# ssemi_adc_decimator_cfg_sequencer

==> ssemi_adc_decimator_cfg_sequencer/logic_types.png <==
Drawn at 4 px/um.
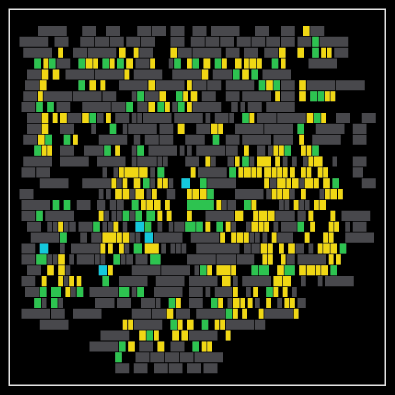

File: src/rtl/ssemi_adc_decimator_cfg_sequencer.sv
// Purpose: boot-time sequencer; walks a {addr,data} table into the decimator CSR port, writes enable, polls ready.
// Latency: 3 cycles/word (4 with SSEMI_ADC_DECIMATOR_CFG_READBACK_EN readback), +ENABLE +POLL(s) +DONE.
// Backpressure: each CSR write holds valid/addr/data until i_csr_wr_ready; decimator error aborts any step.
module ssemi_adc_decimator_cfg_sequencer #(
    parameter int          NUM_WORDS   = 64,
    parameter int          TABLE_AW    = 8,
    parameter logic [7:0]  CTRL_ADDR   = 8'h00,
    parameter logic [31:0] ENABLE_WORD = 32'h0000_0001,
    parameter logic [7:0]  STATUS_ADDR = 8'h04,
    parameter int          READY_BIT   = 0,
    parameter int          POLL_LIMIT  = 1024
) (
    input  logic                i_clk,
    input  logic                i_rst,
    input  logic                i_start,
    output logic                o_busy,
    output logic                o_done,
    output logic                o_error,
    output logic [1:0]          o_err_code,
    output logic                o_tbl_rd_en,
    output logic [TABLE_AW-1:0] o_tbl_addr,
    input  logic [39:0]         i_tbl_data,
    output logic                o_csr_wr_valid,
    output logic [7:0]          o_csr_addr,
    output logic [31:0]         o_csr_wr_data,
    input  logic                i_csr_wr_ready,
    output logic                o_csr_rd_ready,
    input  logic [31:0]         i_csr_rd_data,
    input  logic                i_decim_error
);

    typedef enum logic [3:0] {
        S_IDLE,
        S_FETCH,
        S_LATCH,
        S_WRITE,
`ifdef SSEMI_ADC_DECIMATOR_CFG_READBACK_EN
        S_VERIFY,
`endif
        S_ENABLE,
        S_POLL,
        S_DONE,
        S_FAIL
    } state_t;

    localparam logic [TABLE_AW-1:0] LAST_IDX     = TABLE_AW'(NUM_WORDS - 1);
    localparam logic [16:0]         POLL_LIMIT_W = 17'(POLL_LIMIT);

    localparam logic [1:0] ERR_READBACK = 2'd1;
    localparam logic [1:0] ERR_TIMEOUT  = 2'd2;
    localparam logic [1:0] ERR_DECIM    = 2'd3;

    state_t                state_q;
    logic                  busy_q, done_q, error_q;
    logic [1:0]            err_code_q;
    logic                  tbl_rd_en_q;
    logic [TABLE_AW-1:0]   tbl_addr_q;
    logic                  csr_wr_valid_q, csr_rd_ready_q;
    logic [7:0]            csr_addr_q;
    logic [31:0]           csr_wr_data_q;
    logic [16:0]           poll_cnt_q;

    logic [16:0]           poll_cnt_d;
    logic [TABLE_AW-1:0]   idx_d;
    logic                  last_word;
    logic                  abort;

    // The table index doubles as the table address register.
    assign poll_cnt_d = poll_cnt_q + 17'd1;
    assign idx_d      = tbl_addr_q + 1'b1;
    assign last_word  = (tbl_addr_q == LAST_IDX);
    // A decimator error only matters while a sequence is actively running.
    assign abort      = i_decim_error && (state_q != S_IDLE) && (state_q != S_DONE) && (state_q != S_FAIL);

    // Only READY_BIT feeds the poll decision in the default build; fold the rest away explicitly.
    logic unused_rd_data;
    assign unused_rd_data = ^i_csr_rd_data;

    // Sequencer FSM; every output is a register loaded on entry to the state that drives it.
    always_ff @(posedge i_clk) begin
        if (i_rst) begin
            state_q        <= S_IDLE;
            busy_q         <= 1'b0;
            done_q         <= 1'b0;
            error_q        <= 1'b0;
            err_code_q     <= 2'd0;
            tbl_rd_en_q    <= 1'b0;
            tbl_addr_q     <= '0;
            csr_wr_valid_q <= 1'b0;
            csr_rd_ready_q <= 1'b0;
            csr_addr_q     <= 8'h00;
            csr_wr_data_q  <= 32'h0;
            poll_cnt_q     <= 17'd0;
        end else begin
            done_q      <= 1'b0;
            tbl_rd_en_q <= 1'b0;
            if (abort) begin
                // Error wins even over a write completing in this same cycle.
                state_q        <= S_FAIL;
                error_q        <= 1'b1;
                err_code_q     <= ERR_DECIM;
                csr_wr_valid_q <= 1'b0;
                csr_rd_ready_q <= 1'b0;
            end else begin
                case (state_q)
                    S_IDLE: begin
                        if (i_start) begin
                            state_q     <= S_FETCH;
                            busy_q      <= 1'b1;
                            tbl_addr_q  <= '0;
                            tbl_rd_en_q <= 1'b1;
                            poll_cnt_q  <= 17'd0;
                            error_q     <= 1'b0;
                            err_code_q  <= 2'd0;
                        end
                    end
                    S_FETCH: begin
                        state_q <= S_LATCH;
                    end
                    S_LATCH: begin
                        csr_addr_q     <= i_tbl_data[39:32];
                        csr_wr_data_q  <= i_tbl_data[31:0];
                        csr_wr_valid_q <= 1'b1;
                        state_q        <= S_WRITE;
                    end
                    S_WRITE: begin
                        if (i_csr_wr_ready) begin
                            csr_wr_valid_q <= 1'b0;
`ifdef SSEMI_ADC_DECIMATOR_CFG_READBACK_EN
                            csr_rd_ready_q <= 1'b1;
                            state_q        <= S_VERIFY;
`else
                            if (last_word) begin
                                csr_wr_valid_q <= 1'b1;
                                csr_addr_q     <= CTRL_ADDR;
                                csr_wr_data_q  <= ENABLE_WORD;
                                state_q        <= S_ENABLE;
                            end else begin
                                tbl_addr_q  <= idx_d;
                                tbl_rd_en_q <= 1'b1;
                                state_q     <= S_FETCH;
                            end
`endif
                        end
                    end
`ifdef SSEMI_ADC_DECIMATOR_CFG_READBACK_EN
                    S_VERIFY: begin
                        csr_rd_ready_q <= 1'b0;
                        if (i_csr_rd_data != csr_wr_data_q) begin
                            error_q    <= 1'b1;
                            err_code_q <= ERR_READBACK;
                            state_q    <= S_FAIL;
                        end else if (last_word) begin
                            csr_wr_valid_q <= 1'b1;
                            csr_addr_q     <= CTRL_ADDR;
                            csr_wr_data_q  <= ENABLE_WORD;
                            state_q        <= S_ENABLE;
                        end else begin
                            tbl_addr_q  <= idx_d;
                            tbl_rd_en_q <= 1'b1;
                            state_q     <= S_FETCH;
                        end
                    end
`endif
                    S_ENABLE: begin
                        if (i_csr_wr_ready) begin
                            csr_wr_valid_q <= 1'b0;
                            csr_addr_q     <= STATUS_ADDR;
                            csr_rd_ready_q <= 1'b1;
                            state_q        <= S_POLL;
                        end
                    end
                    S_POLL: begin
                        poll_cnt_q <= poll_cnt_d;
                        if (i_csr_rd_data[READY_BIT]) begin
                            csr_rd_ready_q <= 1'b0;
                            done_q         <= 1'b1;
                            state_q        <= S_DONE;
                        end else if (poll_cnt_d == POLL_LIMIT_W) begin
                            csr_rd_ready_q <= 1'b0;
                            error_q        <= 1'b1;
                            err_code_q     <= ERR_TIMEOUT;
                            state_q        <= S_FAIL;
                        end
                    end
                    S_DONE: begin
                        busy_q  <= 1'b0;
                        state_q <= S_IDLE;
                    end
                    S_FAIL: begin
                        busy_q  <= 1'b0;
                        state_q <= S_IDLE;
                    end
                    default: begin
                        state_q <= S_IDLE;
                    end
                endcase
            end
        end
    end

    assign o_busy         = busy_q;
    assign o_done         = done_q;
    assign o_error        = error_q;
    assign o_err_code     = err_code_q;
    assign o_tbl_rd_en    = tbl_rd_en_q;
    assign o_tbl_addr     = tbl_addr_q;
    assign o_csr_wr_valid = csr_wr_valid_q;
    assign o_csr_addr     = csr_addr_q;
    assign o_csr_wr_data  = csr_wr_data_q;
    assign o_csr_rd_ready = csr_rd_ready_q;

endmodule

File: config.mk
export PLATFORM = sky130hd
export DESIGN_NAME = ssemi_adc_decimator_cfg_sequencer
export DESIGN_NICKNAME = d
export VERILOG_FILES = /design/src/rtl/ssemi_adc_decimator_cfg_sequencer.sv
export SDC_FILE = /design/constraint.sdc
export NUM_CORES = 1
export LEC_CHECK = 0
export ABC_AREA = 1
export CAP_MARGIN = 20
export CORE_MARGIN = 2
export CORE_UTILIZATION = 44
export DETAILED_ROUTE_END_ITERATION = 10
export GPL_ROUTABILITY_DRIVEN = 1
export GPL_TIMING_DRIVEN = 0
export PLACE_DENSITY = 0.81
export SLEW_MARGIN = 30
export SYNTH_ARGS = -nofsm -noshare
export SYNTH_HDL_FRONTEND = slang
export SYNTH_SLANG_ARGS = --single-unit
File: constraint.sdc
create_clock -name i_clk -period 2.7 [get_ports i_clk]
set_clock_uncertainty 0.05 [all_clocks]
set_input_delay 0.54 -clock i_clk [delete_from_list [all_inputs] [get_ports i_clk]]
set_output_delay 0.54 -clock i_clk [all_outputs]
set_load 0.02 [all_outputs]
# idma_desc64_submit_arbiter

`src/rtl/idma_desc64_submit_arbiter.sv`:
```
// Round-robin arbiter that merges per-port descriptor submissions into one
// registered output slot and routes in-order completions back as per-port irqs.
module idma_desc64_submit_arbiter #(
  parameter int unsigned NumPorts       = 4,
  parameter int unsigned MaxOutstanding = 4,
  parameter int unsigned TrackDepth     = 8
) (
  input  logic                         clk_i,
  input  logic                         rst_i,
  input  logic [NumPorts-1:0]          req_valid_i,
  output logic [NumPorts-1:0]          req_ready_o,
  input  logic [NumPorts-1:0][63:0]    req_addr_i,
  output logic                         desc_valid_o,
  input  logic                         desc_ready_i,
  output logic [63:0]                  desc_addr_o,
  input  logic                         done_i,
  output logic [NumPorts-1:0]          irq_o,
  output logic [NumPorts-1:0][3:0]     outstanding_o,
  output logic                         error_o
);

  localparam int unsigned IdxW = (NumPorts > 1) ? $clog2(NumPorts) : 1;
  localparam int unsigned PtrW = $clog2(TrackDepth);
  localparam int unsigned CntW = PtrW + 1;

  logic [IdxW-1:0]     last_grant_q;
  logic [IdxW-1:0]     grant_idx;
  logic [IdxW-1:0]     head_idx;
  logic                grant_vld;
  logic                slot_free;
  logic                fifo_full;
  logic                fifo_empty;
  logic                push;
  logic                pop;
  logic [NumPorts-1:0] eligible;

  logic [IdxW-1:0]     track_mem [TrackDepth];
  logic [PtrW-1:0]     wr_ptr_q;
  logic [PtrW-1:0]     rd_ptr_q;
  logic [CntW-1:0]     count_q;

  assign slot_free  = !desc_valid_o || desc_ready_i;
  assign fifo_full  = (count_q == CntW'(TrackDepth));
  assign fifo_empty = (count_q == '0);
  assign push       = grant_vld;
  assign pop        = done_i && !fifo_empty;
  assign head_idx   = track_mem[rd_ptr_q];

  // Eligibility uses registered occupancy only, so a same-cycle pop never frees a slot.
  always_comb begin
    eligible = '0;
    for (int p = 0; p < int'(NumPorts); p++) begin
      eligible[p] = req_valid_i[p] && (outstanding_o[p] < 4'(MaxOutstanding)) &&
                    !fifo_full && slot_free;
    end
  end

  always_comb begin : arbitrate
    int cand;
    cand      = 0;
    grant_vld = 1'b0;
    grant_idx = '0;
    for (int i = 1; i <= int'(NumPorts); i++) begin
      cand = int'(last_grant_q) + i;
      if (cand >= int'(NumPorts)) cand = cand - int'(NumPorts);
      if (!grant_vld && !rst_i && eligible[IdxW'(cand)]) begin
        grant_vld = 1'b1;
        grant_idx = IdxW'(cand);
      end
    end
  end

  always_comb begin
    req_ready_o = '0;
    if (grant_vld) req_ready_o[grant_idx] = 1'b1;
  end

  // Output slot, tracking pointers, per-port counters and completion pulses
  always_ff @(posedge clk_i or posedge rst_i) begin
    if (rst_i) begin
      desc_valid_o  <= 1'b0;
      desc_addr_o   <= '0;
      last_grant_q  <= IdxW'(NumPorts - 1);
      wr_ptr_q      <= '0;
      rd_ptr_q      <= '0;
      count_q       <= '0;
      irq_o         <= '0;
      error_o       <= 1'b0;
      outstanding_o <= '0;
    end else begin
      if (push) begin
        desc_valid_o <= 1'b1;
        desc_addr_o  <= req_addr_i[grant_idx];
        last_grant_q <= grant_idx;
        wr_ptr_q     <= wr_ptr_q + PtrW'(1);
      end else if (desc_ready_i) begin
        desc_valid_o <= 1'b0;
        desc_addr_o  <= '0;
      end

      if (pop) rd_ptr_q <= rd_ptr_q + PtrW'(1);
      count_q <= count_q + CntW'(push) - CntW'(pop);

      irq_o <= '0;
      if (pop) irq_o[head_idx] <= 1'b1;
      if (done_i && fifo_empty) error_o <= 1'b1;

      for (int p = 0; p < int'(NumPorts); p++) begin
        case ({push && (grant_idx == IdxW'(p)), pop && (head_idx == IdxW'(p))})
          2'b10:   outstanding_o[p] <= outstanding_o[p] + 4'd1;
          2'b01:   outstanding_o[p] <= outstanding_o[p] - 4'd1;
          default: outstanding_o[p] <= outstanding_o[p];
        endcase
      end
    end
  end

  // Owner indices are plain data; the pointers alone define validity.
  always_ff @(posedge clk_i) begin
    if (push) track_mem[wr_ptr_q] <= grant_idx;
  end

endmodule

```
`config.mk`:
```
export PLATFORM = sky130hd
export DESIGN_NAME = idma_desc64_submit_arbiter
export DESIGN_NICKNAME = d
export VERILOG_FILES = /design/src/rtl/idma_desc64_submit_arbiter.sv
export SDC_FILE = /design/constraint.sdc
export NUM_CORES = 1
export LEC_CHECK = 0
export CAP_MARGIN = 5
export CORE_MARGIN = 4
export CORE_UTILIZATION = 31
export DETAILED_ROUTE_END_ITERATION = 10
export SLEW_MARGIN = 5
export SYNTH_ARGS = -nofsm -noshare
export SYNTH_HDL_FRONTEND = slang
export SYNTH_SLANG_ARGS = --single-unit
```
`constraint.sdc`:
```
create_clock -name clk_i -period 4.42 [get_ports clk_i]
set_input_delay 0.442 -clock clk_i [delete_from_list [all_inputs] [get_ports clk_i]]
set_output_delay 0.442 -clock clk_i [all_outputs]
set_load 0.01 [all_outputs]
```

## Gallery

A small window of the routed layout.
shot_01.png
Window x 32 to 62, y 51 to 81 um. Cells in grey, sequential cells in the stronger grey; small squares are vias.
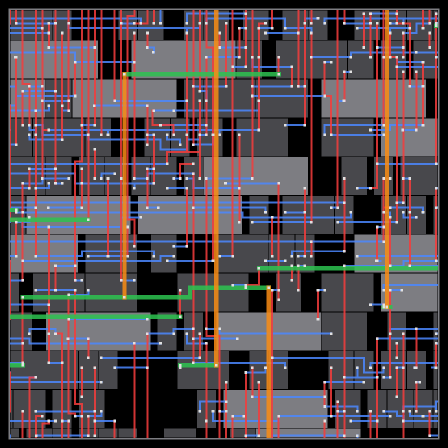
shot_02.png
Window x 64 to 94, y 96 to 126 um. Cells in grey, sequential cells in the stronger grey; small squares are vias.
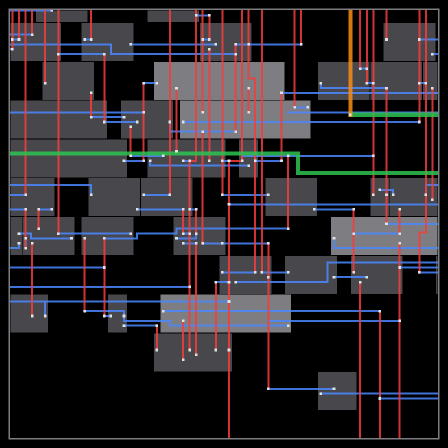
shot_02.png comes from idma_desc64_submit_arbiter.
shot_01.png comes from ssemi_adc_decimator_cfg_sequencer.

Key to shot_02.png:
[metal 1] blue
[metal 3] green
[metal 2] red
[metal 4] orange
netlist names of flops here include: desc_addr_o (4)
cells with their middle in the window: 31
most frequent: clkdlybuf4s50_1 (12), mux2i_1 (6), dfrtp_1 (4)
sequential cells in the window: 4

==> ssemi_adc_decimator_cfg_sequencer/wires.png <==
Drawn at 4 px/um. Two of the layers only.
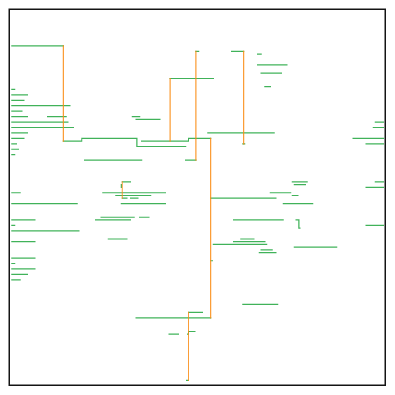
[metal 3] green | wire length: 496 um
[metal 4] orange | wire length: 156 um
WL final: 9530 um
routed vias: 3752
Avg WL per Cell: 13.0 um

Notes on ssemi_adc_decimator_cfg_sequencer/logic_types.png above:
[AND and OR gates] cyan | cells: 5 | most used: or2_2
[NAND gates] yellow | cells: 226 | most used: nand2_1 | where: all over the die
[inverting AOI/OAI gates] green | cells: 89 | most used: a21oi_1 | where: all over the die
Final Non-Filler Cells: 733
logic share of the area: 36.1%

==> results.sh, ssemi_adc_decimator_cfg_sequencer <==
# source this file to load flow results
export IMPL_outcome="completed"
export IMPL_yosys_top_cells_count="143 x nand2_1, 75 x dfxtp_1, 67 x a21oi_1, 67 x nand3_1, 39 x inv_1"
export IMPL_rsz0062_at_grt="false"
export IMPL_synthSimpleGateAreaFrac_pct=35.1
export IMPL_ctsHoldBuffers=0
export IMPL_drive_above_1_share_pct=8.56
export IMPL_nFillCells=732
export IMPL_setup_viol=0
export IMPL_clkPwrFrac_pct=22.1
export IMPL_netlist_area_leader_share_pct=42.5
export IMPL_n_all_buffers=123
export IMPL_grt_overflow=0
export IMPL_clockNetworkAreaShare_pct=4.34
export IMPL_xor_share_pct=0
export IMPL_p_sw_uw=1650
export IMPL_p_leak_uw=0.00179
## ssemi_adc_decimator_cfg_sequencer: worst max-delay path, delay by kind of cell, from the launching register on
kind	cells	cell delay, ps
AOI/OAI and AO/OA	1	230
buffers and inverters	2	120
adders and majority gates	1	310
and+or+nand+nor	10	1050
DFF	1	530
## ssemi_adc_decimator_cfg_sequencer: per-layer routing
metal  vias to the layer above  GRT usage [%]
li1                       1906              -
met1                      1715           27.0
met2                       115           37.3
met3                        16           5.56
met4                         0           6.28
met5                         -              0
## ssemi_adc_decimator_cfg_sequencer: cell families after synthesis
| family | Yosys count |
|---|---|
| AND/OR/NAND/NOR | 280 |
| AND-OR/OR-AND | 89 |
| flip-flops | 75 |
| buffers and inverters | 68 |
| adder cells (fa/ha/maj) | 3 |
## ssemi_adc_decimator_cfg_sequencer: final timing paths
check	end	slack, ps	cells past startpoint
worst max register to register	state_q[0]	300	14
worst min register to register	o_csr_addr[7]	420	2
worst max-delay path	state_q[0]	300	14
worst min-delay path	o_csr_addr[7]	420	2
## ssemi_adc_decimator_cfg_sequencer: sequential cells by signal, indices dropped and copies added (netlist names), 3 cells and up
register       count
o_csr_addr         8
o_csr_wr_data     32
o_tbl_addr         8
poll_cnt_q        17
state_q            3
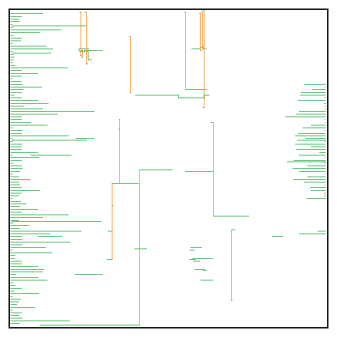
(idma_desc64_submit_arbiter/wires.png)
Drawn at 2 px/um. Two of the layers only.
[metal 4] orange | wire length: 433 um
[metal 3] green | wire length: 1810 um
WL final: 24700 um
routed vias: 6101
Avg WL per Cell: 19.8 um
total track usage: 18.8%

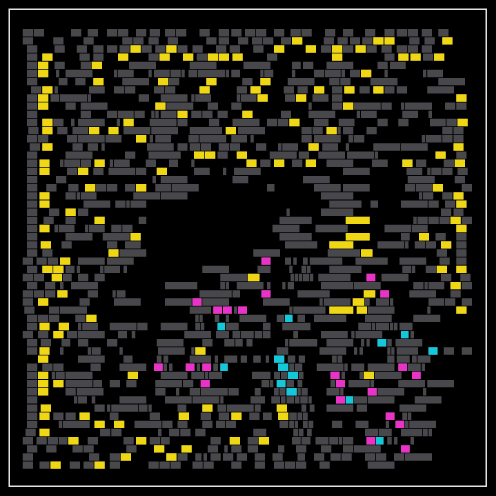
(idma_desc64_submit_arbiter/logic_types.png)
Drawn at 3 px/um.
[multiplexers] yellow | cells: 141 | most used: mux2i_1 | where: all over the die
[AND-OR and OR-AND gates] cyan | cells: 13 | most used: a21o_1
[XOR/XNOR gates] magenta | cells: 22

==> results.sh, idma_desc64_submit_arbiter <==
# source this file to load flow results
export IMPL_outcome="completed"
export IMPL_cts_setup_buffers=0
export IMPL_n_clock_buffer=23
export IMPL_p_total_uw=7370
export IMPL_hold_path_class="reg -> reg"
export IMPL_cp_num_buf_inv=3
export IMPL_route_met2_wl_um=12700
export IMPL_wl_met3_um=1810
export IMPL_synth_compound_area_share_pct=15.5
export IMPL_core_area_um2=22000
export IMPL_hold_viol=0
export IMPL_synth_seq_share_pct=41.8
export IMPL_critical_path_class="reg -> out"
export IMPL_lay_top_count="clkdlybuf4s50_1"
export IMPL_finalNonFillerCells=1243
export IMPL_rows=54
export IMPL_n_sequential_cell=114
export IMPL_grtUsageMet3_pct=5.79
export IMPL_first_pass_iters=5
export IMPL_n_tap_cell=280
export IMPL_final_area_um2=11400
export IMPL_p_seq_share_pct=25.6
export IMPL_cellInternalPower_uw=4540
export IMPL_powerDensity_nw_per_um2=647
export IMPL_post_route_util_pct=51.7
export IMPL_area_growth_pct=62.1
export IMPL_skew_ps=13.5
export IMPL_io_buffers=353
export IMPL_slowest_delay_ps=500
export IMPL_highest_layer="met4"
export IMPL_yosysMostFrequentCell="mux2i_1"
export IMPL_fin_nets=1239
idma_desc64_submit_arbiter: sequential cells by signal (all words and copies together) (netlist names):
name / flops
desc_valid_o: 1
outstanding_o: 16
wr_ptr_q: 3
rd_ptr_q: 3
count_q: 4
irq_o: 4
track_mem: 16
last_grant_q: 2
desc_addr_o: 64
error_o: 1
idma_desc64_submit_arbiter: path summary, 6_finish.rpt:
kind,from,endpoint,slack (ps),depth (start not counted)
setup / recovery,count_q[2],req_ready_o[0],530,10
hold / removal,error_o,error_o,480,1
setup reg to reg,count_q[2],outstanding_o[15],810,14
hold reg to reg,error_o,error_o,480,1
max in group asynchronous,rst_i,desc_addr_o[31],2980,3
min in group asynchronous,rst_i,irq_o[3],580,2
idma_desc64_submit_arbiter: worst reg2reg max path, stage by stage (launching register included):
cell and delay (ps):
dfrtp_1 320, inv_1 70, ha_1 200, nor3b_1 180, or3_1 430, a211o_1 290, a31oi_1 380, nand4_1 300
ha_1 320, ha_1 280, a21o_1 180, a21oi_1 180, xnor2_1 140, nor2_1 80, xor2_1 150

# tpu_tile_sched

### src/rtl/tpu_tile_sched.sv
// Tile scheduler for the systolic array: walks C = A x B in ARR x ARR tiles and drives
// gbuff read addresses, array controls and output-buffer writes; every output is registered.
module tpu_tile_sched #(
   parameter int ARR = 4,
   parameter int AW  = 10
) (
   input  logic          clk,
   input  logic          rst,
   input  logic          start,
   input  logic [4:0]    m,
   input  logic [4:0]    n,
   input  logic [4:0]    k,
   output logic          busy,
   output logic          done,
   output logic          a_rd_en,
   output logic          b_rd_en,
   output logic [AW-1:0] a_addr,
   output logic [AW-1:0] b_addr,
   output logic          arr_clr,
   output logic          arr_en,
   output logic          arr_in_valid,
   output logic          out_wr_en,
   output logic [AW-1:0] out_addr
);

   localparam int LG = $clog2(ARR);
   localparam int CW = $clog2(2 * ARR + 32);

   typedef enum logic [2:0] {
      S_IDLE, S_CLEAR, S_FEED, S_FLUSH, S_DRAIN, S_DONE
   } state_t;

   state_t          state_q, state_d;
   logic [CW-1:0]   cnt_q, cnt_d;
   logic [4:0]      k_q, k_d;
   logic [4:0]      mt_num_q, mt_num_d;
   logic [4:0]      nt_num_q, nt_num_d;
   logic [4:0]      mt_q, mt_d;
   logic [4:0]      nt_q, nt_d;

   logic            busy_q, busy_d;
   logic            done_q, done_d;
   logic            rd_en_q, rd_en_d;
   logic [AW-1:0]   a_addr_q, a_addr_d;
   logic [AW-1:0]   b_addr_q, b_addr_d;
   logic            arr_clr_q, arr_clr_d;
   logic            arr_en_q, arr_en_d;
   logic            in_valid_q, in_valid_d;
   logic            wr_en_q, wr_en_d;
   logic [AW-1:0]   out_addr_q, out_addr_d;

   function automatic logic [4:0] tiles(input logic [4:0] d);
      logic [5:0] s;
      s = {1'b0, d} + 6'(ARR - 1);
      return 5'(s >> LG);
   endfunction

   always_comb begin
      state_d  = state_q;
      cnt_d    = cnt_q;
      k_d      = k_q;
      mt_num_d = mt_num_q;
      nt_num_d = nt_num_q;
      mt_d     = mt_q;
      nt_d     = nt_q;

      case (state_q)
         S_IDLE: begin
            if (start) begin
               k_d      = k;
               mt_num_d = tiles(m);
               nt_num_d = tiles(n);
               mt_d     = '0;
               nt_d     = '0;
               cnt_d    = '0;
               state_d  = (m == '0 || n == '0 || k == '0) ? S_DONE : S_CLEAR;
            end
         end
         S_CLEAR: begin
            cnt_d   = '0;
            state_d = S_FEED;
         end
         S_FEED: begin
            if (cnt_q == CW'(k_q) - CW'(1)) begin
               cnt_d   = '0;
               state_d = S_FLUSH;
            end else begin
               cnt_d = cnt_q + CW'(1);
            end
         end
         S_FLUSH: begin
            if (cnt_q == CW'(2 * ARR - 2)) begin
               cnt_d   = '0;
               state_d = S_DRAIN;
            end else begin
               cnt_d = cnt_q + CW'(1);
            end
         end
         S_DRAIN: begin
            if (cnt_q == CW'(ARR - 1)) begin
               cnt_d   = '0;
               state_d = S_CLEAR;
               // nt is the inner loop; the job ends after the last nt of the last mt
               if (nt_q == nt_num_q - 5'd1) begin
                  nt_d = '0;
                  if (mt_q == mt_num_q - 5'd1) begin
                     state_d = S_DONE;
                  end else begin
                     mt_d = mt_q + 5'd1;
                  end
               end else begin
                  nt_d = nt_q + 5'd1;
               end
            end else begin
               cnt_d = cnt_q + CW'(1);
            end
         end
         S_DONE: begin
            state_d = S_IDLE;
         end
         default: begin
            state_d = S_IDLE;
         end
      endcase

      // Outputs are decoded from the next state so they register in step with it.
      busy_d     = (state_d != S_IDLE);
      done_d     = (state_d == S_DONE);
      rd_en_d    = (state_d == S_FEED);
      arr_clr_d  = (state_d == S_CLEAR);
      arr_en_d   = (state_d == S_FEED) || (state_d == S_FLUSH);
      wr_en_d    = (state_d == S_DRAIN);
      in_valid_d = rd_en_q;
      a_addr_d   = '0;
      b_addr_d   = '0;
      out_addr_d = '0;
      if (rd_en_d) begin
         a_addr_d = AW'(mt_d) * AW'(k_d) + AW'(cnt_d);
         b_addr_d = AW'(nt_d) * AW'(k_d) + AW'(cnt_d);
      end
      if (wr_en_d) begin
         out_addr_d = ((AW'(mt_d) * AW'(nt_num_d) + AW'(nt_d)) << LG) + AW'(cnt_d);
      end
   end

   always_ff @(posedge clk or posedge rst) begin
      if (rst) begin
         state_q    <= S_IDLE;
         cnt_q      <= '0;
         k_q        <= '0;
         mt_num_q   <= '0;
         nt_num_q   <= '0;
         mt_q       <= '0;
         nt_q       <= '0;
         busy_q     <= 1'b0;
         done_q     <= 1'b0;
         rd_en_q    <= 1'b0;
         a_addr_q   <= '0;
         b_addr_q   <= '0;
         arr_clr_q  <= 1'b0;
         arr_en_q   <= 1'b0;
         in_valid_q <= 1'b0;
         wr_en_q    <= 1'b0;
         out_addr_q <= '0;
      end else begin
         state_q    <= state_d;
         cnt_q      <= cnt_d;
         k_q        <= k_d;
         mt_num_q   <= mt_num_d;
         nt_num_q   <= nt_num_d;
         mt_q       <= mt_d;
         nt_q       <= nt_d;
         busy_q     <= busy_d;
         done_q     <= done_d;
         rd_en_q    <= rd_en_d;
         a_addr_q   <= a_addr_d;
         b_addr_q   <= b_addr_d;
         arr_clr_q  <= arr_clr_d;
         arr_en_q   <= arr_en_d;
         in_valid_q <= in_valid_d;
         wr_en_q    <= wr_en_d;
         out_addr_q <= out_addr_d;
      end
   end

   assign busy         = busy_q;
   assign done         = done_q;
   assign a_rd_en      = rd_en_q;
   assign b_rd_en      = rd_en_q;
   assign a_addr       = a_addr_q;
   assign b_addr       = b_addr_q;
   assign arr_clr      = arr_clr_q;
   assign arr_en       = arr_en_q;
   assign arr_in_valid = in_valid_q;
   assign out_wr_en    = wr_en_q;
   assign out_addr     = out_addr_q;

endmodule

### config.mk
export PLATFORM = sky130hd
export DESIGN_NAME = tpu_tile_sched
export DESIGN_NICKNAME = d
export VERILOG_FILES = /design/src/rtl/tpu_tile_sched.sv
export SDC_FILE = /design/constraint.sdc
export NUM_CORES = 1
export LEC_CHECK = 0
export ABC_AREA = 1
export CAP_MARGIN = 20
export CORE_ASPECT_RATIO = 0.5
export CORE_MARGIN = 4
export CORE_UTILIZATION = 45
export CTS_BUF_LIST = sky130_fd_sc_hd__clkbuf_16
export CTS_CLUSTER_DIAMETER = 40
export DETAILED_ROUTE_END_ITERATION = 7
export HOLD_SLACK_MARGIN = 0.12
export PLACE_DENSITY = 0.75
export SYNTH_ARGS = -nofsm -noshare
export SYNTH_HDL_FRONTEND = slang
export SYNTH_SLANG_ARGS = --single-unit
### constraint.sdc
create_clock -name clk -period 8 [get_ports clk]
set_clock_uncertainty 0.1 [all_clocks]
set_input_delay 1.6 -clock clk [delete_from_list [all_inputs] [get_ports clk]]
set_output_delay 1.6 -clock clk [all_outputs]
set_load 0.05 [all_outputs]
# ex_muldiv

File: config.mk
export PLATFORM = sky130hd
export DESIGN_NAME = ex_muldiv
export DESIGN_NICKNAME = d
export VERILOG_FILES = /design/src/rtl/ex_muldiv.sv
export SDC_FILE = /design/constraint.sdc
export NUM_CORES = 1
export LEC_CHECK = 0
export ABC_AREA = 1
export CAP_MARGIN = 5
export CORE_UTILIZATION = 50
export CTS_CLUSTER_SIZE = 30
export DETAILED_ROUTE_END_ITERATION = 10
export PLACE_DENSITY = 0.72
export SLEW_MARGIN = 40
export SYNTH_ARGS = -nofsm -noshare
export SYNTH_HDL_FRONTEND = slang
export SYNTH_SLANG_ARGS = --single-unit
File: constraint.sdc
create_clock -name clk -period 7.3 [get_ports clk]
set_input_delay 2.19 -clock clk [delete_from_list [all_inputs] [get_ports clk]]
set_output_delay 2.19 -clock clk [all_outputs]
set_load 0.1 [all_outputs]
File: src/rtl/ex_muldiv.sv
// ---------------------------------------------------------------------------
// ex_muldiv
//
// Iterative RV32M/RV64M multiply/divide unit for the execute stage.
// One M-extension operation is processed at a time. A radix-2 shift-add
// multiplier and a restoring divider share one 2*XLEN-bit accumulator and
// take XLEN cycles per operation. Divide-by-zero and signed divide overflow
// bypass the iteration and finish straight away with the architecturally
// defined results.
//
// Ports
//   clk           : clock, rising edge
//   arst_n        : asynchronous active-low reset
//   start_i       : operation request, only looked at in IDLE
//   flush_i       : pipeline flush, aborts whatever is in flight
//   funct3_i      : M-extension funct3 (MUL..REMU)
//   op1_i         : rs1 value (multiplicand / dividend)
//   op2_i         : rs2 value (multiplier / divisor)
//   reg_w_addr_i  : destination register index
//   hold_o        : combinational pipeline stall request
//   busy_o        : high while iterating
//   valid_o       : one-cycle result strobe
//   reg_w_ena_o   : register-file write enable (same as valid_o)
//   reg_w_addr_o  : destination register captured at start
//   result_o      : result, held until the next result is produced
// ---------------------------------------------------------------------------
module ex_muldiv #(
  parameter int XLEN = 32
) (
  input  logic            clk,
  input  logic            arst_n,
  input  logic            start_i,
  input  logic            flush_i,
  input  logic [2:0]      funct3_i,
  input  logic [XLEN-1:0] op1_i,
  input  logic [XLEN-1:0] op2_i,
  input  logic [4:0]      reg_w_addr_i,
  output logic            hold_o,
  output logic            busy_o,
  output logic            valid_o,
  output logic            reg_w_ena_o,
  output logic [4:0]      reg_w_addr_o,
  output logic [XLEN-1:0] result_o
);

  typedef enum logic [1:0] {
    S_IDLE = 2'd0,
    S_CALC = 2'd1,
    S_DONE = 2'd2
  } state_t;

  // Wide enough to hold the value XLEN itself.
  localparam int CW = $clog2(XLEN + 1);

  localparam logic [XLEN-1:0] MOST_NEG = {1'b1, {(XLEN-1){1'b0}}};
  localparam logic [XLEN-1:0] ALL_ONES = {XLEN{1'b1}};

  // funct3 encodings
  localparam logic [2:0] F_MUL    = 3'b000;
  localparam logic [2:0] F_MULH   = 3'b001;
  localparam logic [2:0] F_MULHSU = 3'b010;
  localparam logic [2:0] F_MULHU  = 3'b011;
  localparam logic [2:0] F_DIV    = 3'b100;
  localparam logic [2:0] F_DIVU   = 3'b101;
  localparam logic [2:0] F_REM    = 3'b110;
  localparam logic [2:0] F_REMU   = 3'b111;

  // -------------------------------------------------------------------------
  // State
  // -------------------------------------------------------------------------
  state_t            state_reg,  state_next;
  logic [2:0]        funct3_reg, funct3_next;
  logic [4:0]        rd_reg,     rd_next;
  // Multiply: {partial product high, multiplier being shifted out}.
  // Divide:   {partial remainder,    dividend shifting into quotient}.
  logic [2*XLEN-1:0] acc_reg,    acc_next;
  // Multiplicand magnitude (multiply) or divisor magnitude (divide).
  logic [XLEN-1:0]   opb_reg,    opb_next;
  logic [CW-1:0]     cnt_reg,    cnt_next;
  // Operand was signed and negative, i.e. its magnitude was taken.
  logic              neg1_reg,   neg1_next;
  logic              neg2_reg,   neg2_next;
  logic              valid_reg,  valid_next;
  logic [XLEN-1:0]   result_reg, result_next;

  // -------------------------------------------------------------------------
  // Request decode (IDLE side)
  // -------------------------------------------------------------------------
  logic            req_is_div;
  logic            op1_signed;
  logic            op2_signed;
  logic            op1_neg;
  logic            op2_neg;
  logic [XLEN-1:0] op1_mag;
  logic [XLEN-1:0] op2_mag;
  logic            div_by_zero;
  logic            div_overflow;
  logic [XLEN-1:0] special_result;

  always_comb begin
    req_is_div = funct3_i[2];
    op1_signed = (funct3_i == F_MULH) || (funct3_i == F_MULHSU) ||
                 (funct3_i == F_DIV)  || (funct3_i == F_REM);
    op2_signed = (funct3_i == F_MULH) || (funct3_i == F_DIV) ||
                 (funct3_i == F_REM);
    op1_neg    = op1_signed & op1_i[XLEN-1];
    op2_neg    = op2_signed & op2_i[XLEN-1];
    op1_mag    = op1_neg ? -op1_i : op1_i;
    op2_mag    = op2_neg ? -op2_i : op2_i;

    div_by_zero  = req_is_div && (op2_i == '0);
    // Only the signed forms (DIV, REM: funct3[0] == 0) can overflow.
    div_overflow = req_is_div && !funct3_i[0] &&
                   (op1_i == MOST_NEG) && (op2_i == ALL_ONES);

    // funct3[1] separates the remainder forms from the quotient forms.
    special_result = '0;
    if (div_by_zero) begin
      special_result = funct3_i[1] ? op1_i : ALL_ONES;
    end else if (div_overflow) begin
      special_result = funct3_i[1] ? '0 : op1_i;
    end
  end

  // -------------------------------------------------------------------------
  // One iteration of the datapath, computed from the current accumulator
  // -------------------------------------------------------------------------
  logic [XLEN:0]     mul_sum;
  logic [2*XLEN-1:0] mul_step;
  logic [XLEN:0]     rem_shift;
  logic              quot_bit;
  logic [XLEN-1:0]   rem_new;
  logic [2*XLEN-1:0] div_step;
  logic [2*XLEN-1:0] acc_step;

  always_comb begin
    // Shift-add multiply: add the multiplicand into the upper half when the
    // multiplier LSB is set, then shift the whole accumulator right. The
    // carry out of the add becomes the new MSB.
    mul_sum  = {1'b0, acc_reg[2*XLEN-1:XLEN]} +
               (acc_reg[0] ? {1'b0, opb_reg} : {(XLEN+1){1'b0}});
    mul_step = {mul_sum, acc_reg[XLEN-1:1]};

    // Restoring divide: bring the next dividend bit into the remainder and
    // subtract the divisor only if that does not go negative. The remainder
    // is always below the divisor afterwards, so XLEN bits suffice.
    rem_shift = {acc_reg[2*XLEN-1:XLEN], acc_reg[XLEN-1]};
    quot_bit  = (rem_shift >= {1'b0, opb_reg});
    rem_new   = quot_bit ? XLEN'(rem_shift - {1'b0, opb_reg})
                         : rem_shift[XLEN-1:0];
    div_step  = {rem_new, acc_reg[XLEN-2:0], quot_bit};

    acc_step = funct3_reg[2] ? div_step : mul_step;
  end

  // -------------------------------------------------------------------------
  // Final sign correction and result selection (applied to acc_step on the
  // last iteration so the result is registered on the same edge)
  // -------------------------------------------------------------------------
  logic [2*XLEN-1:0] prod_fixed;
  logic [XLEN-1:0]   quot_fixed;
  logic [XLEN-1:0]   rem_fixed;
  logic [XLEN-1:0]   final_result;

  always_comb begin
    // For unsigned operands the neg flags are 0, so a plain XOR covers
    // MULH, MULHSU and MULHU alike.
    prod_fixed = (neg1_reg ^ neg2_reg) ? -acc_step : acc_step;
    quot_fixed = (neg1_reg ^ neg2_reg) ? -acc_step[XLEN-1:0]
                                       : acc_step[XLEN-1:0];
    rem_fixed  = neg1_reg ? -acc_step[2*XLEN-1:XLEN]
                          : acc_step[2*XLEN-1:XLEN];

    case (funct3_reg)
      F_MUL:                     final_result = prod_fixed[XLEN-1:0];
      F_MULH, F_MULHSU, F_MULHU: final_result = prod_fixed[2*XLEN-1:XLEN];
      F_DIV, F_DIVU:             final_result = quot_fixed;
      default:                   final_result = rem_fixed;
    endcase
  end

  // -------------------------------------------------------------------------
  // Next-state / control
  // -------------------------------------------------------------------------
  always_comb begin
    state_next  = state_reg;
    funct3_next = funct3_reg;
    rd_next     = rd_reg;
    acc_next    = acc_reg;
    opb_next    = opb_reg;
    cnt_next    = cnt_reg;
    neg1_next   = neg1_reg;
    neg2_next   = neg2_reg;
    valid_next  = 1'b0;
    result_next = result_reg;
    hold_o      = 1'b0;

    case (state_reg)
      S_IDLE: begin
        if (start_i && !flush_i) begin
          hold_o      = 1'b1;
          funct3_next = funct3_i;
          rd_next     = reg_w_addr_i;
          if (div_by_zero || div_overflow) begin
            result_next = special_result;
            valid_next  = 1'b1;
            state_next  = S_DONE;
          end else begin
            if (req_is_div) begin
              acc_next = {{XLEN{1'b0}}, op1_mag};
              opb_next = op2_mag;
            end else begin
              acc_next = {{XLEN{1'b0}}, op2_mag};
              opb_next = op1_mag;
            end
            neg1_next  = op1_neg;
            neg2_next  = op2_neg;
            cnt_next   = CW'(XLEN);
            state_next = S_CALC;
          end
        end
      end

      S_CALC: begin
        hold_o   = 1'b1;
        acc_next = acc_step;
        cnt_next = cnt_reg - CW'(1);
        // Counter reaches zero with this iteration: finish now so the
        // strobe lands exactly XLEN edges after the start edge.
        if (cnt_reg == CW'(1)) begin
          result_next = final_result;
          valid_next  = 1'b1;
          state_next  = S_DONE;
        end
      end

      S_DONE: begin
        state_next = S_IDLE;
      end

      default: begin
        state_next = S_IDLE;
      end
    endcase

    // A flush wins over everything: back to IDLE, no strobe, and the last
    // delivered result stays on result_o.
    if (flush_i) begin
      state_next  = S_IDLE;
      valid_next  = 1'b0;
      result_next = result_reg;
    end
  end

  // -------------------------------------------------------------------------
  // Registers
  // -------------------------------------------------------------------------
  always_ff @(posedge clk or negedge arst_n) begin
    if (!arst_n) begin
      state_reg  <= S_IDLE;
      funct3_reg <= '0;
      rd_reg     <= '0;
      acc_reg    <= '0;
      opb_reg    <= '0;
      cnt_reg    <= '0;
      neg1_reg   <= 1'b0;
      neg2_reg   <= 1'b0;
      valid_reg  <= 1'b0;
      result_reg <= '0;
    end else begin
      state_reg  <= state_next;
      funct3_reg <= funct3_next;
      rd_reg     <= rd_next;
      acc_reg    <= acc_next;
      opb_reg    <= opb_next;
      cnt_reg    <= cnt_next;
      neg1_reg   <= neg1_next;
      neg2_reg   <= neg2_next;
      valid_reg  <= valid_next;
      result_reg <= result_next;
    end
  end

  // -------------------------------------------------------------------------
  // Outputs
  // -------------------------------------------------------------------------
  assign busy_o       = (state_reg == S_CALC);
  assign valid_o      = valid_reg;
  assign reg_w_ena_o  = valid_reg;
  assign reg_w_addr_o = rd_reg;
  assign result_o     = result_reg;

endmodule

# ps2_line_buffer

--- config.mk ---
export PLATFORM = sky130hd
export DESIGN_NAME = ps2_line_buffer
export DESIGN_NICKNAME = d
export VERILOG_FILES = /design/src/rtl/ps2_line_buffer.sv
export SDC_FILE = /design/constraint.sdc
export NUM_CORES = 1
export LEC_CHECK = 0
export CAP_MARGIN = 5
export CELL_PAD_IN_SITES_DETAIL_PLACEMENT = 1
export CELL_PAD_IN_SITES_GLOBAL_PLACEMENT = 2
export CORE_ASPECT_RATIO = 1.75
export CORE_MARGIN = 2
export CORE_UTILIZATION = 30
export CTS_BUF_LIST = sky130_fd_sc_hd__clkbuf_4 sky130_fd_sc_hd__clkbuf_8
export CTS_CLUSTER_SIZE = 20
export DETAILED_ROUTE_END_ITERATION = 10
export HOLD_SLACK_MARGIN = 0.15
export PLACE_DENSITY_LB_ADDON = 0.3
export SYNTH_ARGS = -nofsm -noshare
export SYNTH_HDL_FRONTEND = slang
export SYNTH_SLANG_ARGS = --single-unit
--- constraint.sdc ---
create_clock -name clock -period 5.35 [get_ports clock]
set_clock_uncertainty 0.2 [all_clocks]
set_input_delay 1.07 -clock clock [delete_from_list [all_inputs] [get_ports clock]]
set_output_delay 1.07 -clock clock [all_outputs]
set_load 0.005 [all_outputs]
--- src/rtl/ps2_line_buffer.sv ---
`default_nettype none
// ============================================================================
// Module   : ps2_line_buffer
// Purpose  : Assembles decoded key codes into an editable line and hands
//            terminated lines to a consumer through a one-deep holding register.
// Revision : 1.0  initial release
// ============================================================================
module ps2_line_buffer #(
    parameter int         LINE_CHARS = 32,
    parameter logic [7:0] TERM_CHAR  = 8'h0A,
    parameter logic [7:0] BS_CHAR    = 8'h08
) (
    input  logic                              clock,
    input  logic                              resetn,
    input  logic                              key_pressed,
    input  logic [7:0]                        ascii_char,
    input  logic                              line_ack,
    output logic [8*LINE_CHARS-1:0]           edit_content,
    output logic [$clog2(LINE_CHARS+1)-1:0]   edit_count,
    output logic [8*LINE_CHARS-1:0]           line_content,
    output logic [$clog2(LINE_CHARS+1)-1:0]   line_length,
    output logic                              line_valid,
    output logic                              line_overflow,
    output logic                              line_dropped
);

    localparam int             c_cnt_w     = $clog2(LINE_CHARS+1);
    localparam logic [c_cnt_w-1:0] c_max_count = c_cnt_w'(LINE_CHARS);

    typedef enum logic [0:0] {
        EMPTY = 1'b0,
        FULL  = 1'b1
    } state_t;

    state_t                           state_q, state_d;
    // Slot 0 lives in the most significant byte (packed index LINE_CHARS-1).
    logic [LINE_CHARS-1:0][7:0]       edit_q, edit_d;
    logic [c_cnt_w-1:0]               count_q, count_d;
    logic                             ovf_q, ovf_d;
    logic [8*LINE_CHARS-1:0]          line_q, line_d;
    logic [c_cnt_w-1:0]               len_q, len_d;
    logic                             lovf_q, lovf_d;
    logic                             drop_q, drop_d;

    logic w_key, w_term, w_bs, w_print;

    assign w_key   = key_pressed && (ascii_char != 8'h00);
    assign w_term  = w_key && (ascii_char == TERM_CHAR);
    assign w_bs    = w_key && (ascii_char == BS_CHAR);
    assign w_print = w_key && !w_term && !w_bs;

    always_comb begin
        state_d = state_q;
        edit_d  = edit_q;
        count_d = count_q;
        ovf_d   = ovf_q;
        line_d  = line_q;
        len_d   = len_q;
        lovf_d  = lovf_q;
        drop_d  = 1'b0;

        if (w_term) begin
            edit_d  = '0;
            count_d = '0;
            ovf_d   = 1'b0;
            // An ack in the same cycle frees the holder, so the new line fits.
            if ((state_q == EMPTY) || line_ack) begin
                line_d  = edit_q;
                len_d   = count_q;
                lovf_d  = ovf_q;
                state_d = FULL;
            end else begin
                drop_d  = 1'b1;
            end
        end else begin
            if ((state_q == FULL) && line_ack) begin
                state_d = EMPTY;
            end
            if (w_bs && (count_q != '0)) begin
                for (int i = 0; i < LINE_CHARS; i++) begin
                    if (c_cnt_w'(LINE_CHARS - 1 - i) == (count_q - c_cnt_w'(1))) begin
                        edit_d[i] = 8'h00;
                    end
                end
                count_d = count_q - c_cnt_w'(1);
            end
            if (w_print) begin
                if (count_q != c_max_count) begin
                    for (int i = 0; i < LINE_CHARS; i++) begin
                        if (c_cnt_w'(LINE_CHARS - 1 - i) == count_q) begin
                            edit_d[i] = ascii_char;
                        end
                    end
                    count_d = count_q + c_cnt_w'(1);
                end else begin
                    ovf_d = 1'b1;
                end
            end
        end
    end

    always_ff @(posedge clock or negedge resetn) begin
        if (!resetn) begin
            state_q <= EMPTY;
            edit_q  <= '0;
            count_q <= '0;
            ovf_q   <= 1'b0;
            line_q  <= '0;
            len_q   <= '0;
            lovf_q  <= 1'b0;
            drop_q  <= 1'b0;
        end else begin
            state_q <= state_d;
            edit_q  <= edit_d;
            count_q <= count_d;
            ovf_q   <= ovf_d;
            line_q  <= line_d;
            len_q   <= len_d;
            lovf_q  <= lovf_d;
            drop_q  <= drop_d;
        end
    end

    assign edit_content  = edit_q;
    assign edit_count    = count_q;
    assign line_content  = line_q;
    assign line_length   = len_q;
    assign line_valid    = (state_q == FULL);
    assign line_overflow = lovf_q;
    assign line_dropped  = drop_q;

endmodule
`default_nettype wire

# hamming_secded_enc

$ cat src/rtl/hamming_secded_enc.sv
// rtl/hamming_secded_enc.sv - Hamming SEC-DED encoder with valid/ready pipeline
// Check bits are computed combinationally at the input and carried through 1 or 2 register stages.
module hamming_secded_enc #(
  parameter int DATA_W = 32,
  parameter int SECDED = 1,
  parameter int PIPE   = 1,
  localparam int R_W   = (DATA_W <= 4)   ? 3 :
                         (DATA_W <= 11)  ? 4 :
                         (DATA_W <= 26)  ? 5 :
                         (DATA_W <= 57)  ? 6 :
                         (DATA_W <= 120) ? 7 : 8,
  localparam int PAR_W = R_W + SECDED
) (
  input  logic              i_clk,
  input  logic              i_rst_n,
  input  logic              i_en,
  input  logic              i_valid,
  output logic              o_ready,
  input  logic [DATA_W-1:0] i_pattern,
  output logic              o_valid,
  input  logic              i_ready,
  output logic [DATA_W-1:0] o_pattern,
  output logic [PAR_W-1:0]  o_parity,
  output logic [31:0]       o_count
);

  // Codeword position of data bit i: skip every power-of-two slot at or below it.
  function automatic int data_pos(input int i);
    int p;
    p = i + 1;
    for (int k = 0; k < R_W; k++)
      if ((1 << k) <= p) p = p + 1;
    return p;
  endfunction

  logic [R_W-1:0]    chk;
  logic [PAR_W-1:0]  enc_par;
  logic              s1_full_q, s1_full_d;
  logic [DATA_W-1:0] s1_pat_q, s1_pat_d;
  logic [PAR_W-1:0]  s1_par_q, s1_par_d;
  logic [31:0]       count_q, count_d;
  logic              out_valid, out_fire, s1_adv, in_fire;
  logic [DATA_W-1:0] out_pat;
  logic [PAR_W-1:0]  out_par;

  always_comb begin
    chk = '0;
    for (int i = 0; i < DATA_W; i++)
      for (int k = 0; k < R_W; k++)
        if (((data_pos(i) >> k) & 1) != 0)
          chk[k] = chk[k] ^ i_pattern[i];
  end

  if (SECDED != 0) begin : g_secded
    assign enc_par = {(^i_pattern) ^ (^chk), chk};
  end else begin : g_sec
    assign enc_par = chk;
  end

  assign out_fire = i_en & out_valid & i_ready;
  assign o_ready  = i_rst_n & i_en & (!s1_full_q | s1_adv);
  assign in_fire  = i_valid & o_ready;
  assign count_d  = count_q + {31'b0, out_fire};

  always_comb begin
    s1_full_d = s1_full_q;
    s1_pat_d  = s1_pat_q;
    s1_par_d  = s1_par_q;
    if (in_fire) begin
      s1_full_d = 1'b1;
      s1_pat_d  = i_pattern;
      s1_par_d  = enc_par;
    end else if (s1_adv) begin
      s1_full_d = 1'b0;
    end
  end

  always_ff @(posedge i_clk) begin
    if (!i_rst_n) begin
      s1_full_q <= 1'b0;
      s1_pat_q  <= '0;
      s1_par_q  <= '0;
      count_q   <= '0;
    end else begin
      s1_full_q <= s1_full_d;
      s1_pat_q  <= s1_pat_d;
      s1_par_q  <= s1_par_d;
      count_q   <= count_d;
    end
  end

  if (PIPE != 0) begin : g_pipe
    logic              s2_full_q, s2_full_d;
    logic [DATA_W-1:0] s2_pat_q, s2_pat_d;
    logic [PAR_W-1:0]  s2_par_q, s2_par_d;

    assign s1_adv = i_en & s1_full_q & (!s2_full_q | out_fire);

    always_comb begin
      s2_full_d = s2_full_q;
      s2_pat_d  = s2_pat_q;
      s2_par_d  = s2_par_q;
      if (s1_adv) begin
        s2_full_d = 1'b1;
        s2_pat_d  = s1_pat_q;
        s2_par_d  = s1_par_q;
      end else if (out_fire) begin
        s2_full_d = 1'b0;
      end
    end

    always_ff @(posedge i_clk) begin
      if (!i_rst_n) begin
        s2_full_q <= 1'b0;
        s2_pat_q  <= '0;
        s2_par_q  <= '0;
      end else begin
        s2_full_q <= s2_full_d;
        s2_pat_q  <= s2_pat_d;
        s2_par_q  <= s2_par_d;
      end
    end

    assign out_valid = s2_full_q;
    assign out_pat   = s2_pat_q;
    assign out_par   = s2_par_q;
  end else begin : g_nopipe
    assign s1_adv    = out_fire;
    assign out_valid = s1_full_q;
    assign out_pat   = s1_pat_q;
    assign out_par   = s1_par_q;
  end

  assign o_valid   = out_valid;
  assign o_pattern = out_pat;
  assign o_parity  = out_par;
  assign o_count   = count_q;

endmodule

$ cat config.mk
export PLATFORM = sky130hd
export DESIGN_NAME = hamming_secded_enc
export DESIGN_NICKNAME = d
export VERILOG_FILES = /design/src/rtl/hamming_secded_enc.sv
export SDC_FILE = /design/constraint.sdc
export NUM_CORES = 1
export LEC_CHECK = 0
export CORE_AREA = 2 2 112 87
export CTS_CLUSTER_SIZE = 20
export DETAILED_ROUTE_END_ITERATION = 10
export DIE_AREA = 0 0 114 89
export HOLD_SLACK_MARGIN = 0.06
export PLACE_DENSITY = 0.79
export REMOVE_ABC_BUFFERS = 1
export SYNTH_ARGS = -nofsm -noshare
export SYNTH_HDL_FRONTEND = slang
export SYNTH_SLANG_ARGS = --single-unit
$ cat constraint.sdc
create_clock -name i_clk -period 7.3 [get_ports i_clk]
set_clock_uncertainty 0.1 [all_clocks]
set_input_delay 1.46 -clock i_clk [delete_from_list [all_inputs] [get_ports i_clk]]
set_output_delay 1.46 -clock i_clk [all_outputs]
set_load 0.02 [all_outputs]

==> screenshots <==
Gate families picked out.
(a)
Drawn at 4 px/um.
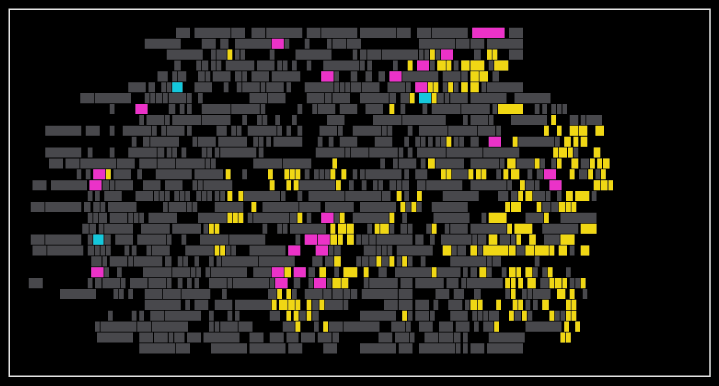
(b)
Drawn at 2 px/um.
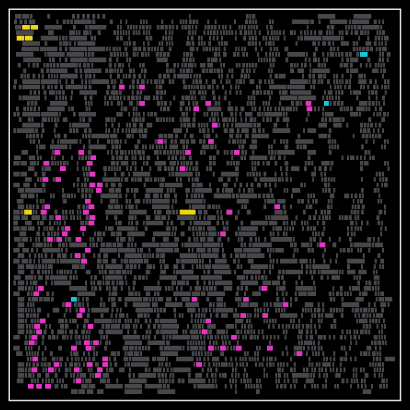
(c)
Drawn at 4 px/um.
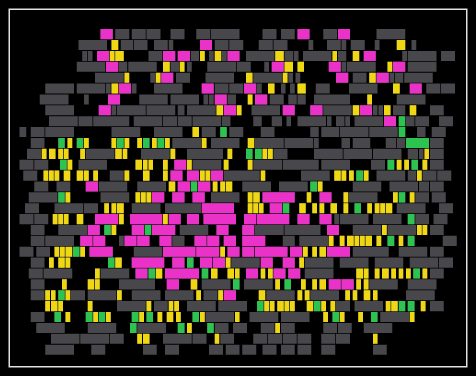
(d)
Drawn at 1.5 px/um.
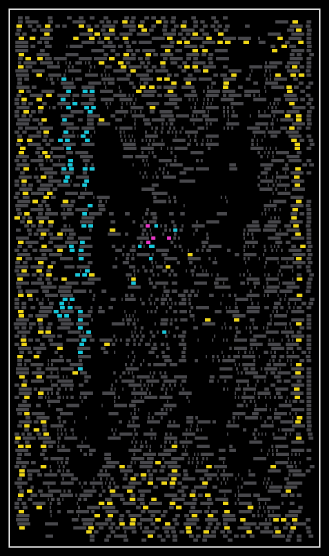
hamming_secded_enc is (c).
tpu_tile_sched is (a).
ex_muldiv is (b).
ps2_line_buffer is (d).
The one with the fewest cells is (c).
The one with the largest die is (d).

Key to (d):
[XOR/XNOR gates] magenta | cells: 4 | most used: xnor2_1 | where: centre
[AND-OR and OR-AND gates] cyan | cells: 63 | most used: a32o_1
[multiplexers] yellow | cells: 234 | most used: mux2_2 | where: all over the die

==> tpu_tile_sched/layer_met1.png <==
Drawn at 3 px/um. Supply wires on this layer in grey.
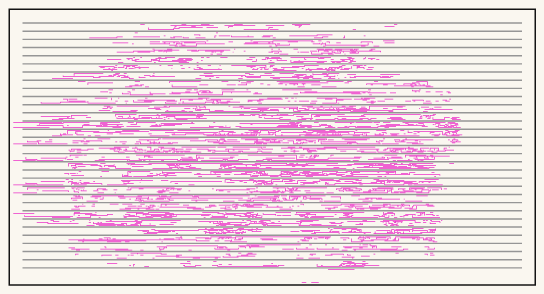
longest straight run: 42.5 um
main direction: horizontal
share of all routed wire: 47%
nets with wire on the layer: 914
wire length on this layer: 6830 um

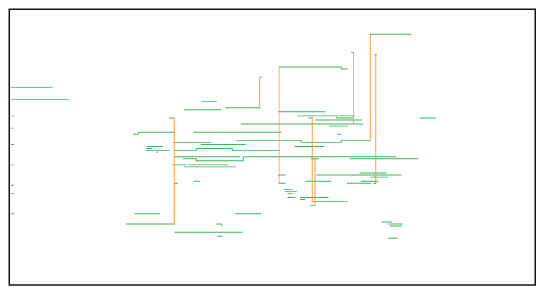
(tpu_tile_sched/wires.png)
Drawn at 3 px/um. Two of the layers only.
[metal 3] green | wire length: 724 um
[metal 4] orange | wire length: 230 um
total track usage: 19.5%
routed vias: 5167
Avg WL per Cell: 14.1 um
WL final: 14700 um

==> results.sh, tpu_tile_sched <==
# source this file to load flow results
export IMPL_ir_drop_mv=0.172
export IMPL_worst_slack_ps=1370
export IMPL_worstRegToRegCells=30
export IMPL_p_seq_share_pct=22.0
export IMPL_dp_hpwl_um=11600
export IMPL_placed_cells=1022
export IMPL_grt_busiest_layer="met2"
export IMPL_gp_congestion=0.902
export IMPL_highest_layer="met4"
export IMPL_end_kind="flop"
export IMPL_crit_required_ps=8130
export IMPL_holdPathStages=0
export IMPL_first_pass_iters=5
export IMPL_fa_ha_area_share_pct=26.1
export IMPL_cp_top_family="adder cells"
export IMPL_p_total_uw=2440
export IMPL_cp_endpoint="out_addr[9]"
export IMPL_comb_share_pct=51.9
export IMPL_outcome="completed"
export IMPL_timing_rr_end="out_addr[9]"
export IMPL_final_setup_tns_ps=0
export IMPL_crit_top_cell="inv_1"
export IMPL_n_sequential_cell=70
export IMPL_grt_overflow=0
export IMPL_clockBufferDepth=2
export IMPL_cp_num_buf_inv=8
export IMPL_cellInternalPower_uw=1210
export IMPL_setup_viol=0
export IMPL_muxShareOfSynthArea_pct=0
export IMPL_use_met1_pct=25.5
export IMPL_cap_violations=0
export IMPL_path_max_fanout=15
export IMPL_viasPerCell=4.97
export IMPL_post_cts_resized=0
export IMPL_netlist_area_um2=6260
-- tpu_tile_sched: synth_stat cells --
master	number	share of area [%]
a2111oi_0	1	0.14
a21oi_1	12	0.96
a31o_2	1	0.14
a31oi_1	2	0.20
and2_1	3	0.30
and3_1	1	0.10
buf_2	4	0.32
buf_4	2	0.24
clkinv_2	1	0.080
dfrtp_1	70	28
fa_1	44	14
ha_1	60	12
inv_1	152	9.1
inv_2	21	1.3
nand2_1	121	7.3
nand2_2	13	1.3
nand2_4	1	0.18
nand3_1	29	2.3
nand3_2	6	0.96
nand3_4	2	0.56
nand3b_1	1	0.12
nand4_1	9	0.90
nand4_2	2	0.40
nor2_1	117	7.0
nor2_2	9	0.90
nor2_4	3	0.54
nor2_8	2	0.64
nor3_1	20	1.6
o211ai_1	1	0.12
o211ai_4	1	0.34
o21a_1	2	0.24
o21ai_0	14	1.1
o21ai_1	4	0.32
o21ai_2	5	0.70
o21ai_4	1	0.26
o21bai_1	1	0.12
o22ai_1	4	0.40
o22ai_2	1	0.20
o311ai_0	1	0.14
o31ai_1	6	0.72
or2_2	3	0.30
xnor2_1	4	0.56
xnor3_1	1	0.36
xor2_1	18	2.5
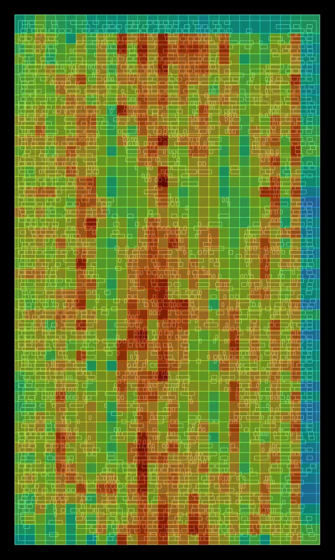
(ps2_line_buffer/congestion.png)
fin util: 42.3%
GRT busiest layer: met2
total track usage: 23.5%
met2 Use GR: 42.8%

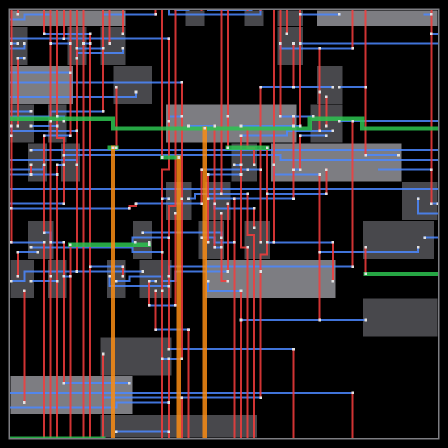
(ps2_line_buffer/detail.png)
Window x 88 to 118, y 235 to 265 um. Cells in grey, sequential cells in the stronger grey; small squares are vias.
[metal 4] orange
[metal 2] red
[metal 3] green
[metal 1] blue
most frequent: nand3_1 (7), nand2_1 (5), o21ai_0 (5)
sequential cells in the window: 4
cells with their middle in the window: 29
netlist names of flops here include: edit_content (4)

==> results.sh, ps2_line_buffer <==
# source this file to load flow results
export IMPL_crit_required_ps=5680
export IMPL_top_logic_kind="multiplexers"
export IMPL_viasPerCell=5.13
export IMPL_yosys_top_cells_count="528 x dfrtp_1, 314 x nand2_1, 231 x mux2_2"
export IMPL_highest_layer="met5"
export IMPL_path_clk_slew_ps=70
export IMPL_yosysCellCount=1822
export IMPL_p_total_uw=12100
export IMPL_slew_headroom_pct=18.5
export IMPL_flop_area_um2=13200
export IMPL_grt_pass1_wl_um=128000
export IMPL_netlist_area_leader_share_pct=61.7
export IMPL_cap_violations=0
export IMPL_lay_top_count="clkdlybuf4s50_1"
export IMPL_synthFlopType="dfrtp_1"
export IMPL_synth_compound_area_share_pct=11.6
export IMPL_drc=0
export IMPL_outcome="completed"
export IMPL_cp_top_family="AND-OR/OR-AND gates"
export IMPL_gp_congestion=0.834
export IMPL_p_sw_uw=3740
export IMPL_synth_cells=1822
export IMPL_boundaryPins=539
export IMPL_min_period_ps=3950
export IMPL_rows=129
export IMPL_avgSynthCellArea_um2=11.8
export IMPL_drive_above_1_share_pct=19.6
export IMPL_cellInternalPower_uw=8340
export IMPL_powerComb_uw=2650
export IMPL_setup_viol=0
export IMPL_cts_setup_buffers=0
export IMPL_fa_ha_area_share_pct=0.350
export IMPL_cts_tree="built"
export IMPL_post_cts_resized=0
export IMPL_nFillCells=7657
export IMPL_powerDensity_nw_per_um2=404
export IMPL_crit_top_cell="o21ai_0"
export IMPL_drt_iter0_drc=735
export IMPL_num_vias=17300
export IMPL_hold_path_class="in -> async"
export IMPL_ys_chip_area_um2=21400
export IMPL_area_growth_pct=39.7
==> ps2_line_buffer: final timing paths <==
| path | start | to | slack, ps | cells after the start |
|---|---|---|---|---|
| worst max-delay path | edit_count[1] | edit_content[133] | 1400 | 7 |
| worst min-delay path | resetn | edit_content[131] | 220 | 1 |
| worst max register to register | edit_count[1] | edit_content[133] | 1400 | 7 |
| worst min register to register | line_content[31] | line_content[31] | 280 | 2 |
| max in group asynchronous | resetn | edit_content[176] | 3430 | 2 |
| min in group clock | line_content[31] | line_content[31] | 280 | 2 |
==> ps2_line_buffer: through the flow <==
stage / instance area, um^2 / cells / setup WS, ps
floorplan: 21400 / 1822 / 2120
global placement: 27900 / 3205 / 945
detailed placement: 27900 / 3205 / 815
CTS: 29900 / 3362 / 1340
global route: 29900 / 3363 / 1000
finish: 29900 / 3363 / 1400
==> ps2_line_buffer: layout make-up <==
cell class	count	share of cell area (%)
antenna	1	0.00836
clock buffer	124	5.35
clock inverter	33	1.35
inverter	36	0.452
multi-input combinational	1143	25.6
sequential	528	44.2
tap	917	3.83
timing repair buffer	581	19.2
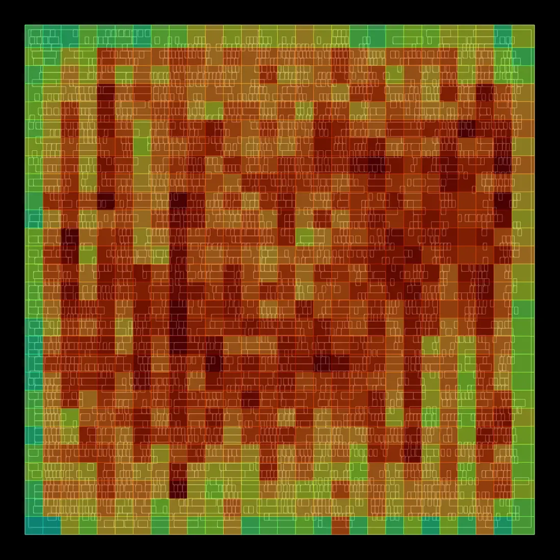
(ex_muldiv/congestion.png)
fin util: 55.8%
Avg WL per Cell: 22.4 um
GR Util met1: 52.2%

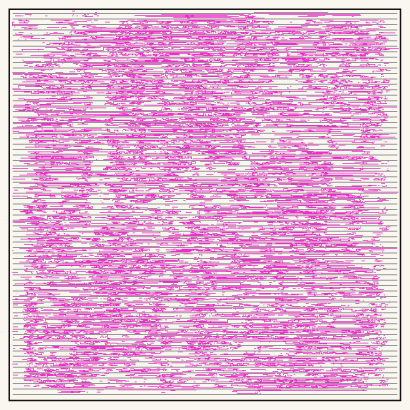
(ex_muldiv/layer_met1.png)
Drawn at 2 px/um. Supply wires on this layer in grey.
main direction: horizontal
share of all routed wire: 36%
wire length on this layer: 30.5 mm
nets with wire on the layer: 3173
longest straight run: 66.7 um
routed vias: 22500
WL final: 83600 um

==> results.sh, ex_muldiv <==
# source this file to load flow results
export IMPL_outcome="completed"
export IMPL_min_period_ps=5810
export IMPL_timing_hold_ws_ps=499
export IMPL_cp_num_buf_inv=3
export IMPL_grtUsageMet3_pct=8.68
export IMPL_cap_violations=0
export IMPL_grt_util_met2_pct=69.2
export IMPL_seq_share_pct=18.0
export IMPL_antenna_cells=2
export IMPL_crit_start="start_i"
export IMPL_antenna_found_initial=1
export IMPL_final_setup_tns_ps=0
export IMPL_final_area_um2=20400
export IMPL_dp_slack_ps=1500
export IMPL_ys_types=61
export IMPL_syn_num_nets=3349
export IMPL_grt_pass1_vias=20900
## ex_muldiv: cells by family after synthesis
logic type                 share of synthesized area [%]
and+or+nand+nor                                     41.7
adders and majority gates                           4.99
AOI/OAI and AO/OA                                   16.2
buffers and inverters                               12.7
muxes                                              0.424
xor gates and xnor gates                            4.24
DFF                                                 19.8
## ex_muldiv: power by group through the flow
stage | clock (uW) | sequential [uW] | combinational (uW)
floorplan | 0 | 2090 | 5020
global placement | 0 | 1560 | 7920
detailed placement | 0 | 1560 | 7910
CTS | 953 | 1560 | 7950
global route | 989 | 1580 | 8870
finish | 958 | 1560 | 8240
## ex_muldiv: layout by cell type (no fill, tap or decap), types with 14 or more instances in the layout
cell type / instances
o211ai_1: 21
nand3_2: 23
o21ai_0: 168
nor4_1: 19
o21ai_1: 30
nand3_1: 250
nand4_1: 42
inv_1: 449
o22ai_1: 26
ha_1: 71
nor2_1: 318
buf_2: 41
buf_4: 24
nand2_1: 975
o221ai_1: 19
or2_2: 14
dfrtp_1: 146
nor2_2: 27
nor3_1: 37
a21oi_1: 164
clkbuf_16: 17
xor2_1: 80
inv_2: 19
clkdlybuf4s50_1: 73
nand2_2: 32
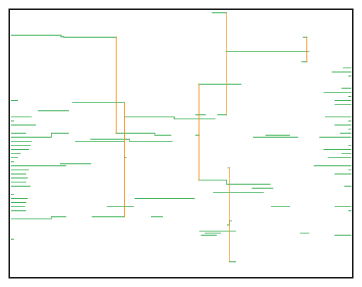
(hamming_secded_enc/wires.png)
Drawn at 3 px/um. Two of the layers only.
[metal 3] green | wire length: 639 um
[metal 4] orange | wire length: 175 um
WL final: 11100 um
routed vias: 3956
total track usage: 22.6%
Avg WL per Cell: 14.5 um

==> results.sh, hamming_secded_enc <==
# source this file to load flow results
export IMPL_outcome="completed"
export IMPL_hold_viol=0
export IMPL_yosysMostFrequentCell="nand2_1"
export IMPL_core_area_um2=8930
export IMPL_p_sw_uw=357
export IMPL_path_clk_slew_ps=70
export IMPL_synth_cells=556
export IMPL_drc=0
export IMPL_arrival_ps=3510
export IMPL_cp_depth=7
export IMPL_end_kind="primary output"
export IMPL_flop_area_um2=2240
export IMPL_ctsHoldBuffers=0
export IMPL_top_area_cell="dfxtp_1"
export IMPL_worstPathCellList="clkdlybuf4s50_1, nand2_1, a21o_1, buf_4, nand2_1, and3_1, clkdlybuf4s50_1"
export IMPL_critPathLaunchType="input pin"
export IMPL_slowest_delay_ps=610
export IMPL_crit_start="i_en"
export IMPL_cp_slowest_cell="clkdlybuf4s50_1"
export IMPL_rsz0062_at_grt="false"
export IMPL_min_period_ps=5070
export IMPL_clkSinkCount=112
export IMPL_lay_top_count="nand2_1"
export IMPL_viasPerCell=5.17
export IMPL_tightest_slew_ps=1280
-- hamming_secded_enc: sequential cells by signal, indices dropped and copies added, names as in the netlist --
| register | count |
|---|---|
| o_count | 32 |
| o_parity | 7 |
| o_pattern | 32 |
| o_valid | 1 |
| s1_full_q | 1 |
| s1_par_q | 7 |
| s1_pat_q | 32 |
-- hamming_secded_enc: power groups by stage --
stage / Sequential (uW) / Combinational (uW) / Clock [uW]
global placement: 655 / 315 / 0
global route: 644 / 344 / 478
floorplan: 657 / 244 / 0
CTS: 642 / 324 / 451
detailed placement: 656 / 320 / 0
finish: 643 / 322 / 444
-- hamming_secded_enc: kinds of logic (layout without fill, tap and decap cells) --
family          Yosys count  after routing
simple gates            270            270
flops                   112            112
xor+xnor                 90             90
compound gates           51             51
buf+inv                  31            128
fa+ha+maj                 2              2
-- hamming_secded_enc: cell type report --
class	instances	area share [%]
repair buffers	111	17.9
flip-flops and latches	112	36.4
inverters	2	0.122
clock inverters	4	0.488
clock buffers	11	3.78
multi-input cells	413	39.0
well taps	112	2.28
-- hamming_secded_enc: per-layer routing --
metal	share of wire, %	global-route usage [%]
met3	5.8	5.15
met1	46	30.1
met2	47	37.2
met5	0	0
met4	1.6	6.87

# keypad_calc_core

===== src/rtl/keypad_calc_core.sv =====
// Fixed-point decimal calculator engine: key-driven operand entry, chained + - x / operators,
// shared sequential restoring divider. Define SUB_OP_EN to make B a subtract operator.
module keypad_calc_core #(
  parameter int unsigned MAX_DIGITS  = 4,
  parameter int unsigned FRAC_DIGITS = 3,
  parameter int unsigned VAL_W       = 25,
  parameter int unsigned ACC_W       = 36
) (
  input  logic                    clk,
  input  logic                    rst_n,
  input  logic                    key_valid,
  input  logic [3:0]              key_code,
  output logic                    key_ready,
  output logic signed [VAL_W-1:0] disp_value,
  output logic                    disp_frac,
  output logic                    disp_is_result,
  output logic                    error,
  output logic                    busy
);

  localparam int unsigned CntW  = $clog2(MAX_DIGITS + 1);
  localparam int unsigned FracW = $clog2(FRAC_DIGITS + 1);
  localparam int unsigned CycW  = $clog2(ACC_W);
  localparam longint Scale  = longint'(10) ** FRAC_DIGITS;
  localparam longint MaxRes = (longint'(10) ** MAX_DIGITS - 1) * Scale;
  localparam longint MinRes = -((longint'(10) ** (MAX_DIGITS - 1) - 1) * Scale);
  localparam logic signed [ACC_W-1:0] ScaleAcc = ACC_W'(Scale);
  localparam logic signed [ACC_W-1:0] MaxAcc   = ACC_W'(MaxRes);
  localparam logic signed [ACC_W-1:0] MinAcc   = ACC_W'(MinRes);
  localparam logic signed [VAL_W-1:0] ScaleVal = VAL_W'(Scale);
  localparam logic signed [VAL_W-1:0] TenVal   = VAL_W'(10);
  localparam logic [CntW-1:0]  MaxCnt  = CntW'(MAX_DIGITS);
  localparam logic [FracW-1:0] MaxFrac = FracW'(FRAC_DIGITS);
  localparam logic [CycW-1:0]  LastCyc = CycW'(ACC_W - 1);

  typedef enum logic [3:0] {
    StClear, StRead, StDigit, StSign, StPoint, StShowArg,
    StOp, StMul, StDivRun, StCheck, StShowRes
  } state_e;

  typedef enum logic [1:0] {OpAdd, OpSub, OpMul, OpDiv} op_e;

  state_e                  state_q, state_d;
  op_e                     pend_q, pend_d;
  logic [3:0]              key_q, key_d;
  logic signed [VAL_W-1:0] arg_q, arg_d, disp_q, disp_d;
  logic signed [ACC_W-1:0] acc_q, acc_d;
  logic                    neg_q, neg_d, point_q, point_d, is_res_q, is_res_d, err_q, err_d;
  logic [CntW-1:0]         dig_cnt_q, dig_cnt_d;
  logic [FracW-1:0]        frac_cnt_q, frac_cnt_d;
  logic [ACC_W-1:0]        rem_q, rem_d, quo_q, quo_d, dvsr_q, dvsr_d;
  logic                    qneg_q, qneg_d;
  logic [CycW-1:0]         cyc_q, cyc_d;

  function automatic logic [ACC_W-1:0] mag(input logic signed [ACC_W-1:0] x);
    return x[ACC_W-1] ? -x : x;
  endfunction

  function automatic logic signed [VAL_W-1:0] pow10(input logic [FracW-1:0] e);
    logic signed [VAL_W-1:0] w;
    w = VAL_W'(1);
    for (int unsigned i = 0; i < FRAC_DIGITS; i++) begin
      if (i < 32'(e)) w = w * TenVal;
    end
    return w;
  endfunction

  logic signed [ACC_W-1:0] arg_ext, prod, dvd;
  logic signed [VAL_W-1:0] weight, term, sterm, arg_next;
  logic [CntW-1:0]         limit;
  logic [ACC_W:0]          shifted, trial;
  logic [ACC_W-1:0]        step_rem, step_quo;

  always_comb begin
    arg_ext  = ACC_W'(arg_q);
    prod     = acc_q * arg_ext;
    dvd      = acc_q * ScaleAcc;
    // k-th fractional digit weighs 10**(FRAC_DIGITS-k); integer digits weigh SCALE
    weight   = point_q ? pow10(FracW'(MaxFrac - frac_cnt_q - FracW'(1))) : ScaleVal;
    term     = VAL_W'($signed({1'b0, key_q})) * weight;
    sterm    = neg_q ? -term : term;
    arg_next = point_q ? arg_q + sterm : arg_q * TenVal + sterm;
    limit    = neg_q ? CntW'(MaxCnt - CntW'(1)) : MaxCnt;
    shifted  = {rem_q, quo_q[ACC_W-1]};
    trial    = shifted - {1'b0, dvsr_q};
    step_rem = trial[ACC_W] ? shifted[ACC_W-1:0] : trial[ACC_W-1:0];
    step_quo = {quo_q[ACC_W-2:0], ~trial[ACC_W]};
  end

  always_comb begin
    state_d    = state_q;
    pend_d     = pend_q;
    key_d      = key_q;
    arg_d      = arg_q;
    disp_d     = disp_q;
    acc_d      = acc_q;
    neg_d      = neg_q;
    point_d    = point_q;
    is_res_d   = is_res_q;
    err_d      = err_q;
    dig_cnt_d  = dig_cnt_q;
    frac_cnt_d = frac_cnt_q;
    rem_d      = rem_q;
    quo_d      = quo_q;
    dvsr_d     = dvsr_q;
    qneg_d     = qneg_q;
    cyc_d      = cyc_q;
    unique case (state_q)
      StClear: begin
        acc_d      = '0;
        arg_d      = '0;
        disp_d     = '0;
        neg_d      = 1'b0;
        point_d    = 1'b0;
        is_res_d   = 1'b0;
        dig_cnt_d  = '0;
        frac_cnt_d = '0;
        pend_d     = OpAdd;
        key_d      = '0;
        state_d    = StRead;
      end
      StRead: begin
        if (key_valid) begin
          err_d = 1'b0;
          key_d = key_code;
          case (key_code)
            4'hA, 4'hC, 4'hD: state_d = StOp;
            4'hB: begin
              if (dig_cnt_q == '0) state_d = StSign;
`ifdef SUB_OP_EN
              else state_d = StOp;
`else
              else state_d = StRead;
`endif
            end
            4'hE:    state_d = StClear;
            4'hF:    state_d = StPoint;
            default: state_d = StDigit;
          endcase
        end
      end
      StDigit: begin
        if (dig_cnt_q >= limit || (point_q && frac_cnt_q >= MaxFrac)) begin
          err_d   = 1'b1;
          state_d = StClear;
        end else begin
          arg_d      = arg_next;
          disp_d     = arg_next;
          is_res_d   = 1'b0;
          dig_cnt_d  = dig_cnt_q + CntW'(1);
          frac_cnt_d = point_q ? frac_cnt_q + FracW'(1) : frac_cnt_q;
          state_d    = StShowArg;
        end
      end
      StSign: begin
        neg_d    = 1'b1;
        disp_d   = arg_q;
        is_res_d = 1'b0;
        state_d  = StShowArg;
      end
      StPoint: begin
        if (point_q) begin
          err_d   = 1'b1;
          state_d = StClear;
        end else begin
          point_d  = 1'b1;
          disp_d   = arg_q;
          is_res_d = 1'b0;
          state_d  = StShowArg;
        end
      end
      StShowArg: state_d = StRead;
      StOp: begin
        case (key_q)
          4'hA:    pend_d = OpAdd;
          4'hB:    pend_d = OpSub;
          4'hC:    pend_d = OpMul;
          default: pend_d = OpDiv;
        endcase
        unique case (pend_q)
          OpAdd: begin acc_d = acc_q + arg_ext; state_d = StCheck; end
          OpSub: begin acc_d = acc_q - arg_ext; state_d = StCheck; end
          OpMul: state_d = StMul;
          OpDiv: begin
            if (arg_q == '0) begin
              err_d   = 1'b1;
              state_d = StClear;
            end else begin
              rem_d   = '0;
              quo_d   = mag(dvd);
              dvsr_d  = mag(arg_ext);
              qneg_d  = dvd[ACC_W-1] ^ arg_q[VAL_W-1];
              cyc_d   = '0;
              state_d = StDivRun;
            end
          end
          default: state_d = StClear;
        endcase
      end
      StMul: begin
        rem_d   = '0;
        quo_d   = mag(prod);
        dvsr_d  = mag(ScaleAcc);
        qneg_d  = prod[ACC_W-1];
        cyc_d   = '0;
        state_d = StDivRun;
      end
      StDivRun: begin
        rem_d = step_rem;
        quo_d = step_quo;
        cyc_d = cyc_q + CycW'(1);
        if (cyc_q == LastCyc) begin
          acc_d   = qneg_q ? -step_quo : step_quo;
          state_d = StCheck;
        end
      end
      StCheck: begin
        if (acc_q > MaxAcc || acc_q < MinAcc) begin
          err_d   = 1'b1;
          state_d = StClear;
        end else begin
          disp_d   = acc_q[VAL_W-1:0];
          is_res_d = 1'b1;
          state_d  = StShowRes;
        end
      end
      StShowRes: begin
        arg_d      = '0;
        neg_d      = 1'b0;
        point_d    = 1'b0;
        dig_cnt_d  = '0;
        frac_cnt_d = '0;
        state_d    = StRead;
      end
      default: state_d = StClear;
    endcase
  end

  always_ff @(posedge clk or negedge rst_n) begin
    if (!rst_n) begin
      state_q    <= StClear;
      pend_q     <= OpAdd;
      key_q      <= '0;
      arg_q      <= '0;
      disp_q     <= '0;
      acc_q      <= '0;
      neg_q      <= 1'b0;
      point_q    <= 1'b0;
      is_res_q   <= 1'b0;
      err_q      <= 1'b0;
      dig_cnt_q  <= '0;
      frac_cnt_q <= '0;
      rem_q      <= '0;
      quo_q      <= '0;
      dvsr_q     <= '0;
      qneg_q     <= 1'b0;
      cyc_q      <= '0;
    end else begin
      state_q    <= state_d;
      pend_q     <= pend_d;
      key_q      <= key_d;
      arg_q      <= arg_d;
      disp_q     <= disp_d;
      acc_q      <= acc_d;
      neg_q      <= neg_d;
      point_q    <= point_d;
      is_res_q   <= is_res_d;
      err_q      <= err_d;
      dig_cnt_q  <= dig_cnt_d;
      frac_cnt_q <= frac_cnt_d;
      rem_q      <= rem_d;
      quo_q      <= quo_d;
      dvsr_q     <= dvsr_d;
      qneg_q     <= qneg_d;
      cyc_q      <= cyc_d;
    end
  end

  assign key_ready      = (state_q == StRead);
  assign busy           = (state_q == StDivRun);
  assign disp_value     = disp_q;
  assign disp_frac      = point_q;
  assign disp_is_result = is_res_q;
  assign error          = err_q;

endmodule


===== config.mk =====
export PLATFORM = sky130hd
export DESIGN_NAME = keypad_calc_core
export DESIGN_NICKNAME = d
export VERILOG_FILES = /design/src/rtl/keypad_calc_core.sv
export SDC_FILE = /design/constraint.sdc
export NUM_CORES = 2
export LEC_CHECK = 0
export ABC_AREA = 1
export CAP_MARGIN = 20
export CORE_MARGIN = 2
export CORE_UTILIZATION = 45
export DETAILED_ROUTE_END_ITERATION = 16
export HOLD_SLACK_MARGIN = 0.08
export MAX_ROUTING_LAYER = met4
export PLACE_DENSITY_LB_ADDON = 0.15
export SYNTH_ARGS = -nofsm -noshare
export SYNTH_HDL_FRONTEND = slang
export SYNTH_SLANG_ARGS = --single-unit

===== constraint.sdc =====
create_clock -name clk -period 9.05 [get_ports clk]
set_input_delay 2.715 -clock clk [delete_from_list [all_inputs] [get_ports clk]]
set_output_delay 2.715 -clock clk [all_outputs]
set_load 0.02 [all_outputs]

# adder_trojan_monitor

### src/rtl/adder_mon_pkg.sv
// -----------------------------------------------------------------------------
// adder_mon_pkg
// Shared types and helpers for the adder_trojan_monitor block.
//   mon_state_t : monitor FSM states (MONITOR, ALARM, HALT)
//   txn_t       : one {a,b,sum} transaction at the reference adder width
//   golden_sum  : reference addition, computed one bit wider than the operands
// Configuration macro used by the block: MISMATCH_LOG_EN (mismatch log FIFO).
// -----------------------------------------------------------------------------
package adder_mon_pkg;

  // Reference width of the trojan_adder datapath.
  localparam int ADDER_W = 4;

  // Width at which golden_sum operates. Callers zero-extend narrower operands,
  // so any operand width up to GOLD_W is handled without truncation.
  localparam int GOLD_W = 32;

  typedef enum logic [1:0] {
    MONITOR = 2'd0,
    ALARM   = 2'd1,
    HALT    = 2'd2
  } mon_state_t;

  typedef struct packed {
    logic [ADDER_W-1:0] a;
    logic [ADDER_W-1:0] b;
    logic [ADDER_W:0]   sum;
  } txn_t;

  function automatic logic [GOLD_W:0] golden_sum(input logic [GOLD_W-1:0] op_a,
                                                input logic [GOLD_W-1:0] op_b);
    return {1'b0, op_a} + {1'b0, op_b};
  endfunction

endpackage

### src/rtl/mismatch_log_fifo.sv
// -----------------------------------------------------------------------------
// mismatch_log_fifo
// Small synchronous FIFO holding failing transactions. The head entry is
// presented on dout while empty is low (first-word fall-through).
// Ports:
//   clk, rst     : clock, synchronous active-high reset (empties the FIFO)
//   push, din    : write request and data; ignored when full unless a pop
//                  happens in the same cycle
//   pop          : remove head entry; ignored when empty
//   dout         : head entry
//   full, empty  : occupancy flags
// DEPTH must be a power of two, 2 or more.
// -----------------------------------------------------------------------------
module mismatch_log_fifo #(
  parameter int DW    = 13,
  parameter int DEPTH = 4
) (
  input  logic          clk,
  input  logic          rst,
  input  logic          push,
  input  logic          pop,
  input  logic [DW-1:0] din,
  output logic [DW-1:0] dout,
  output logic          full,
  output logic          empty
);

  localparam int AW = $clog2(DEPTH);
  localparam logic [AW:0] PTR_ONE = 1;

  logic [DW-1:0] mem_q [DEPTH];
  // Pointers carry one extra wrap bit to tell full from empty.
  logic [AW:0]   wr_ptr_q, rd_ptr_q;
  logic [AW:0]   wr_ptr_d, rd_ptr_d;
  logic          do_push, do_pop;

  assign empty   = (wr_ptr_q == rd_ptr_q);
  assign full    = (wr_ptr_q[AW] != rd_ptr_q[AW]) &&
                   (wr_ptr_q[AW-1:0] == rd_ptr_q[AW-1:0]);
  assign do_pop  = pop && !empty;
  // A pop frees the slot this cycle, so a push into a full FIFO still lands.
  assign do_push = push && (!full || do_pop);
  assign dout    = mem_q[rd_ptr_q[AW-1:0]];

  always_comb begin
    wr_ptr_d = wr_ptr_q;
    rd_ptr_d = rd_ptr_q;
    if (do_push) wr_ptr_d = wr_ptr_q + PTR_ONE;
    if (do_pop)  rd_ptr_d = rd_ptr_q + PTR_ONE;
  end

  always_ff @(posedge clk) begin
    if (rst) begin
      wr_ptr_q <= '0;
      rd_ptr_q <= '0;
    end else begin
      wr_ptr_q <= wr_ptr_d;
      rd_ptr_q <= rd_ptr_d;
    end
  end

  // Storage is not reset; only the pointers define valid contents.
  always_ff @(posedge clk) begin
    if (do_push) mem_q[wr_ptr_q[AW-1:0]] <= din;
  end

endmodule

### src/rtl/adder_trojan_monitor.sv
// -----------------------------------------------------------------------------
// adder_trojan_monitor
// Runtime checker on the output side of the trojan_adder datapath. Accepted
// {a,b,sum} transactions are registered into a single check stage, compared
// with the golden sum one cycle later, counted, and the first failure is held.
// A mismatch raises a sticky alarm; with HALT_ON_ALARM the monitor also stops
// accepting transactions until clr.
// Ports:
//   clk, rst                : clock, synchronous active-high reset
//   in_valid, in_ready      : transaction handshake
//   a, b, sum               : operands and adder result under test
//   clr                     : clear alarm, counters and first-fail capture
//   alarm, halted           : sticky mismatch flag, FSM in HALT
//   txn_cnt, mismatch_cnt   : saturating counters
//   first_valid/a/b/sum     : first failing transaction
//   log_rd, log_valid, log_data : mismatch log access
// Configuration: define MISMATCH_LOG_EN to build the LOG_DEPTH-entry mismatch
// log; otherwise log_valid/log_data are tied to 0 and log_rd is ignored.
// -----------------------------------------------------------------------------
module adder_trojan_monitor
  import adder_mon_pkg::*;
#(
  parameter int W             = ADDER_W,
  parameter int CNT_W         = 16,
  parameter int HALT_ON_ALARM = 1,
  parameter int LOG_DEPTH     = 4
) (
  input  logic             clk,
  input  logic             rst,
  input  logic             in_valid,
  output logic             in_ready,
  input  logic [W-1:0]     a,
  input  logic [W-1:0]     b,
  input  logic [W:0]       sum,
  input  logic             clr,
  output logic             alarm,
  output logic             halted,
  output logic [CNT_W-1:0] txn_cnt,
  output logic [CNT_W-1:0] mismatch_cnt,
  output logic             first_valid,
  output logic [W-1:0]     first_a,
  output logic [W-1:0]     first_b,
  output logic [W:0]       first_sum,
  input  logic             log_rd,
  output logic             log_valid,
  output logic [3*W:0]     log_data
);

  localparam logic [CNT_W-1:0] CNT_MAX = '1;
  localparam logic [CNT_W-1:0] CNT_ONE = 1;
  localparam logic             HALT_EN = (HALT_ON_ALARM != 0);

  mon_state_t state_q, state_d;

  logic             s1_valid_q, s1_valid_d;
  logic [W-1:0]     s1_a_q, s1_a_d, s1_b_q, s1_b_d;
  logic [W:0]       s1_sum_q, s1_sum_d;
  logic [CNT_W-1:0] txn_cnt_q, txn_cnt_d, mis_cnt_q, mis_cnt_d;
  logic             first_valid_q, first_valid_d;
  logic [W-1:0]     first_a_q, first_a_d, first_b_q, first_b_d;
  logic [W:0]       first_sum_q, first_sum_d;

  logic accept;
  logic mismatch;

  assign accept = in_valid && in_ready;

  // Golden comparison at full package width so no carry is ever dropped.
  assign mismatch = s1_valid_q &&
                    ({{(GOLD_W - W){1'b0}}, s1_sum_q} !=
                     golden_sum({{(GOLD_W - W){1'b0}}, s1_a_q},
                                {{(GOLD_W - W){1'b0}}, s1_b_q}));

  // FSM next state and state-decoded outputs.
  always_comb begin
    state_d  = state_q;
    in_ready = 1'b0;
    alarm    = 1'b0;
    halted   = 1'b0;
    if (clr) begin
      state_d = MONITOR;
    end else begin
      case (state_q)
        MONITOR: if (mismatch) state_d = HALT_EN ? HALT : ALARM;
        ALARM:   state_d = ALARM;
        HALT:    state_d = HALT;
        default: state_d = MONITOR;
      endcase
    end
    in_ready = !rst && !clr && (state_q != HALT);
    alarm    = (state_q != MONITOR);
    halted   = (state_q == HALT);
  end

  // Check stage, counters and first-failure capture.
  always_comb begin
    s1_valid_d    = s1_valid_q;
    s1_a_d        = s1_a_q;
    s1_b_d        = s1_b_q;
    s1_sum_d      = s1_sum_q;
    txn_cnt_d     = txn_cnt_q;
    mis_cnt_d     = mis_cnt_q;
    first_valid_d = first_valid_q;
    first_a_d     = first_a_q;
    first_b_d     = first_b_q;
    first_sum_d   = first_sum_q;
    if (clr) begin
      // Whatever sits in stage 1 is discarded and never counted.
      s1_valid_d    = 1'b0;
      txn_cnt_d     = '0;
      mis_cnt_d     = '0;
      first_valid_d = 1'b0;
    end else begin
      s1_valid_d = accept;
      if (accept) begin
        s1_a_d   = a;
        s1_b_d   = b;
        s1_sum_d = sum;
      end
      if (s1_valid_q && (txn_cnt_q != CNT_MAX)) txn_cnt_d = txn_cnt_q + CNT_ONE;
      if (mismatch && (mis_cnt_q != CNT_MAX))   mis_cnt_d = mis_cnt_q + CNT_ONE;
      if (mismatch && !first_valid_q) begin
        first_valid_d = 1'b1;
        first_a_d     = s1_a_q;
        first_b_d     = s1_b_q;
        first_sum_d   = s1_sum_q;
      end
    end
  end

  always_ff @(posedge clk) begin
    if (rst) begin
      state_q       <= MONITOR;
      s1_valid_q    <= 1'b0;
      s1_a_q        <= '0;
      s1_b_q        <= '0;
      s1_sum_q      <= '0;
      txn_cnt_q     <= '0;
      mis_cnt_q     <= '0;
      first_valid_q <= 1'b0;
      first_a_q     <= '0;
      first_b_q     <= '0;
      first_sum_q   <= '0;
    end else begin
      state_q       <= state_d;
      s1_valid_q    <= s1_valid_d;
      s1_a_q        <= s1_a_d;
      s1_b_q        <= s1_b_d;
      s1_sum_q      <= s1_sum_d;
      txn_cnt_q     <= txn_cnt_d;
      mis_cnt_q     <= mis_cnt_d;
      first_valid_q <= first_valid_d;
      first_a_q     <= first_a_d;
      first_b_q     <= first_b_d;
      first_sum_q   <= first_sum_d;
    end
  end

  assign txn_cnt      = txn_cnt_q;
  assign mismatch_cnt = mis_cnt_q;
  assign first_valid  = first_valid_q;
  assign first_a      = first_a_q;
  assign first_b      = first_b_q;
  assign first_sum    = first_sum_q;

`ifdef MISMATCH_LOG_EN
  logic log_full, log_empty;

  // A mismatch cancelled by clr is not logged; a full log drops new entries
  // unless a pop makes room in the same cycle.
  mismatch_log_fifo #(
    .DW    (3 * W + 1),
    .DEPTH (LOG_DEPTH)
  ) u_log (
    .clk   (clk),
    .rst   (rst),
    .push  (mismatch && !clr && (!log_full || log_rd)),
    .pop   (log_rd),
    .din   ({s1_a_q, s1_b_q, s1_sum_q}),
    .dout  (log_data),
    .full  (log_full),
    .empty (log_empty)
  );

  assign log_valid = !log_empty;
`else
  logic unused_log_cfg;
  assign unused_log_cfg = log_rd ^ LOG_DEPTH[0];
  assign log_valid      = 1'b0;
  assign log_data       = '0;
`endif

endmodule

### config.mk
export PLATFORM = sky130hd
export DESIGN_NAME = adder_trojan_monitor
export DESIGN_NICKNAME = d
export VERILOG_FILES = /design/src/rtl/adder_mon_pkg.sv /design/src/rtl/mismatch_log_fifo.sv /design/src/rtl/adder_trojan_monitor.sv
export SDC_FILE = /design/constraint.sdc
export NUM_CORES = 1
export LEC_CHECK = 0
export CORE_MARGIN = 4
export CORE_UTILIZATION = 50
export CTS_BUF_LIST = sky130_fd_sc_hd__clkbuf_16
export DETAILED_ROUTE_END_ITERATION = 7
export PLACE_DENSITY = 0.93
export SYNTH_ARGS = -nofsm -noshare
export SYNTH_HDL_FRONTEND = slang
export SYNTH_HIERARCHICAL = 1
export SYNTH_SLANG_ARGS = --single-unit
### constraint.sdc
create_clock -name clk -period 7.24 [get_ports clk]
set_input_delay 1.448 -clock clk [delete_from_list [all_inputs] [get_ports clk]]
set_output_delay 1.448 -clock clk [all_outputs]
set_load 0.05 [all_outputs]
# alu_arbiter

**src/rtl/alu_arbiter.sv**
```systemverilog
// Two-requester round-robin front end for a shared combinational ALU.
// One operation every three cycles: grant, execute, done.
module alu_arbiter (
   input  logic       clk,
   input  logic       rst,
   input  logic       req0,
   input  logic [2:0] oc0,
   input  logic [3:0] a0,
   input  logic [3:0] b0,
   output logic       ack0,
   input  logic       req1,
   input  logic [2:0] oc1,
   input  logic [3:0] a1,
   input  logic [3:0] b1,
   output logic       ack1,
   output logic [2:0] alu_oc,
   output logic [3:0] alu_a,
   output logic [3:0] alu_b,
   input  logic [3:0] alu_f,
   output logic [3:0] res,
   output logic       res_valid,
   output logic       res_id,
   output logic       busy
);

   typedef enum logic [1:0] {
      IDLE = 2'd0,
      EXEC = 2'd1,
      DONE = 2'd2
   } state_t;

   state_t     state_q, state_d;
   logic       ack0_q, ack0_d;
   logic       ack1_q, ack1_d;
   logic [2:0] oc_q, oc_d;
   logic [3:0] a_q, a_d;
   logic [3:0] b_q, b_d;
   logic [3:0] res_q, res_d;
   logic       vld_q, vld_d;
   logic       rid_q, rid_d;
   logic       last_q, last_d;

   logic       any_req;
   logic       gnt_id;

   assign any_req = req0 | req1;
   // On a tie the requester not served last wins.
   assign gnt_id  = (req0 & req1) ? ~last_q : req1;

   always_ff @(posedge clk or posedge rst) begin
      if (rst) begin
         state_q <= IDLE;
      end else begin
         state_q <= state_d;
      end
   end

   always_comb begin
      state_d = state_q;
      unique case (state_q)
         IDLE:    if (any_req) state_d = EXEC;
         EXEC:    state_d = DONE;
         DONE:    state_d = IDLE;
         default: state_d = IDLE;
      endcase
   end

   always_comb begin
      ack0_d = ack0_q;
      ack1_d = ack1_q;
      oc_d   = oc_q;
      a_d    = a_q;
      b_d    = b_q;
      res_d  = res_q;
      vld_d  = vld_q;
      rid_d  = rid_q;
      last_d = last_q;
      unique case (state_q)
         IDLE: begin
            if (any_req) begin
               ack0_d = ~gnt_id;
               ack1_d = gnt_id;
               last_d = gnt_id;
               oc_d   = gnt_id ? oc1 : oc0;
               a_d    = gnt_id ? a1  : a0;
               b_d    = gnt_id ? b1  : b0;
            end
         end
         EXEC: begin
            ack0_d = 1'b0;
            ack1_d = 1'b0;
            res_d  = alu_f;
            rid_d  = last_q;
            vld_d  = 1'b1;
         end
         DONE: begin
            vld_d  = 1'b0;
         end
         default: begin
            ack0_d = 1'b0;
            ack1_d = 1'b0;
            vld_d  = 1'b0;
         end
      endcase
   end

   always_ff @(posedge clk or posedge rst) begin
      if (rst) begin
         ack0_q <= 1'b0;
         ack1_q <= 1'b0;
         oc_q   <= 3'd0;
         a_q    <= 4'd0;
         b_q    <= 4'd0;
         res_q  <= 4'd0;
         vld_q  <= 1'b0;
         rid_q  <= 1'b0;
         last_q <= 1'b1;
      end else begin
         ack0_q <= ack0_d;
         ack1_q <= ack1_d;
         oc_q   <= oc_d;
         a_q    <= a_d;
         b_q    <= b_d;
         res_q  <= res_d;
         vld_q  <= vld_d;
         rid_q  <= rid_d;
         last_q <= last_d;
      end
   end

   assign ack0      = ack0_q;
   assign ack1      = ack1_q;
   assign alu_oc    = oc_q;
   assign alu_a     = a_q;
   assign alu_b     = b_q;
   assign res       = res_q;
   assign res_valid = vld_q;
   assign res_id    = rid_q;
   assign busy      = (state_q != IDLE);

endmodule

```
**config.mk**
```make
export PLATFORM = sky130hd
export DESIGN_NAME = alu_arbiter
export DESIGN_NICKNAME = d
export VERILOG_FILES = /design/src/rtl/alu_arbiter.sv
export SDC_FILE = /design/constraint.sdc
export NUM_CORES = 1
export LEC_CHECK = 0
export CORE_MARGIN = 4
export CORE_UTILIZATION = 41
export DETAILED_ROUTE_END_ITERATION = 12
export GPL_TIMING_DRIVEN = 1
export HOLD_SLACK_MARGIN = 0.12
export MAX_ROUTING_LAYER = met4
export PLACE_DENSITY = 0.88
export REMOVE_ABC_BUFFERS = 1
export SYNTH_ARGS = -nofsm -noshare
export SYNTH_HDL_FRONTEND = slang
export SYNTH_SLANG_ARGS = --single-unit
```
**constraint.sdc**
```tcl
create_clock -name clk -period 2.1 [get_ports clk]
set_input_delay 0.42 -clock clk [delete_from_list [all_inputs] [get_ports clk]]
set_output_delay 0.42 -clock clk [all_outputs]
set_load 0.01 [all_outputs]
```
# cdb_arbiter_flat

$ cat config.mk
export PLATFORM = sky130hd
export DESIGN_NAME = cdb_arbiter_flat
export DESIGN_NICKNAME = d
export VERILOG_FILES = /design/src/rtl/cdb_arbiter_if.sv /design/src/rtl/cdb_arbiter.sv /design/src/flat_wrapper.sv
export SDC_FILE = /design/constraint.sdc
export NUM_CORES = 1
export LEC_CHECK = 0
export ABC_AREA = 1
export CAP_MARGIN = 40
export CORE_AREA = 2 2 143 145
export CTS_CLUSTER_DIAMETER = 30
export DETAILED_ROUTE_END_ITERATION = 8
export DIE_AREA = 0 0 145 147
export PLACE_DENSITY_LB_ADDON = 0.2
export SLEW_MARGIN = 30
export SYNTH_ARGS = -nofsm -noshare
export SYNTH_HDL_FRONTEND = slang
export SYNTH_SLANG_ARGS = --single-unit
$ cat constraint.sdc
create_clock -name clk -period 3.8 [get_ports clk]
set_clock_uncertainty 0.15 [all_clocks]
set_input_delay 0.76 -clock clk [delete_from_list [all_inputs] [get_ports clk]]
set_output_delay 0.76 -clock clk [all_outputs]
set_load 0.005 [all_outputs]
$ cat src/rtl/cdb_arbiter_if.sv
// Functional-unit result inputs and CDB broadcast outputs of cdb_arbiter.
// The master side is the FU/consumer cluster; the slave side is the arbiter.
interface cdb_arbiter_if #(
    parameter int N_REQ     = 4,
    parameter int TAG_W     = 4,
    parameter int ROB_PTR_W = 4
);
    logic [N_REQ-1:0]           fu_req;
    logic [N_REQ*TAG_W-1:0]     fu_tag;
    logic [N_REQ*32-1:0]        fu_wdata;
    logic [N_REQ*ROB_PTR_W-1:0] fu_inst_id;
    logic [N_REQ-1:0]           fu_rdy;
    logic                       cdb_wr;
    logic [TAG_W-1:0]           cdb_tag;
    logic [31:0]                cdb_wdata;
    logic [ROB_PTR_W-1:0]       cdb_inst_id;
    logic                       err_tag0;

    modport master (
        output fu_req, fu_tag, fu_wdata, fu_inst_id,
        input  fu_rdy, cdb_wr, cdb_tag, cdb_wdata, cdb_inst_id, err_tag0
    );

    modport slave (
        input  fu_req, fu_tag, fu_wdata, fu_inst_id,
        output fu_rdy, cdb_wr, cdb_tag, cdb_wdata, cdb_inst_id, err_tag0
    );
endinterface

$ cat src/rtl/cdb_arbiter.sv
// Round-robin CDB arbiter: one-entry holding buffer per functional unit,
// one registered broadcast per cycle.

module cdb_arbiter_lane #(
    parameter int TAG_W     = 4,
    parameter int ROB_PTR_W = 4
) (
    input  logic                 clk,
    input  logic                 rst,
    input  logic                 req_i,
    input  logic                 grant_i,
    input  logic [TAG_W-1:0]     tag_i,
    input  logic [31:0]          wdata_i,
    input  logic [ROB_PTR_W-1:0] id_i,
    output logic                 rdy_o,
    output logic                 vld_o,
    output logic                 tag0_o,
    output logic [TAG_W-1:0]     tag_o,
    output logic [31:0]          wdata_o,
    output logic [ROB_PTR_W-1:0] id_o
);
    logic                 vld_q, vld_d;
    logic [TAG_W-1:0]     tag_q;
    logic [31:0]          wdata_q;
    logic [ROB_PTR_W-1:0] id_q;
    logic                 accept, load;

    // A granted buffer frees up in the same cycle, so it can refill back-to-back.
    assign rdy_o  = ~vld_q | grant_i;
    assign accept = req_i & rdy_o;
    assign load   = accept & (tag_i != '0);
    assign tag0_o = accept & (tag_i == '0);

    always_comb begin
        vld_d = vld_q;
        if (load)         vld_d = 1'b1;
        else if (grant_i) vld_d = 1'b0;
    end

    always_ff @(posedge clk) begin
        if (rst) vld_q <= 1'b0;
        else     vld_q <= vld_d;
        if (load) begin
            tag_q   <= tag_i;
            wdata_q <= wdata_i;
            id_q    <= id_i;
        end
    end

    assign vld_o   = vld_q;
    assign tag_o   = tag_q;
    assign wdata_o = wdata_q;
    assign id_o    = id_q;
endmodule

module cdb_arbiter #(
    parameter int N_REQ     = 4,
    parameter int TAG_W     = 4,
    parameter int ROB_PTR_W = 4
) (
    input  logic       clk,
    input  logic       rst,
    cdb_arbiter_if.slave bus
);
    localparam int PTR_W = $clog2(N_REQ);

    logic [N_REQ-1:0]                buf_vld, grant, tag0;
    logic [N_REQ-1:0][TAG_W-1:0]     buf_tag;
    logic [N_REQ-1:0][31:0]          buf_wdata;
    logic [N_REQ-1:0][ROB_PTR_W-1:0] buf_id;

    logic [PTR_W-1:0]     rr_q, rr_d, gidx;
    logic                 found;
    logic [PTR_W:0]       scan;
    logic                 cdb_wr_q;
    logic [TAG_W-1:0]     cdb_tag_q;
    logic [31:0]          cdb_wdata_q;
    logic [ROB_PTR_W-1:0] cdb_id_q;
    logic                 err_q;

    for (genvar i = 0; i < N_REQ; i++) begin : g_lane
        cdb_arbiter_lane #(.TAG_W(TAG_W), .ROB_PTR_W(ROB_PTR_W)) u_lane (
            .clk     (clk),
            .rst     (rst),
            .req_i   (bus.fu_req[i]),
            .grant_i (grant[i]),
            .tag_i   (bus.fu_tag[i*TAG_W +: TAG_W]),
            .wdata_i (bus.fu_wdata[i*32 +: 32]),
            .id_i    (bus.fu_inst_id[i*ROB_PTR_W +: ROB_PTR_W]),
            .rdy_o   (bus.fu_rdy[i]),
            .vld_o   (buf_vld[i]),
            .tag0_o  (tag0[i]),
            .tag_o   (buf_tag[i]),
            .wdata_o (buf_wdata[i]),
            .id_o    (buf_id[i])
        );
    end

    // Scan from rr_q upward with explicit wrap so non-power-of-2 N_REQ works.
    always_comb begin
        found = 1'b0;
        gidx  = '0;
        scan  = '0;
        for (int k = 0; k < N_REQ; k++) begin
            scan = {1'b0, rr_q} + (PTR_W+1)'(k);
            if (scan >= (PTR_W+1)'(N_REQ)) scan = scan - (PTR_W+1)'(N_REQ);
            if (!found && buf_vld[scan[PTR_W-1:0]]) begin
                found = 1'b1;
                gidx  = scan[PTR_W-1:0];
            end
        end
        grant = found ? (N_REQ'(1) << gidx) : '0;
        rr_d  = (gidx == PTR_W'(N_REQ-1)) ? '0 : gidx + 1'b1;
    end

    always_ff @(posedge clk) begin
        if (rst) begin
            rr_q        <= '0;
            cdb_wr_q    <= 1'b0;
            cdb_tag_q   <= '0;
            cdb_wdata_q <= '0;
            cdb_id_q    <= '0;
            err_q       <= 1'b0;
        end else begin
            cdb_wr_q <= found;
            if (found) begin
                rr_q        <= rr_d;
                cdb_tag_q   <= buf_tag[gidx];
                cdb_wdata_q <= buf_wdata[gidx];
                cdb_id_q    <= buf_id[gidx];
            end
            if (|tag0) err_q <= 1'b1;
        end
    end

    assign bus.cdb_wr      = cdb_wr_q;
    assign bus.cdb_tag     = cdb_tag_q;
    assign bus.cdb_wdata   = cdb_wdata_q;
    assign bus.cdb_inst_id = cdb_id_q;
    assign bus.err_tag0    = err_q;
endmodule

$ cat src/flat_wrapper.sv
// flat-port wrapper written by rule: the top's interface ports become plain ports
module cdb_arbiter_flat 
#(
    parameter int N_REQ     = 4,
    parameter int TAG_W     = 4,
    parameter int ROB_PTR_W = 4
)
  (clk, rst, bus_fu_req, bus_fu_tag, bus_fu_wdata, bus_fu_inst_id, bus_fu_rdy, bus_cdb_wr, bus_cdb_tag, bus_cdb_wdata, bus_cdb_inst_id, bus_err_tag0);
  cdb_arbiter_if #(.N_REQ(N_REQ), .TAG_W(TAG_W), .ROB_PTR_W(ROB_PTR_W)) bus_i ();
  input  logic clk;
  input  logic rst;
  input wire logic [$bits(bus_i.fu_req)-1:0] bus_fu_req;
  input wire logic [$bits(bus_i.fu_tag)-1:0] bus_fu_tag;
  input wire logic [$bits(bus_i.fu_wdata)-1:0] bus_fu_wdata;
  input wire logic [$bits(bus_i.fu_inst_id)-1:0] bus_fu_inst_id;
  output wire logic [$bits(bus_i.fu_rdy)-1:0] bus_fu_rdy;
  output wire logic [$bits(bus_i.cdb_wr)-1:0] bus_cdb_wr;
  output wire logic [$bits(bus_i.cdb_tag)-1:0] bus_cdb_tag;
  output wire logic [$bits(bus_i.cdb_wdata)-1:0] bus_cdb_wdata;
  output wire logic [$bits(bus_i.cdb_inst_id)-1:0] bus_cdb_inst_id;
  output wire logic [$bits(bus_i.err_tag0)-1:0] bus_err_tag0;
  assign bus_i.fu_req = bus_fu_req;
  assign bus_i.fu_tag = bus_fu_tag;
  assign bus_i.fu_wdata = bus_fu_wdata;
  assign bus_i.fu_inst_id = bus_fu_inst_id;
  assign bus_fu_rdy = bus_i.fu_rdy;
  assign bus_cdb_wr = bus_i.cdb_wr;
  assign bus_cdb_tag = bus_i.cdb_tag;
  assign bus_cdb_wdata = bus_i.cdb_wdata;
  assign bus_cdb_inst_id = bus_i.cdb_inst_id;
  assign bus_err_tag0 = bus_i.err_tag0;
  cdb_arbiter #(.N_REQ(N_REQ), .TAG_W(TAG_W), .ROB_PTR_W(ROB_PTR_W)) u_core (.clk(clk), .rst(rst), .bus(bus_i));
endmodule

## Gallery

A small window of the routed layout.
Plate I
Window x 58 to 88, y 88 to 118 um. Cells in grey, sequential cells in the stronger grey; small squares are vias.
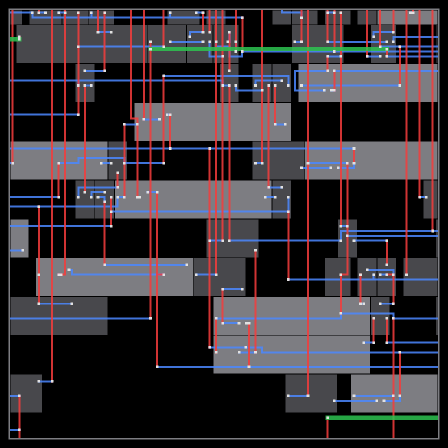
Plate II
Window x 27 to 57, y 44 to 74 um. Cells in grey, sequential cells in the stronger grey; small squares are vias.
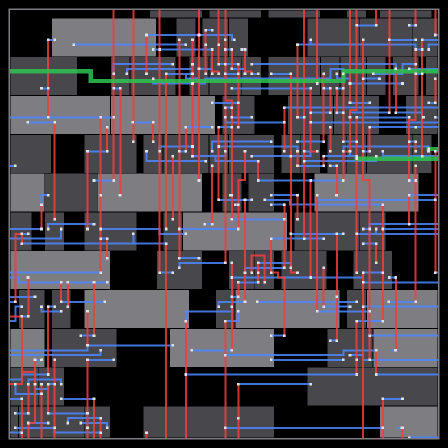
Plate III
Window x 13 to 43, y 24 to 54 um. Cells in grey, sequential cells in the stronger grey; small squares are vias.
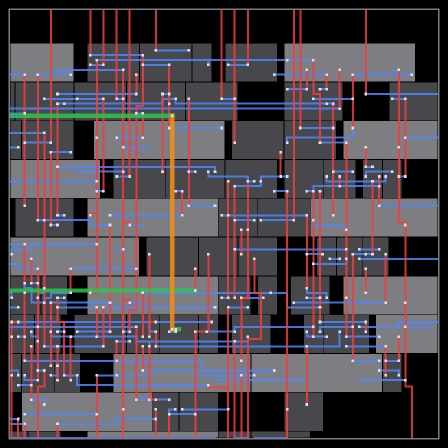
Plate IV
Window x 156 to 186, y 224 to 254 um. Cells in grey, sequential cells in the stronger grey; small squares are vias.
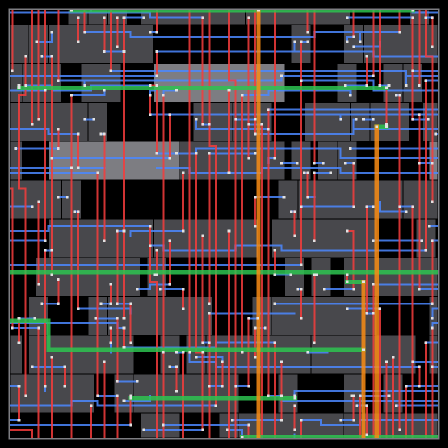
For cdb_arbiter_flat, see Plate I.
For keypad_calc_core, see Plate IV.
For adder_trojan_monitor, see Plate II.
For alu_arbiter, see Plate III.

Key to Plate III:
[metal 2] red
[metal 1] blue
[metal 4] orange
[metal 3] green
most frequent: clkdlybuf4s50_1 (13), dfrtp_1 (11), a21oi_1 (5)
sequential cells in the window: 12
netlist names of flops here include: res (3), alu_oc (2), state_q (2)
cells with their middle in the window: 62

==> keypad_calc_core/congestion.png <==
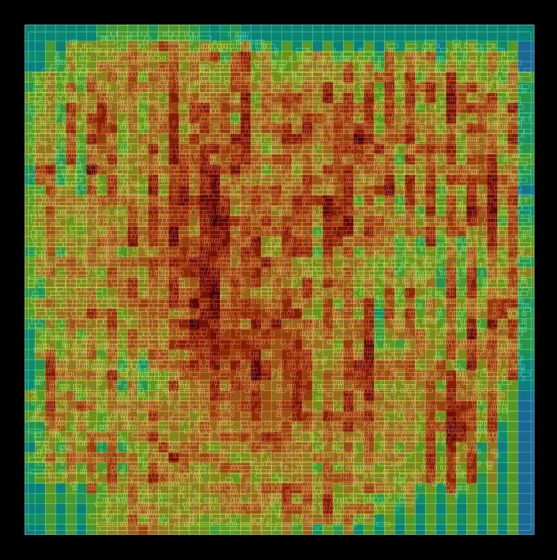
Avg WL per Cell: 21.2 um
met2 Use GR: 52.4%
met3 Use GR: 4.18%

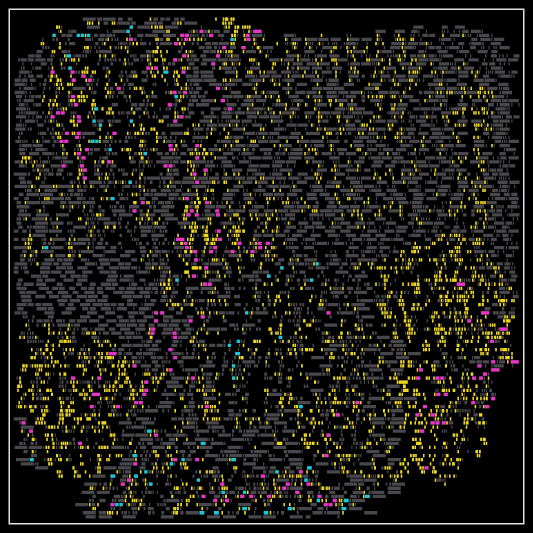
(keypad_calc_core/logic_types.png)
Drawn at 1.5 px/um.
[XOR/XNOR gates] magenta | cells: 178 | most used: xor2_1 | where: all over the die
[NAND gates] yellow | cells: 2514 | most used: nand2_1 | where: all over the die
[AND-OR and OR-AND gates] cyan | cells: 63 | most used: a21o_1
Final Non-Filler Cells: 9002
logic share of the area: 70.1%
Top cell excl fill/tap: nand2_1

==> results.sh, keypad_calc_core <==
# source this file to load flow results
export IMPL_core_area_um2=113000
export IMPL_avgSynthCellArea_um2=6.82
export IMPL_gp_congestion=1.02
export IMPL_final_setup_tns_ps=0
export IMPL_grt_pass1_vias=47600
export IMPL_arrival_ps=8860
export IMPL_cts_tree="built"
export IMPL_outcome="completed"
export IMPL_final_area_um2=54600
export IMPL_buffer_area_share_pct=2.68
export IMPL_critical_path_class="reg -> reg"
export IMPL_finalMaxSlewViolations=0
export IMPL_setup_viol=0
export IMPL_rsz0062_at_grt="false"
export IMPL_path_clk_slew_ps=70
export IMPL_edf_count=0
export IMPL_top_logic_kind="adder cells"
export IMPL_area_leaders="fa_1 24%, nand2_1 15%, inv_1 12%"
-- keypad_calc_core: placed cells by master, fill, tap and decap left out, types with 14 or more instances in the layout --
cell type / instances
nand3b_1: 20
dfrtp_1: 215
nand4_1: 110
o21ai_1: 14
o211ai_1: 24
a22oi_1: 23
nand2_2: 14
inv_1: 1698
nor3_1: 72
nand2_1: 1996
nor2_1: 453
xor2_1: 114
a32o_1: 15
clkbuf_16: 29
a21oi_1: 308
a21o_1: 27
inv_2: 25
nor4_1: 16
a21boi_1: 18
nand3_1: 356
o22ai_1: 51
or2_2: 29
fa_1: 616
a31oi_1: 41
ha_1: 468
nor2_2: 23
o21ai_0: 319
buf_4: 119
xnor2_1: 55
o21bai_1: 17
clkdlybuf4s50_1: 35
-- keypad_calc_core: worst max-delay path: cells and delay by family, from the launching register on --
kind          cells  cell delay [ps]
simple gates     16             2370
flops             1             1090
xor+xnor          1              160
fa+ha+maj         8             3850
buf+inv           7              720
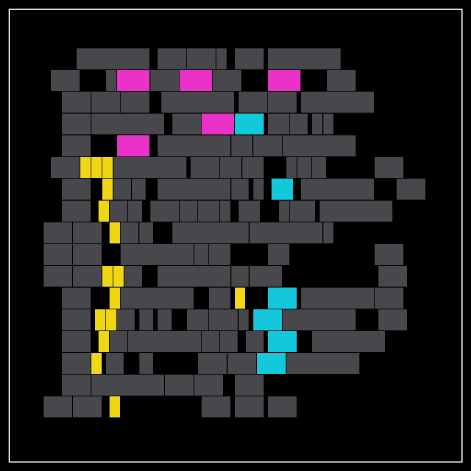
(alu_arbiter/logic_types.png)
Drawn at 8 px/um.
[AND-OR and OR-AND gates] cyan | cells: 6 | most used: a221o_1
[NAND gates] yellow | cells: 15 | most used: nand2_1
[multiplexers] magenta | cells: 5 | most used: mux2_2 | where: top centre
logic share of the area: 23.3%
Final Non-Filler Cells: 170
Top cell excl fill/tap: clkdlybuf4s50_1

==> results.sh, alu_arbiter <==
# source this file to load flow results
export IMPL_outcome="completed"
export IMPL_core_area_um2=2210
export IMPL_area_leaders="dfrtp_1 55%, nand2_1 5.9%, mux2_2 4.7%"
export IMPL_num_vias=849
export IMPL_clockNetworkAreaShare_pct=1.74
export IMPL_post_route_util_pct=68.4
export IMPL_clkSinkCount=22
export IMPL_warning_count=25
export IMPL_n_all_inverters=5
export IMPL_clockBufferDepth=2
export IMPL_top_area_cell="dfrtp_1"
export IMPL_min_period_ps=1860
export IMPL_ys_ff=22
export IMPL_skew_ps=7.66
export IMPL_fmax_mhz=536
export IMPL_n_all_buffers=54
==> alu_arbiter: cells in the mapped netlist <==
master      n
mux2_2      4
a31oi_1     7
dfrtp_1    21
inv_2       1
o22ai_1     1
o21ai_0     1
a21o_1      1
a21boi_1    1
buf_2       3
and3_4      1
inv_1       4
or2b_1      1
and3_1      4
buf_6       2
a21oi_1     8
a2bb2oi_1   1
nor2_1      4
dfstp_2     1
nor2b_1     1
mux2_1      1
nand2_1    15
or2_1       1
a221o_1     4
a21bo_1     1
==> alu_arbiter: sequential cells by signal, indices dropped and copies added, names as in the netlist <==
register	flops
alu_b	4
alu_a	4
last_q	1
ack0	1
res	4
alu_oc	3
res_valid	1
res_id	1
ack1	1
state_q	2
==> alu_arbiter: worst max-delay path: cells and delay by family (launching register included) <==
| kind | cells | cell delay (ps) |
|---|---|---|
| buffers and inverters | 2 | 560 |
| DFF | 1 | 450 |
| and+or+nand+nor | 1 | 140 |
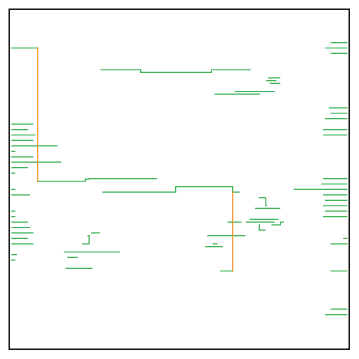
(adder_trojan_monitor/wires.png)
Drawn at 4 px/um. Two of the layers only.
[metal 4] orange | wire length: 53.0 um
[metal 3] green | wire length: 413 um
WL final: 6740 um
routed vias: 2650

==> results.sh, adder_trojan_monitor <==
# source this file to load flow results
export IMPL_largest_cell_class="combinational gates"
export IMPL_setup_viol=0
export IMPL_logic_gate_count=262
export IMPL_drive_above_1_share_pct=5.10
export IMPL_edf_count=0
export IMPL_crit_required_ps=5790
export IMPL_cts_tree="built"
export IMPL_lay_top_count="clkdlybuf4s50_1"
export IMPL_area_leaders="dfxtp_1 42%, nand2_1 6.1%, a21oi_1 5.5%"
export IMPL_n_tap_cell=72
export IMPL_xor_share_pct=5.07
export IMPL_area_growth_pct=29.3
export IMPL_clockNetworkAreaShare_pct=6.79
export IMPL_comb_share_pct=40.1
export IMPL_n_all_inverters=5
export IMPL_timing_rr_end="mismatch_cnt[12]"
export IMPL_min_to="s1_b_q[2]"
export IMPL_outcome="completed"
export IMPL_cts_root_buf="clkbuf_16"
export IMPL_async_flop_share_pct=0
export IMPL_top_area_cell="dfxtp_1"
export IMPL_fa_ha_area_share_pct=3.24
[adder_trojan_monitor: registers in the layout, indices dropped and copies added, names as in the netlist]
| name | flops |
|---|---|
| state_q | 2 |
| txn_cnt | 16 |
| first_sum | 5 |
| first_a | 4 |
| first_b | 4 |
| s1_sum_q | 5 |
| s1_a_q | 4 |
| s1_b_q | 4 |
| s1_valid_q | 1 |
| mismatch_cnt | 16 |
| first_valid | 1 |
[adder_trojan_monitor: tightest hold or removal path, stage by stage, from the launching register on]
cell and delay [ps]:
dfxtp_1 320, nand2_1 60, a21oi_1 50
[adder_trojan_monitor: routing by layer]
metal | part of all wire (%) | track usage, %
met2 | 51 | 32.2
met3 | 6.1 | 5.59
met1 | 42 | 22.0
met5 | 0 | 0
met4 | 0.79 | 7.19
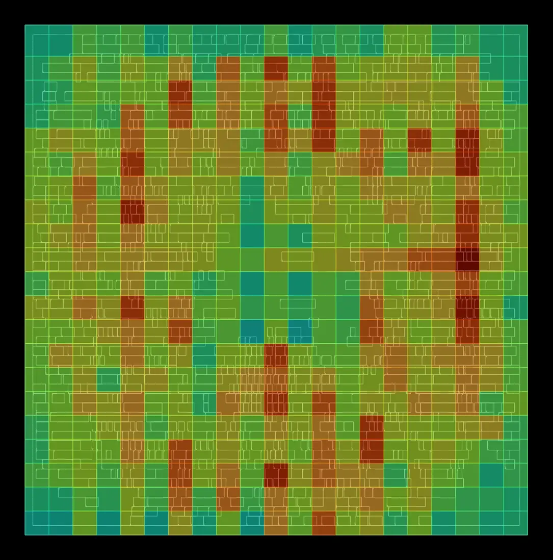
(cdb_arbiter_flat/congestion.png)
met2 Use GR: 32.4%
fin util: 64.4%
Avg WL per Cell: 15.5 um
met3 Use GR: 4.38%
GR Util met1: 26.0%

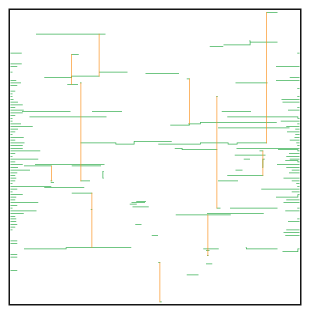
(cdb_arbiter_flat/wires.png)
Drawn at 2 px/um. Two of the layers only.
[metal 3] green | wire length: 1410 um
[metal 4] orange | wire length: 316 um

==> results.sh, cdb_arbiter_flat <==
# source this file to load flow results
export IMPL_n_tap_cell=270
export IMPL_io_buffers=211
export IMPL_comb_share_pct=19.2
export IMPL_slowest_delay_ps=510
export IMPL_hold_path_class="reg -> reg"
export IMPL_rows=52
export IMPL_min_from="u_core.bus.cdb_wdata[7]"
export IMPL_final_setup_tns_ps=0
export IMPL_ys_ff=208
export IMPL_crit_top_cell="nand2_1"
export IMPL_outcome="completed"
export IMPL_nFillCells=1556
export IMPL_min_period_ps=3610
export IMPL_synth_cells=811
export IMPL_finalClockPeriodUsage_pct=94.9
export IMPL_dp_hpwl_um=13400
export IMPL_n_sequential_cell=208
export IMPL_ys_chip_area_um2=8810
export IMPL_num_vias=6395
export IMPL_r2r_slack_ps=910
export IMPL_ys_types=25
export IMPL_n_all_inverters=101
export IMPL_grt_overflow=0
export IMPL_holdPathStages=3
export IMPL_cp_slowest_cell="clkdlybuf4s50_1"
export IMPL_top_area_cell="edfxtp_1"
export IMPL_gp_congestion=0.800
export IMPL_largest_cell_class="flip-flops and latches"
export IMPL_cts_htree_levels=2
export IMPL_fin_nets=1208
export IMPL_rsz0062_at_grt="false"
export IMPL_cts_root_buf="clkbuf_16"
export IMPL_antenna_found_initial=0
export IMPL_clkSinkCount=208
export IMPL_critical_path_class="reg -> out"
export IMPL_yosysWarningCount=0
export IMPL_path_max_fanout=20
export IMPL_netlist_area_leader_share_pct=54.5
export IMPL_critPathLaunchType="flop"
export IMPL_n_clock_buffer=55
export IMPL_slew_headroom_pct=46.4
export IMPL_fmax_mhz=277
export IMPL_drc=0
export IMPL_synth_seq_share_pct=65.4
export IMPL_yosysCellCount=811
## cdb_arbiter_flat: through the flow
stage / setup slack, ps / cell area, um^2
2_1_floorplan: 61.4 / 8810
3_3_place_gp: 545 / 11200
3_5_place_dp: 458 / 11200
4_1_cts: 54.5 / 12800
5_1_grt: 8.02 / 12800
6_report: 195 / 12800
## cdb_arbiter_flat: layer usage
layer | global-route usage, % | up-vias | share of wire (%)
li1 | - | 3160 | -
met5 | 0 | - | 0
met3 | 4.38 | 26 | 6.7
met1 | 26.0 | 2990 | 44
met2 | 32.4 | 219 | 48
met4 | 7.03 | 0 | 1.5
## cdb_arbiter_flat: logic make-up after synthesis
kind of cell / after synthesis / share of synthesized area [%]
AND/OR/NAND/NOR: 407 / 20.5
flip-flops: 208 / 65.4
buffers and inverters: 144 / 7.53
AND-OR/OR-AND: 51 / 6.40
adder cells (fa/ha/maj): 1 / 0.142
## cdb_arbiter_flat: critical path: cells and delay by family, from the launching register on
family | cells | cell delay [ps]
flip-flops | 1 | 400
buffers and inverters | 3 | 880
AND/OR/NAND/NOR | 9 | 890


==> screenshots <==
A small window of the routed layout.
picture 1
Window x 82 to 112, y 121 to 151 um. Cells in grey, sequential cells in the stronger grey; small squares are vias.
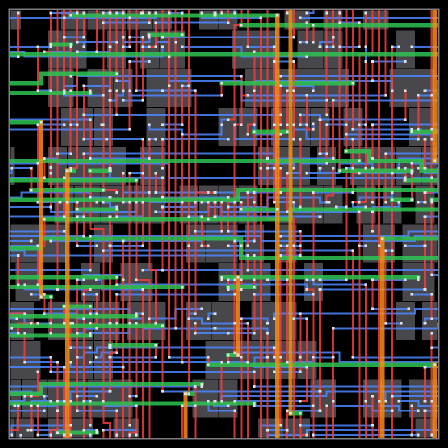
picture 2
Window x 72 to 102, y 49 to 79 um. Cells in grey, sequential cells in the stronger grey; small squares are vias.
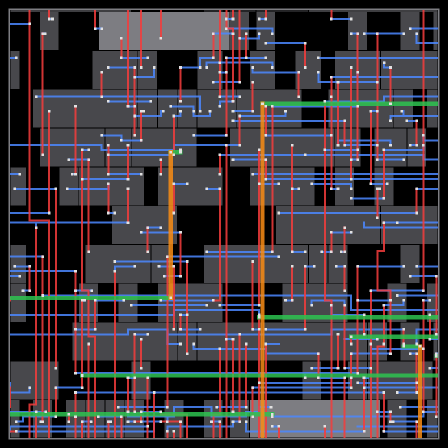
picture 3
Window x 42 to 72, y 47 to 77 um. Cells in grey, sequential cells in the stronger grey; small squares are vias.
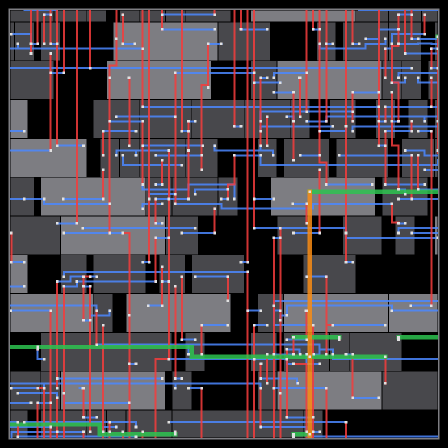
Picture 1 comes from ex_muldiv.
Picture 2 comes from tpu_tile_sched.
Picture 3 comes from hamming_secded_enc.


==> layout pictures side by side <==
The metal 1 layer.
image #1
Drawn at 4 px/um. Supply wires on this layer in grey.
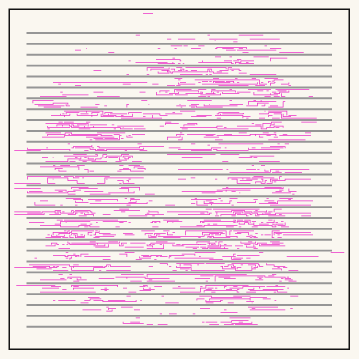
image #2
Drawn at 4 px/um. Supply wires on this layer in grey.
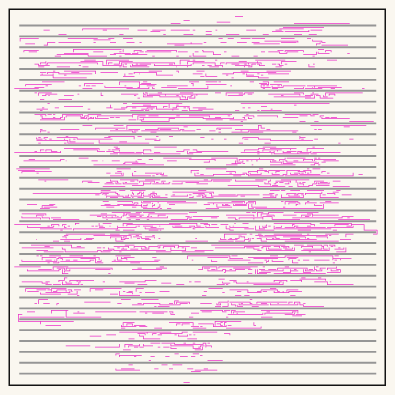
image #3
Drawn at 1.5 px/um. Supply wires on this layer in grey.
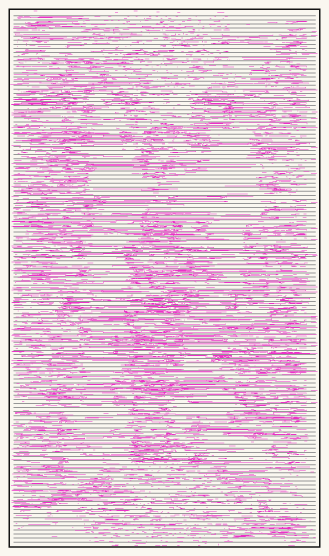
image #4
Drawn at 2 px/um. Supply wires on this layer in grey.
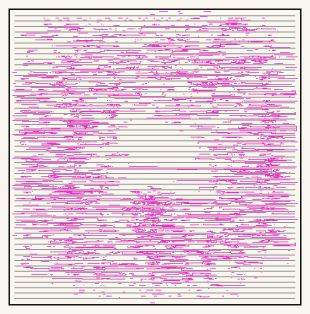
image #5
Drawn at 3 px/um. Supply wires on this layer in grey.
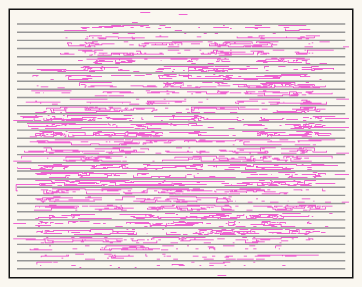
image #6
Drawn at 2 px/um. Supply wires on this layer in grey.
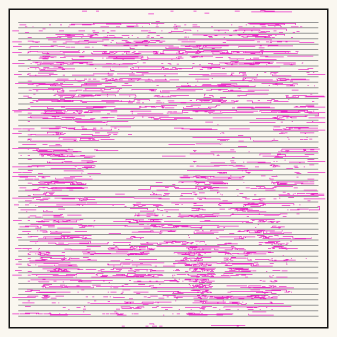
- image #5 = hamming_secded_enc
- image #6 = idma_desc64_submit_arbiter
- image #2 = ssemi_adc_decimator_cfg_sequencer
- image #1 = adder_trojan_monitor
- image #4 = cdb_arbiter_flat
- image #3 = ps2_line_buffer
The one with the smallest die is image #1.
The one with the largest die is image #3.

Power figures rest on the tool's default switching activity, not on a simulated workload.
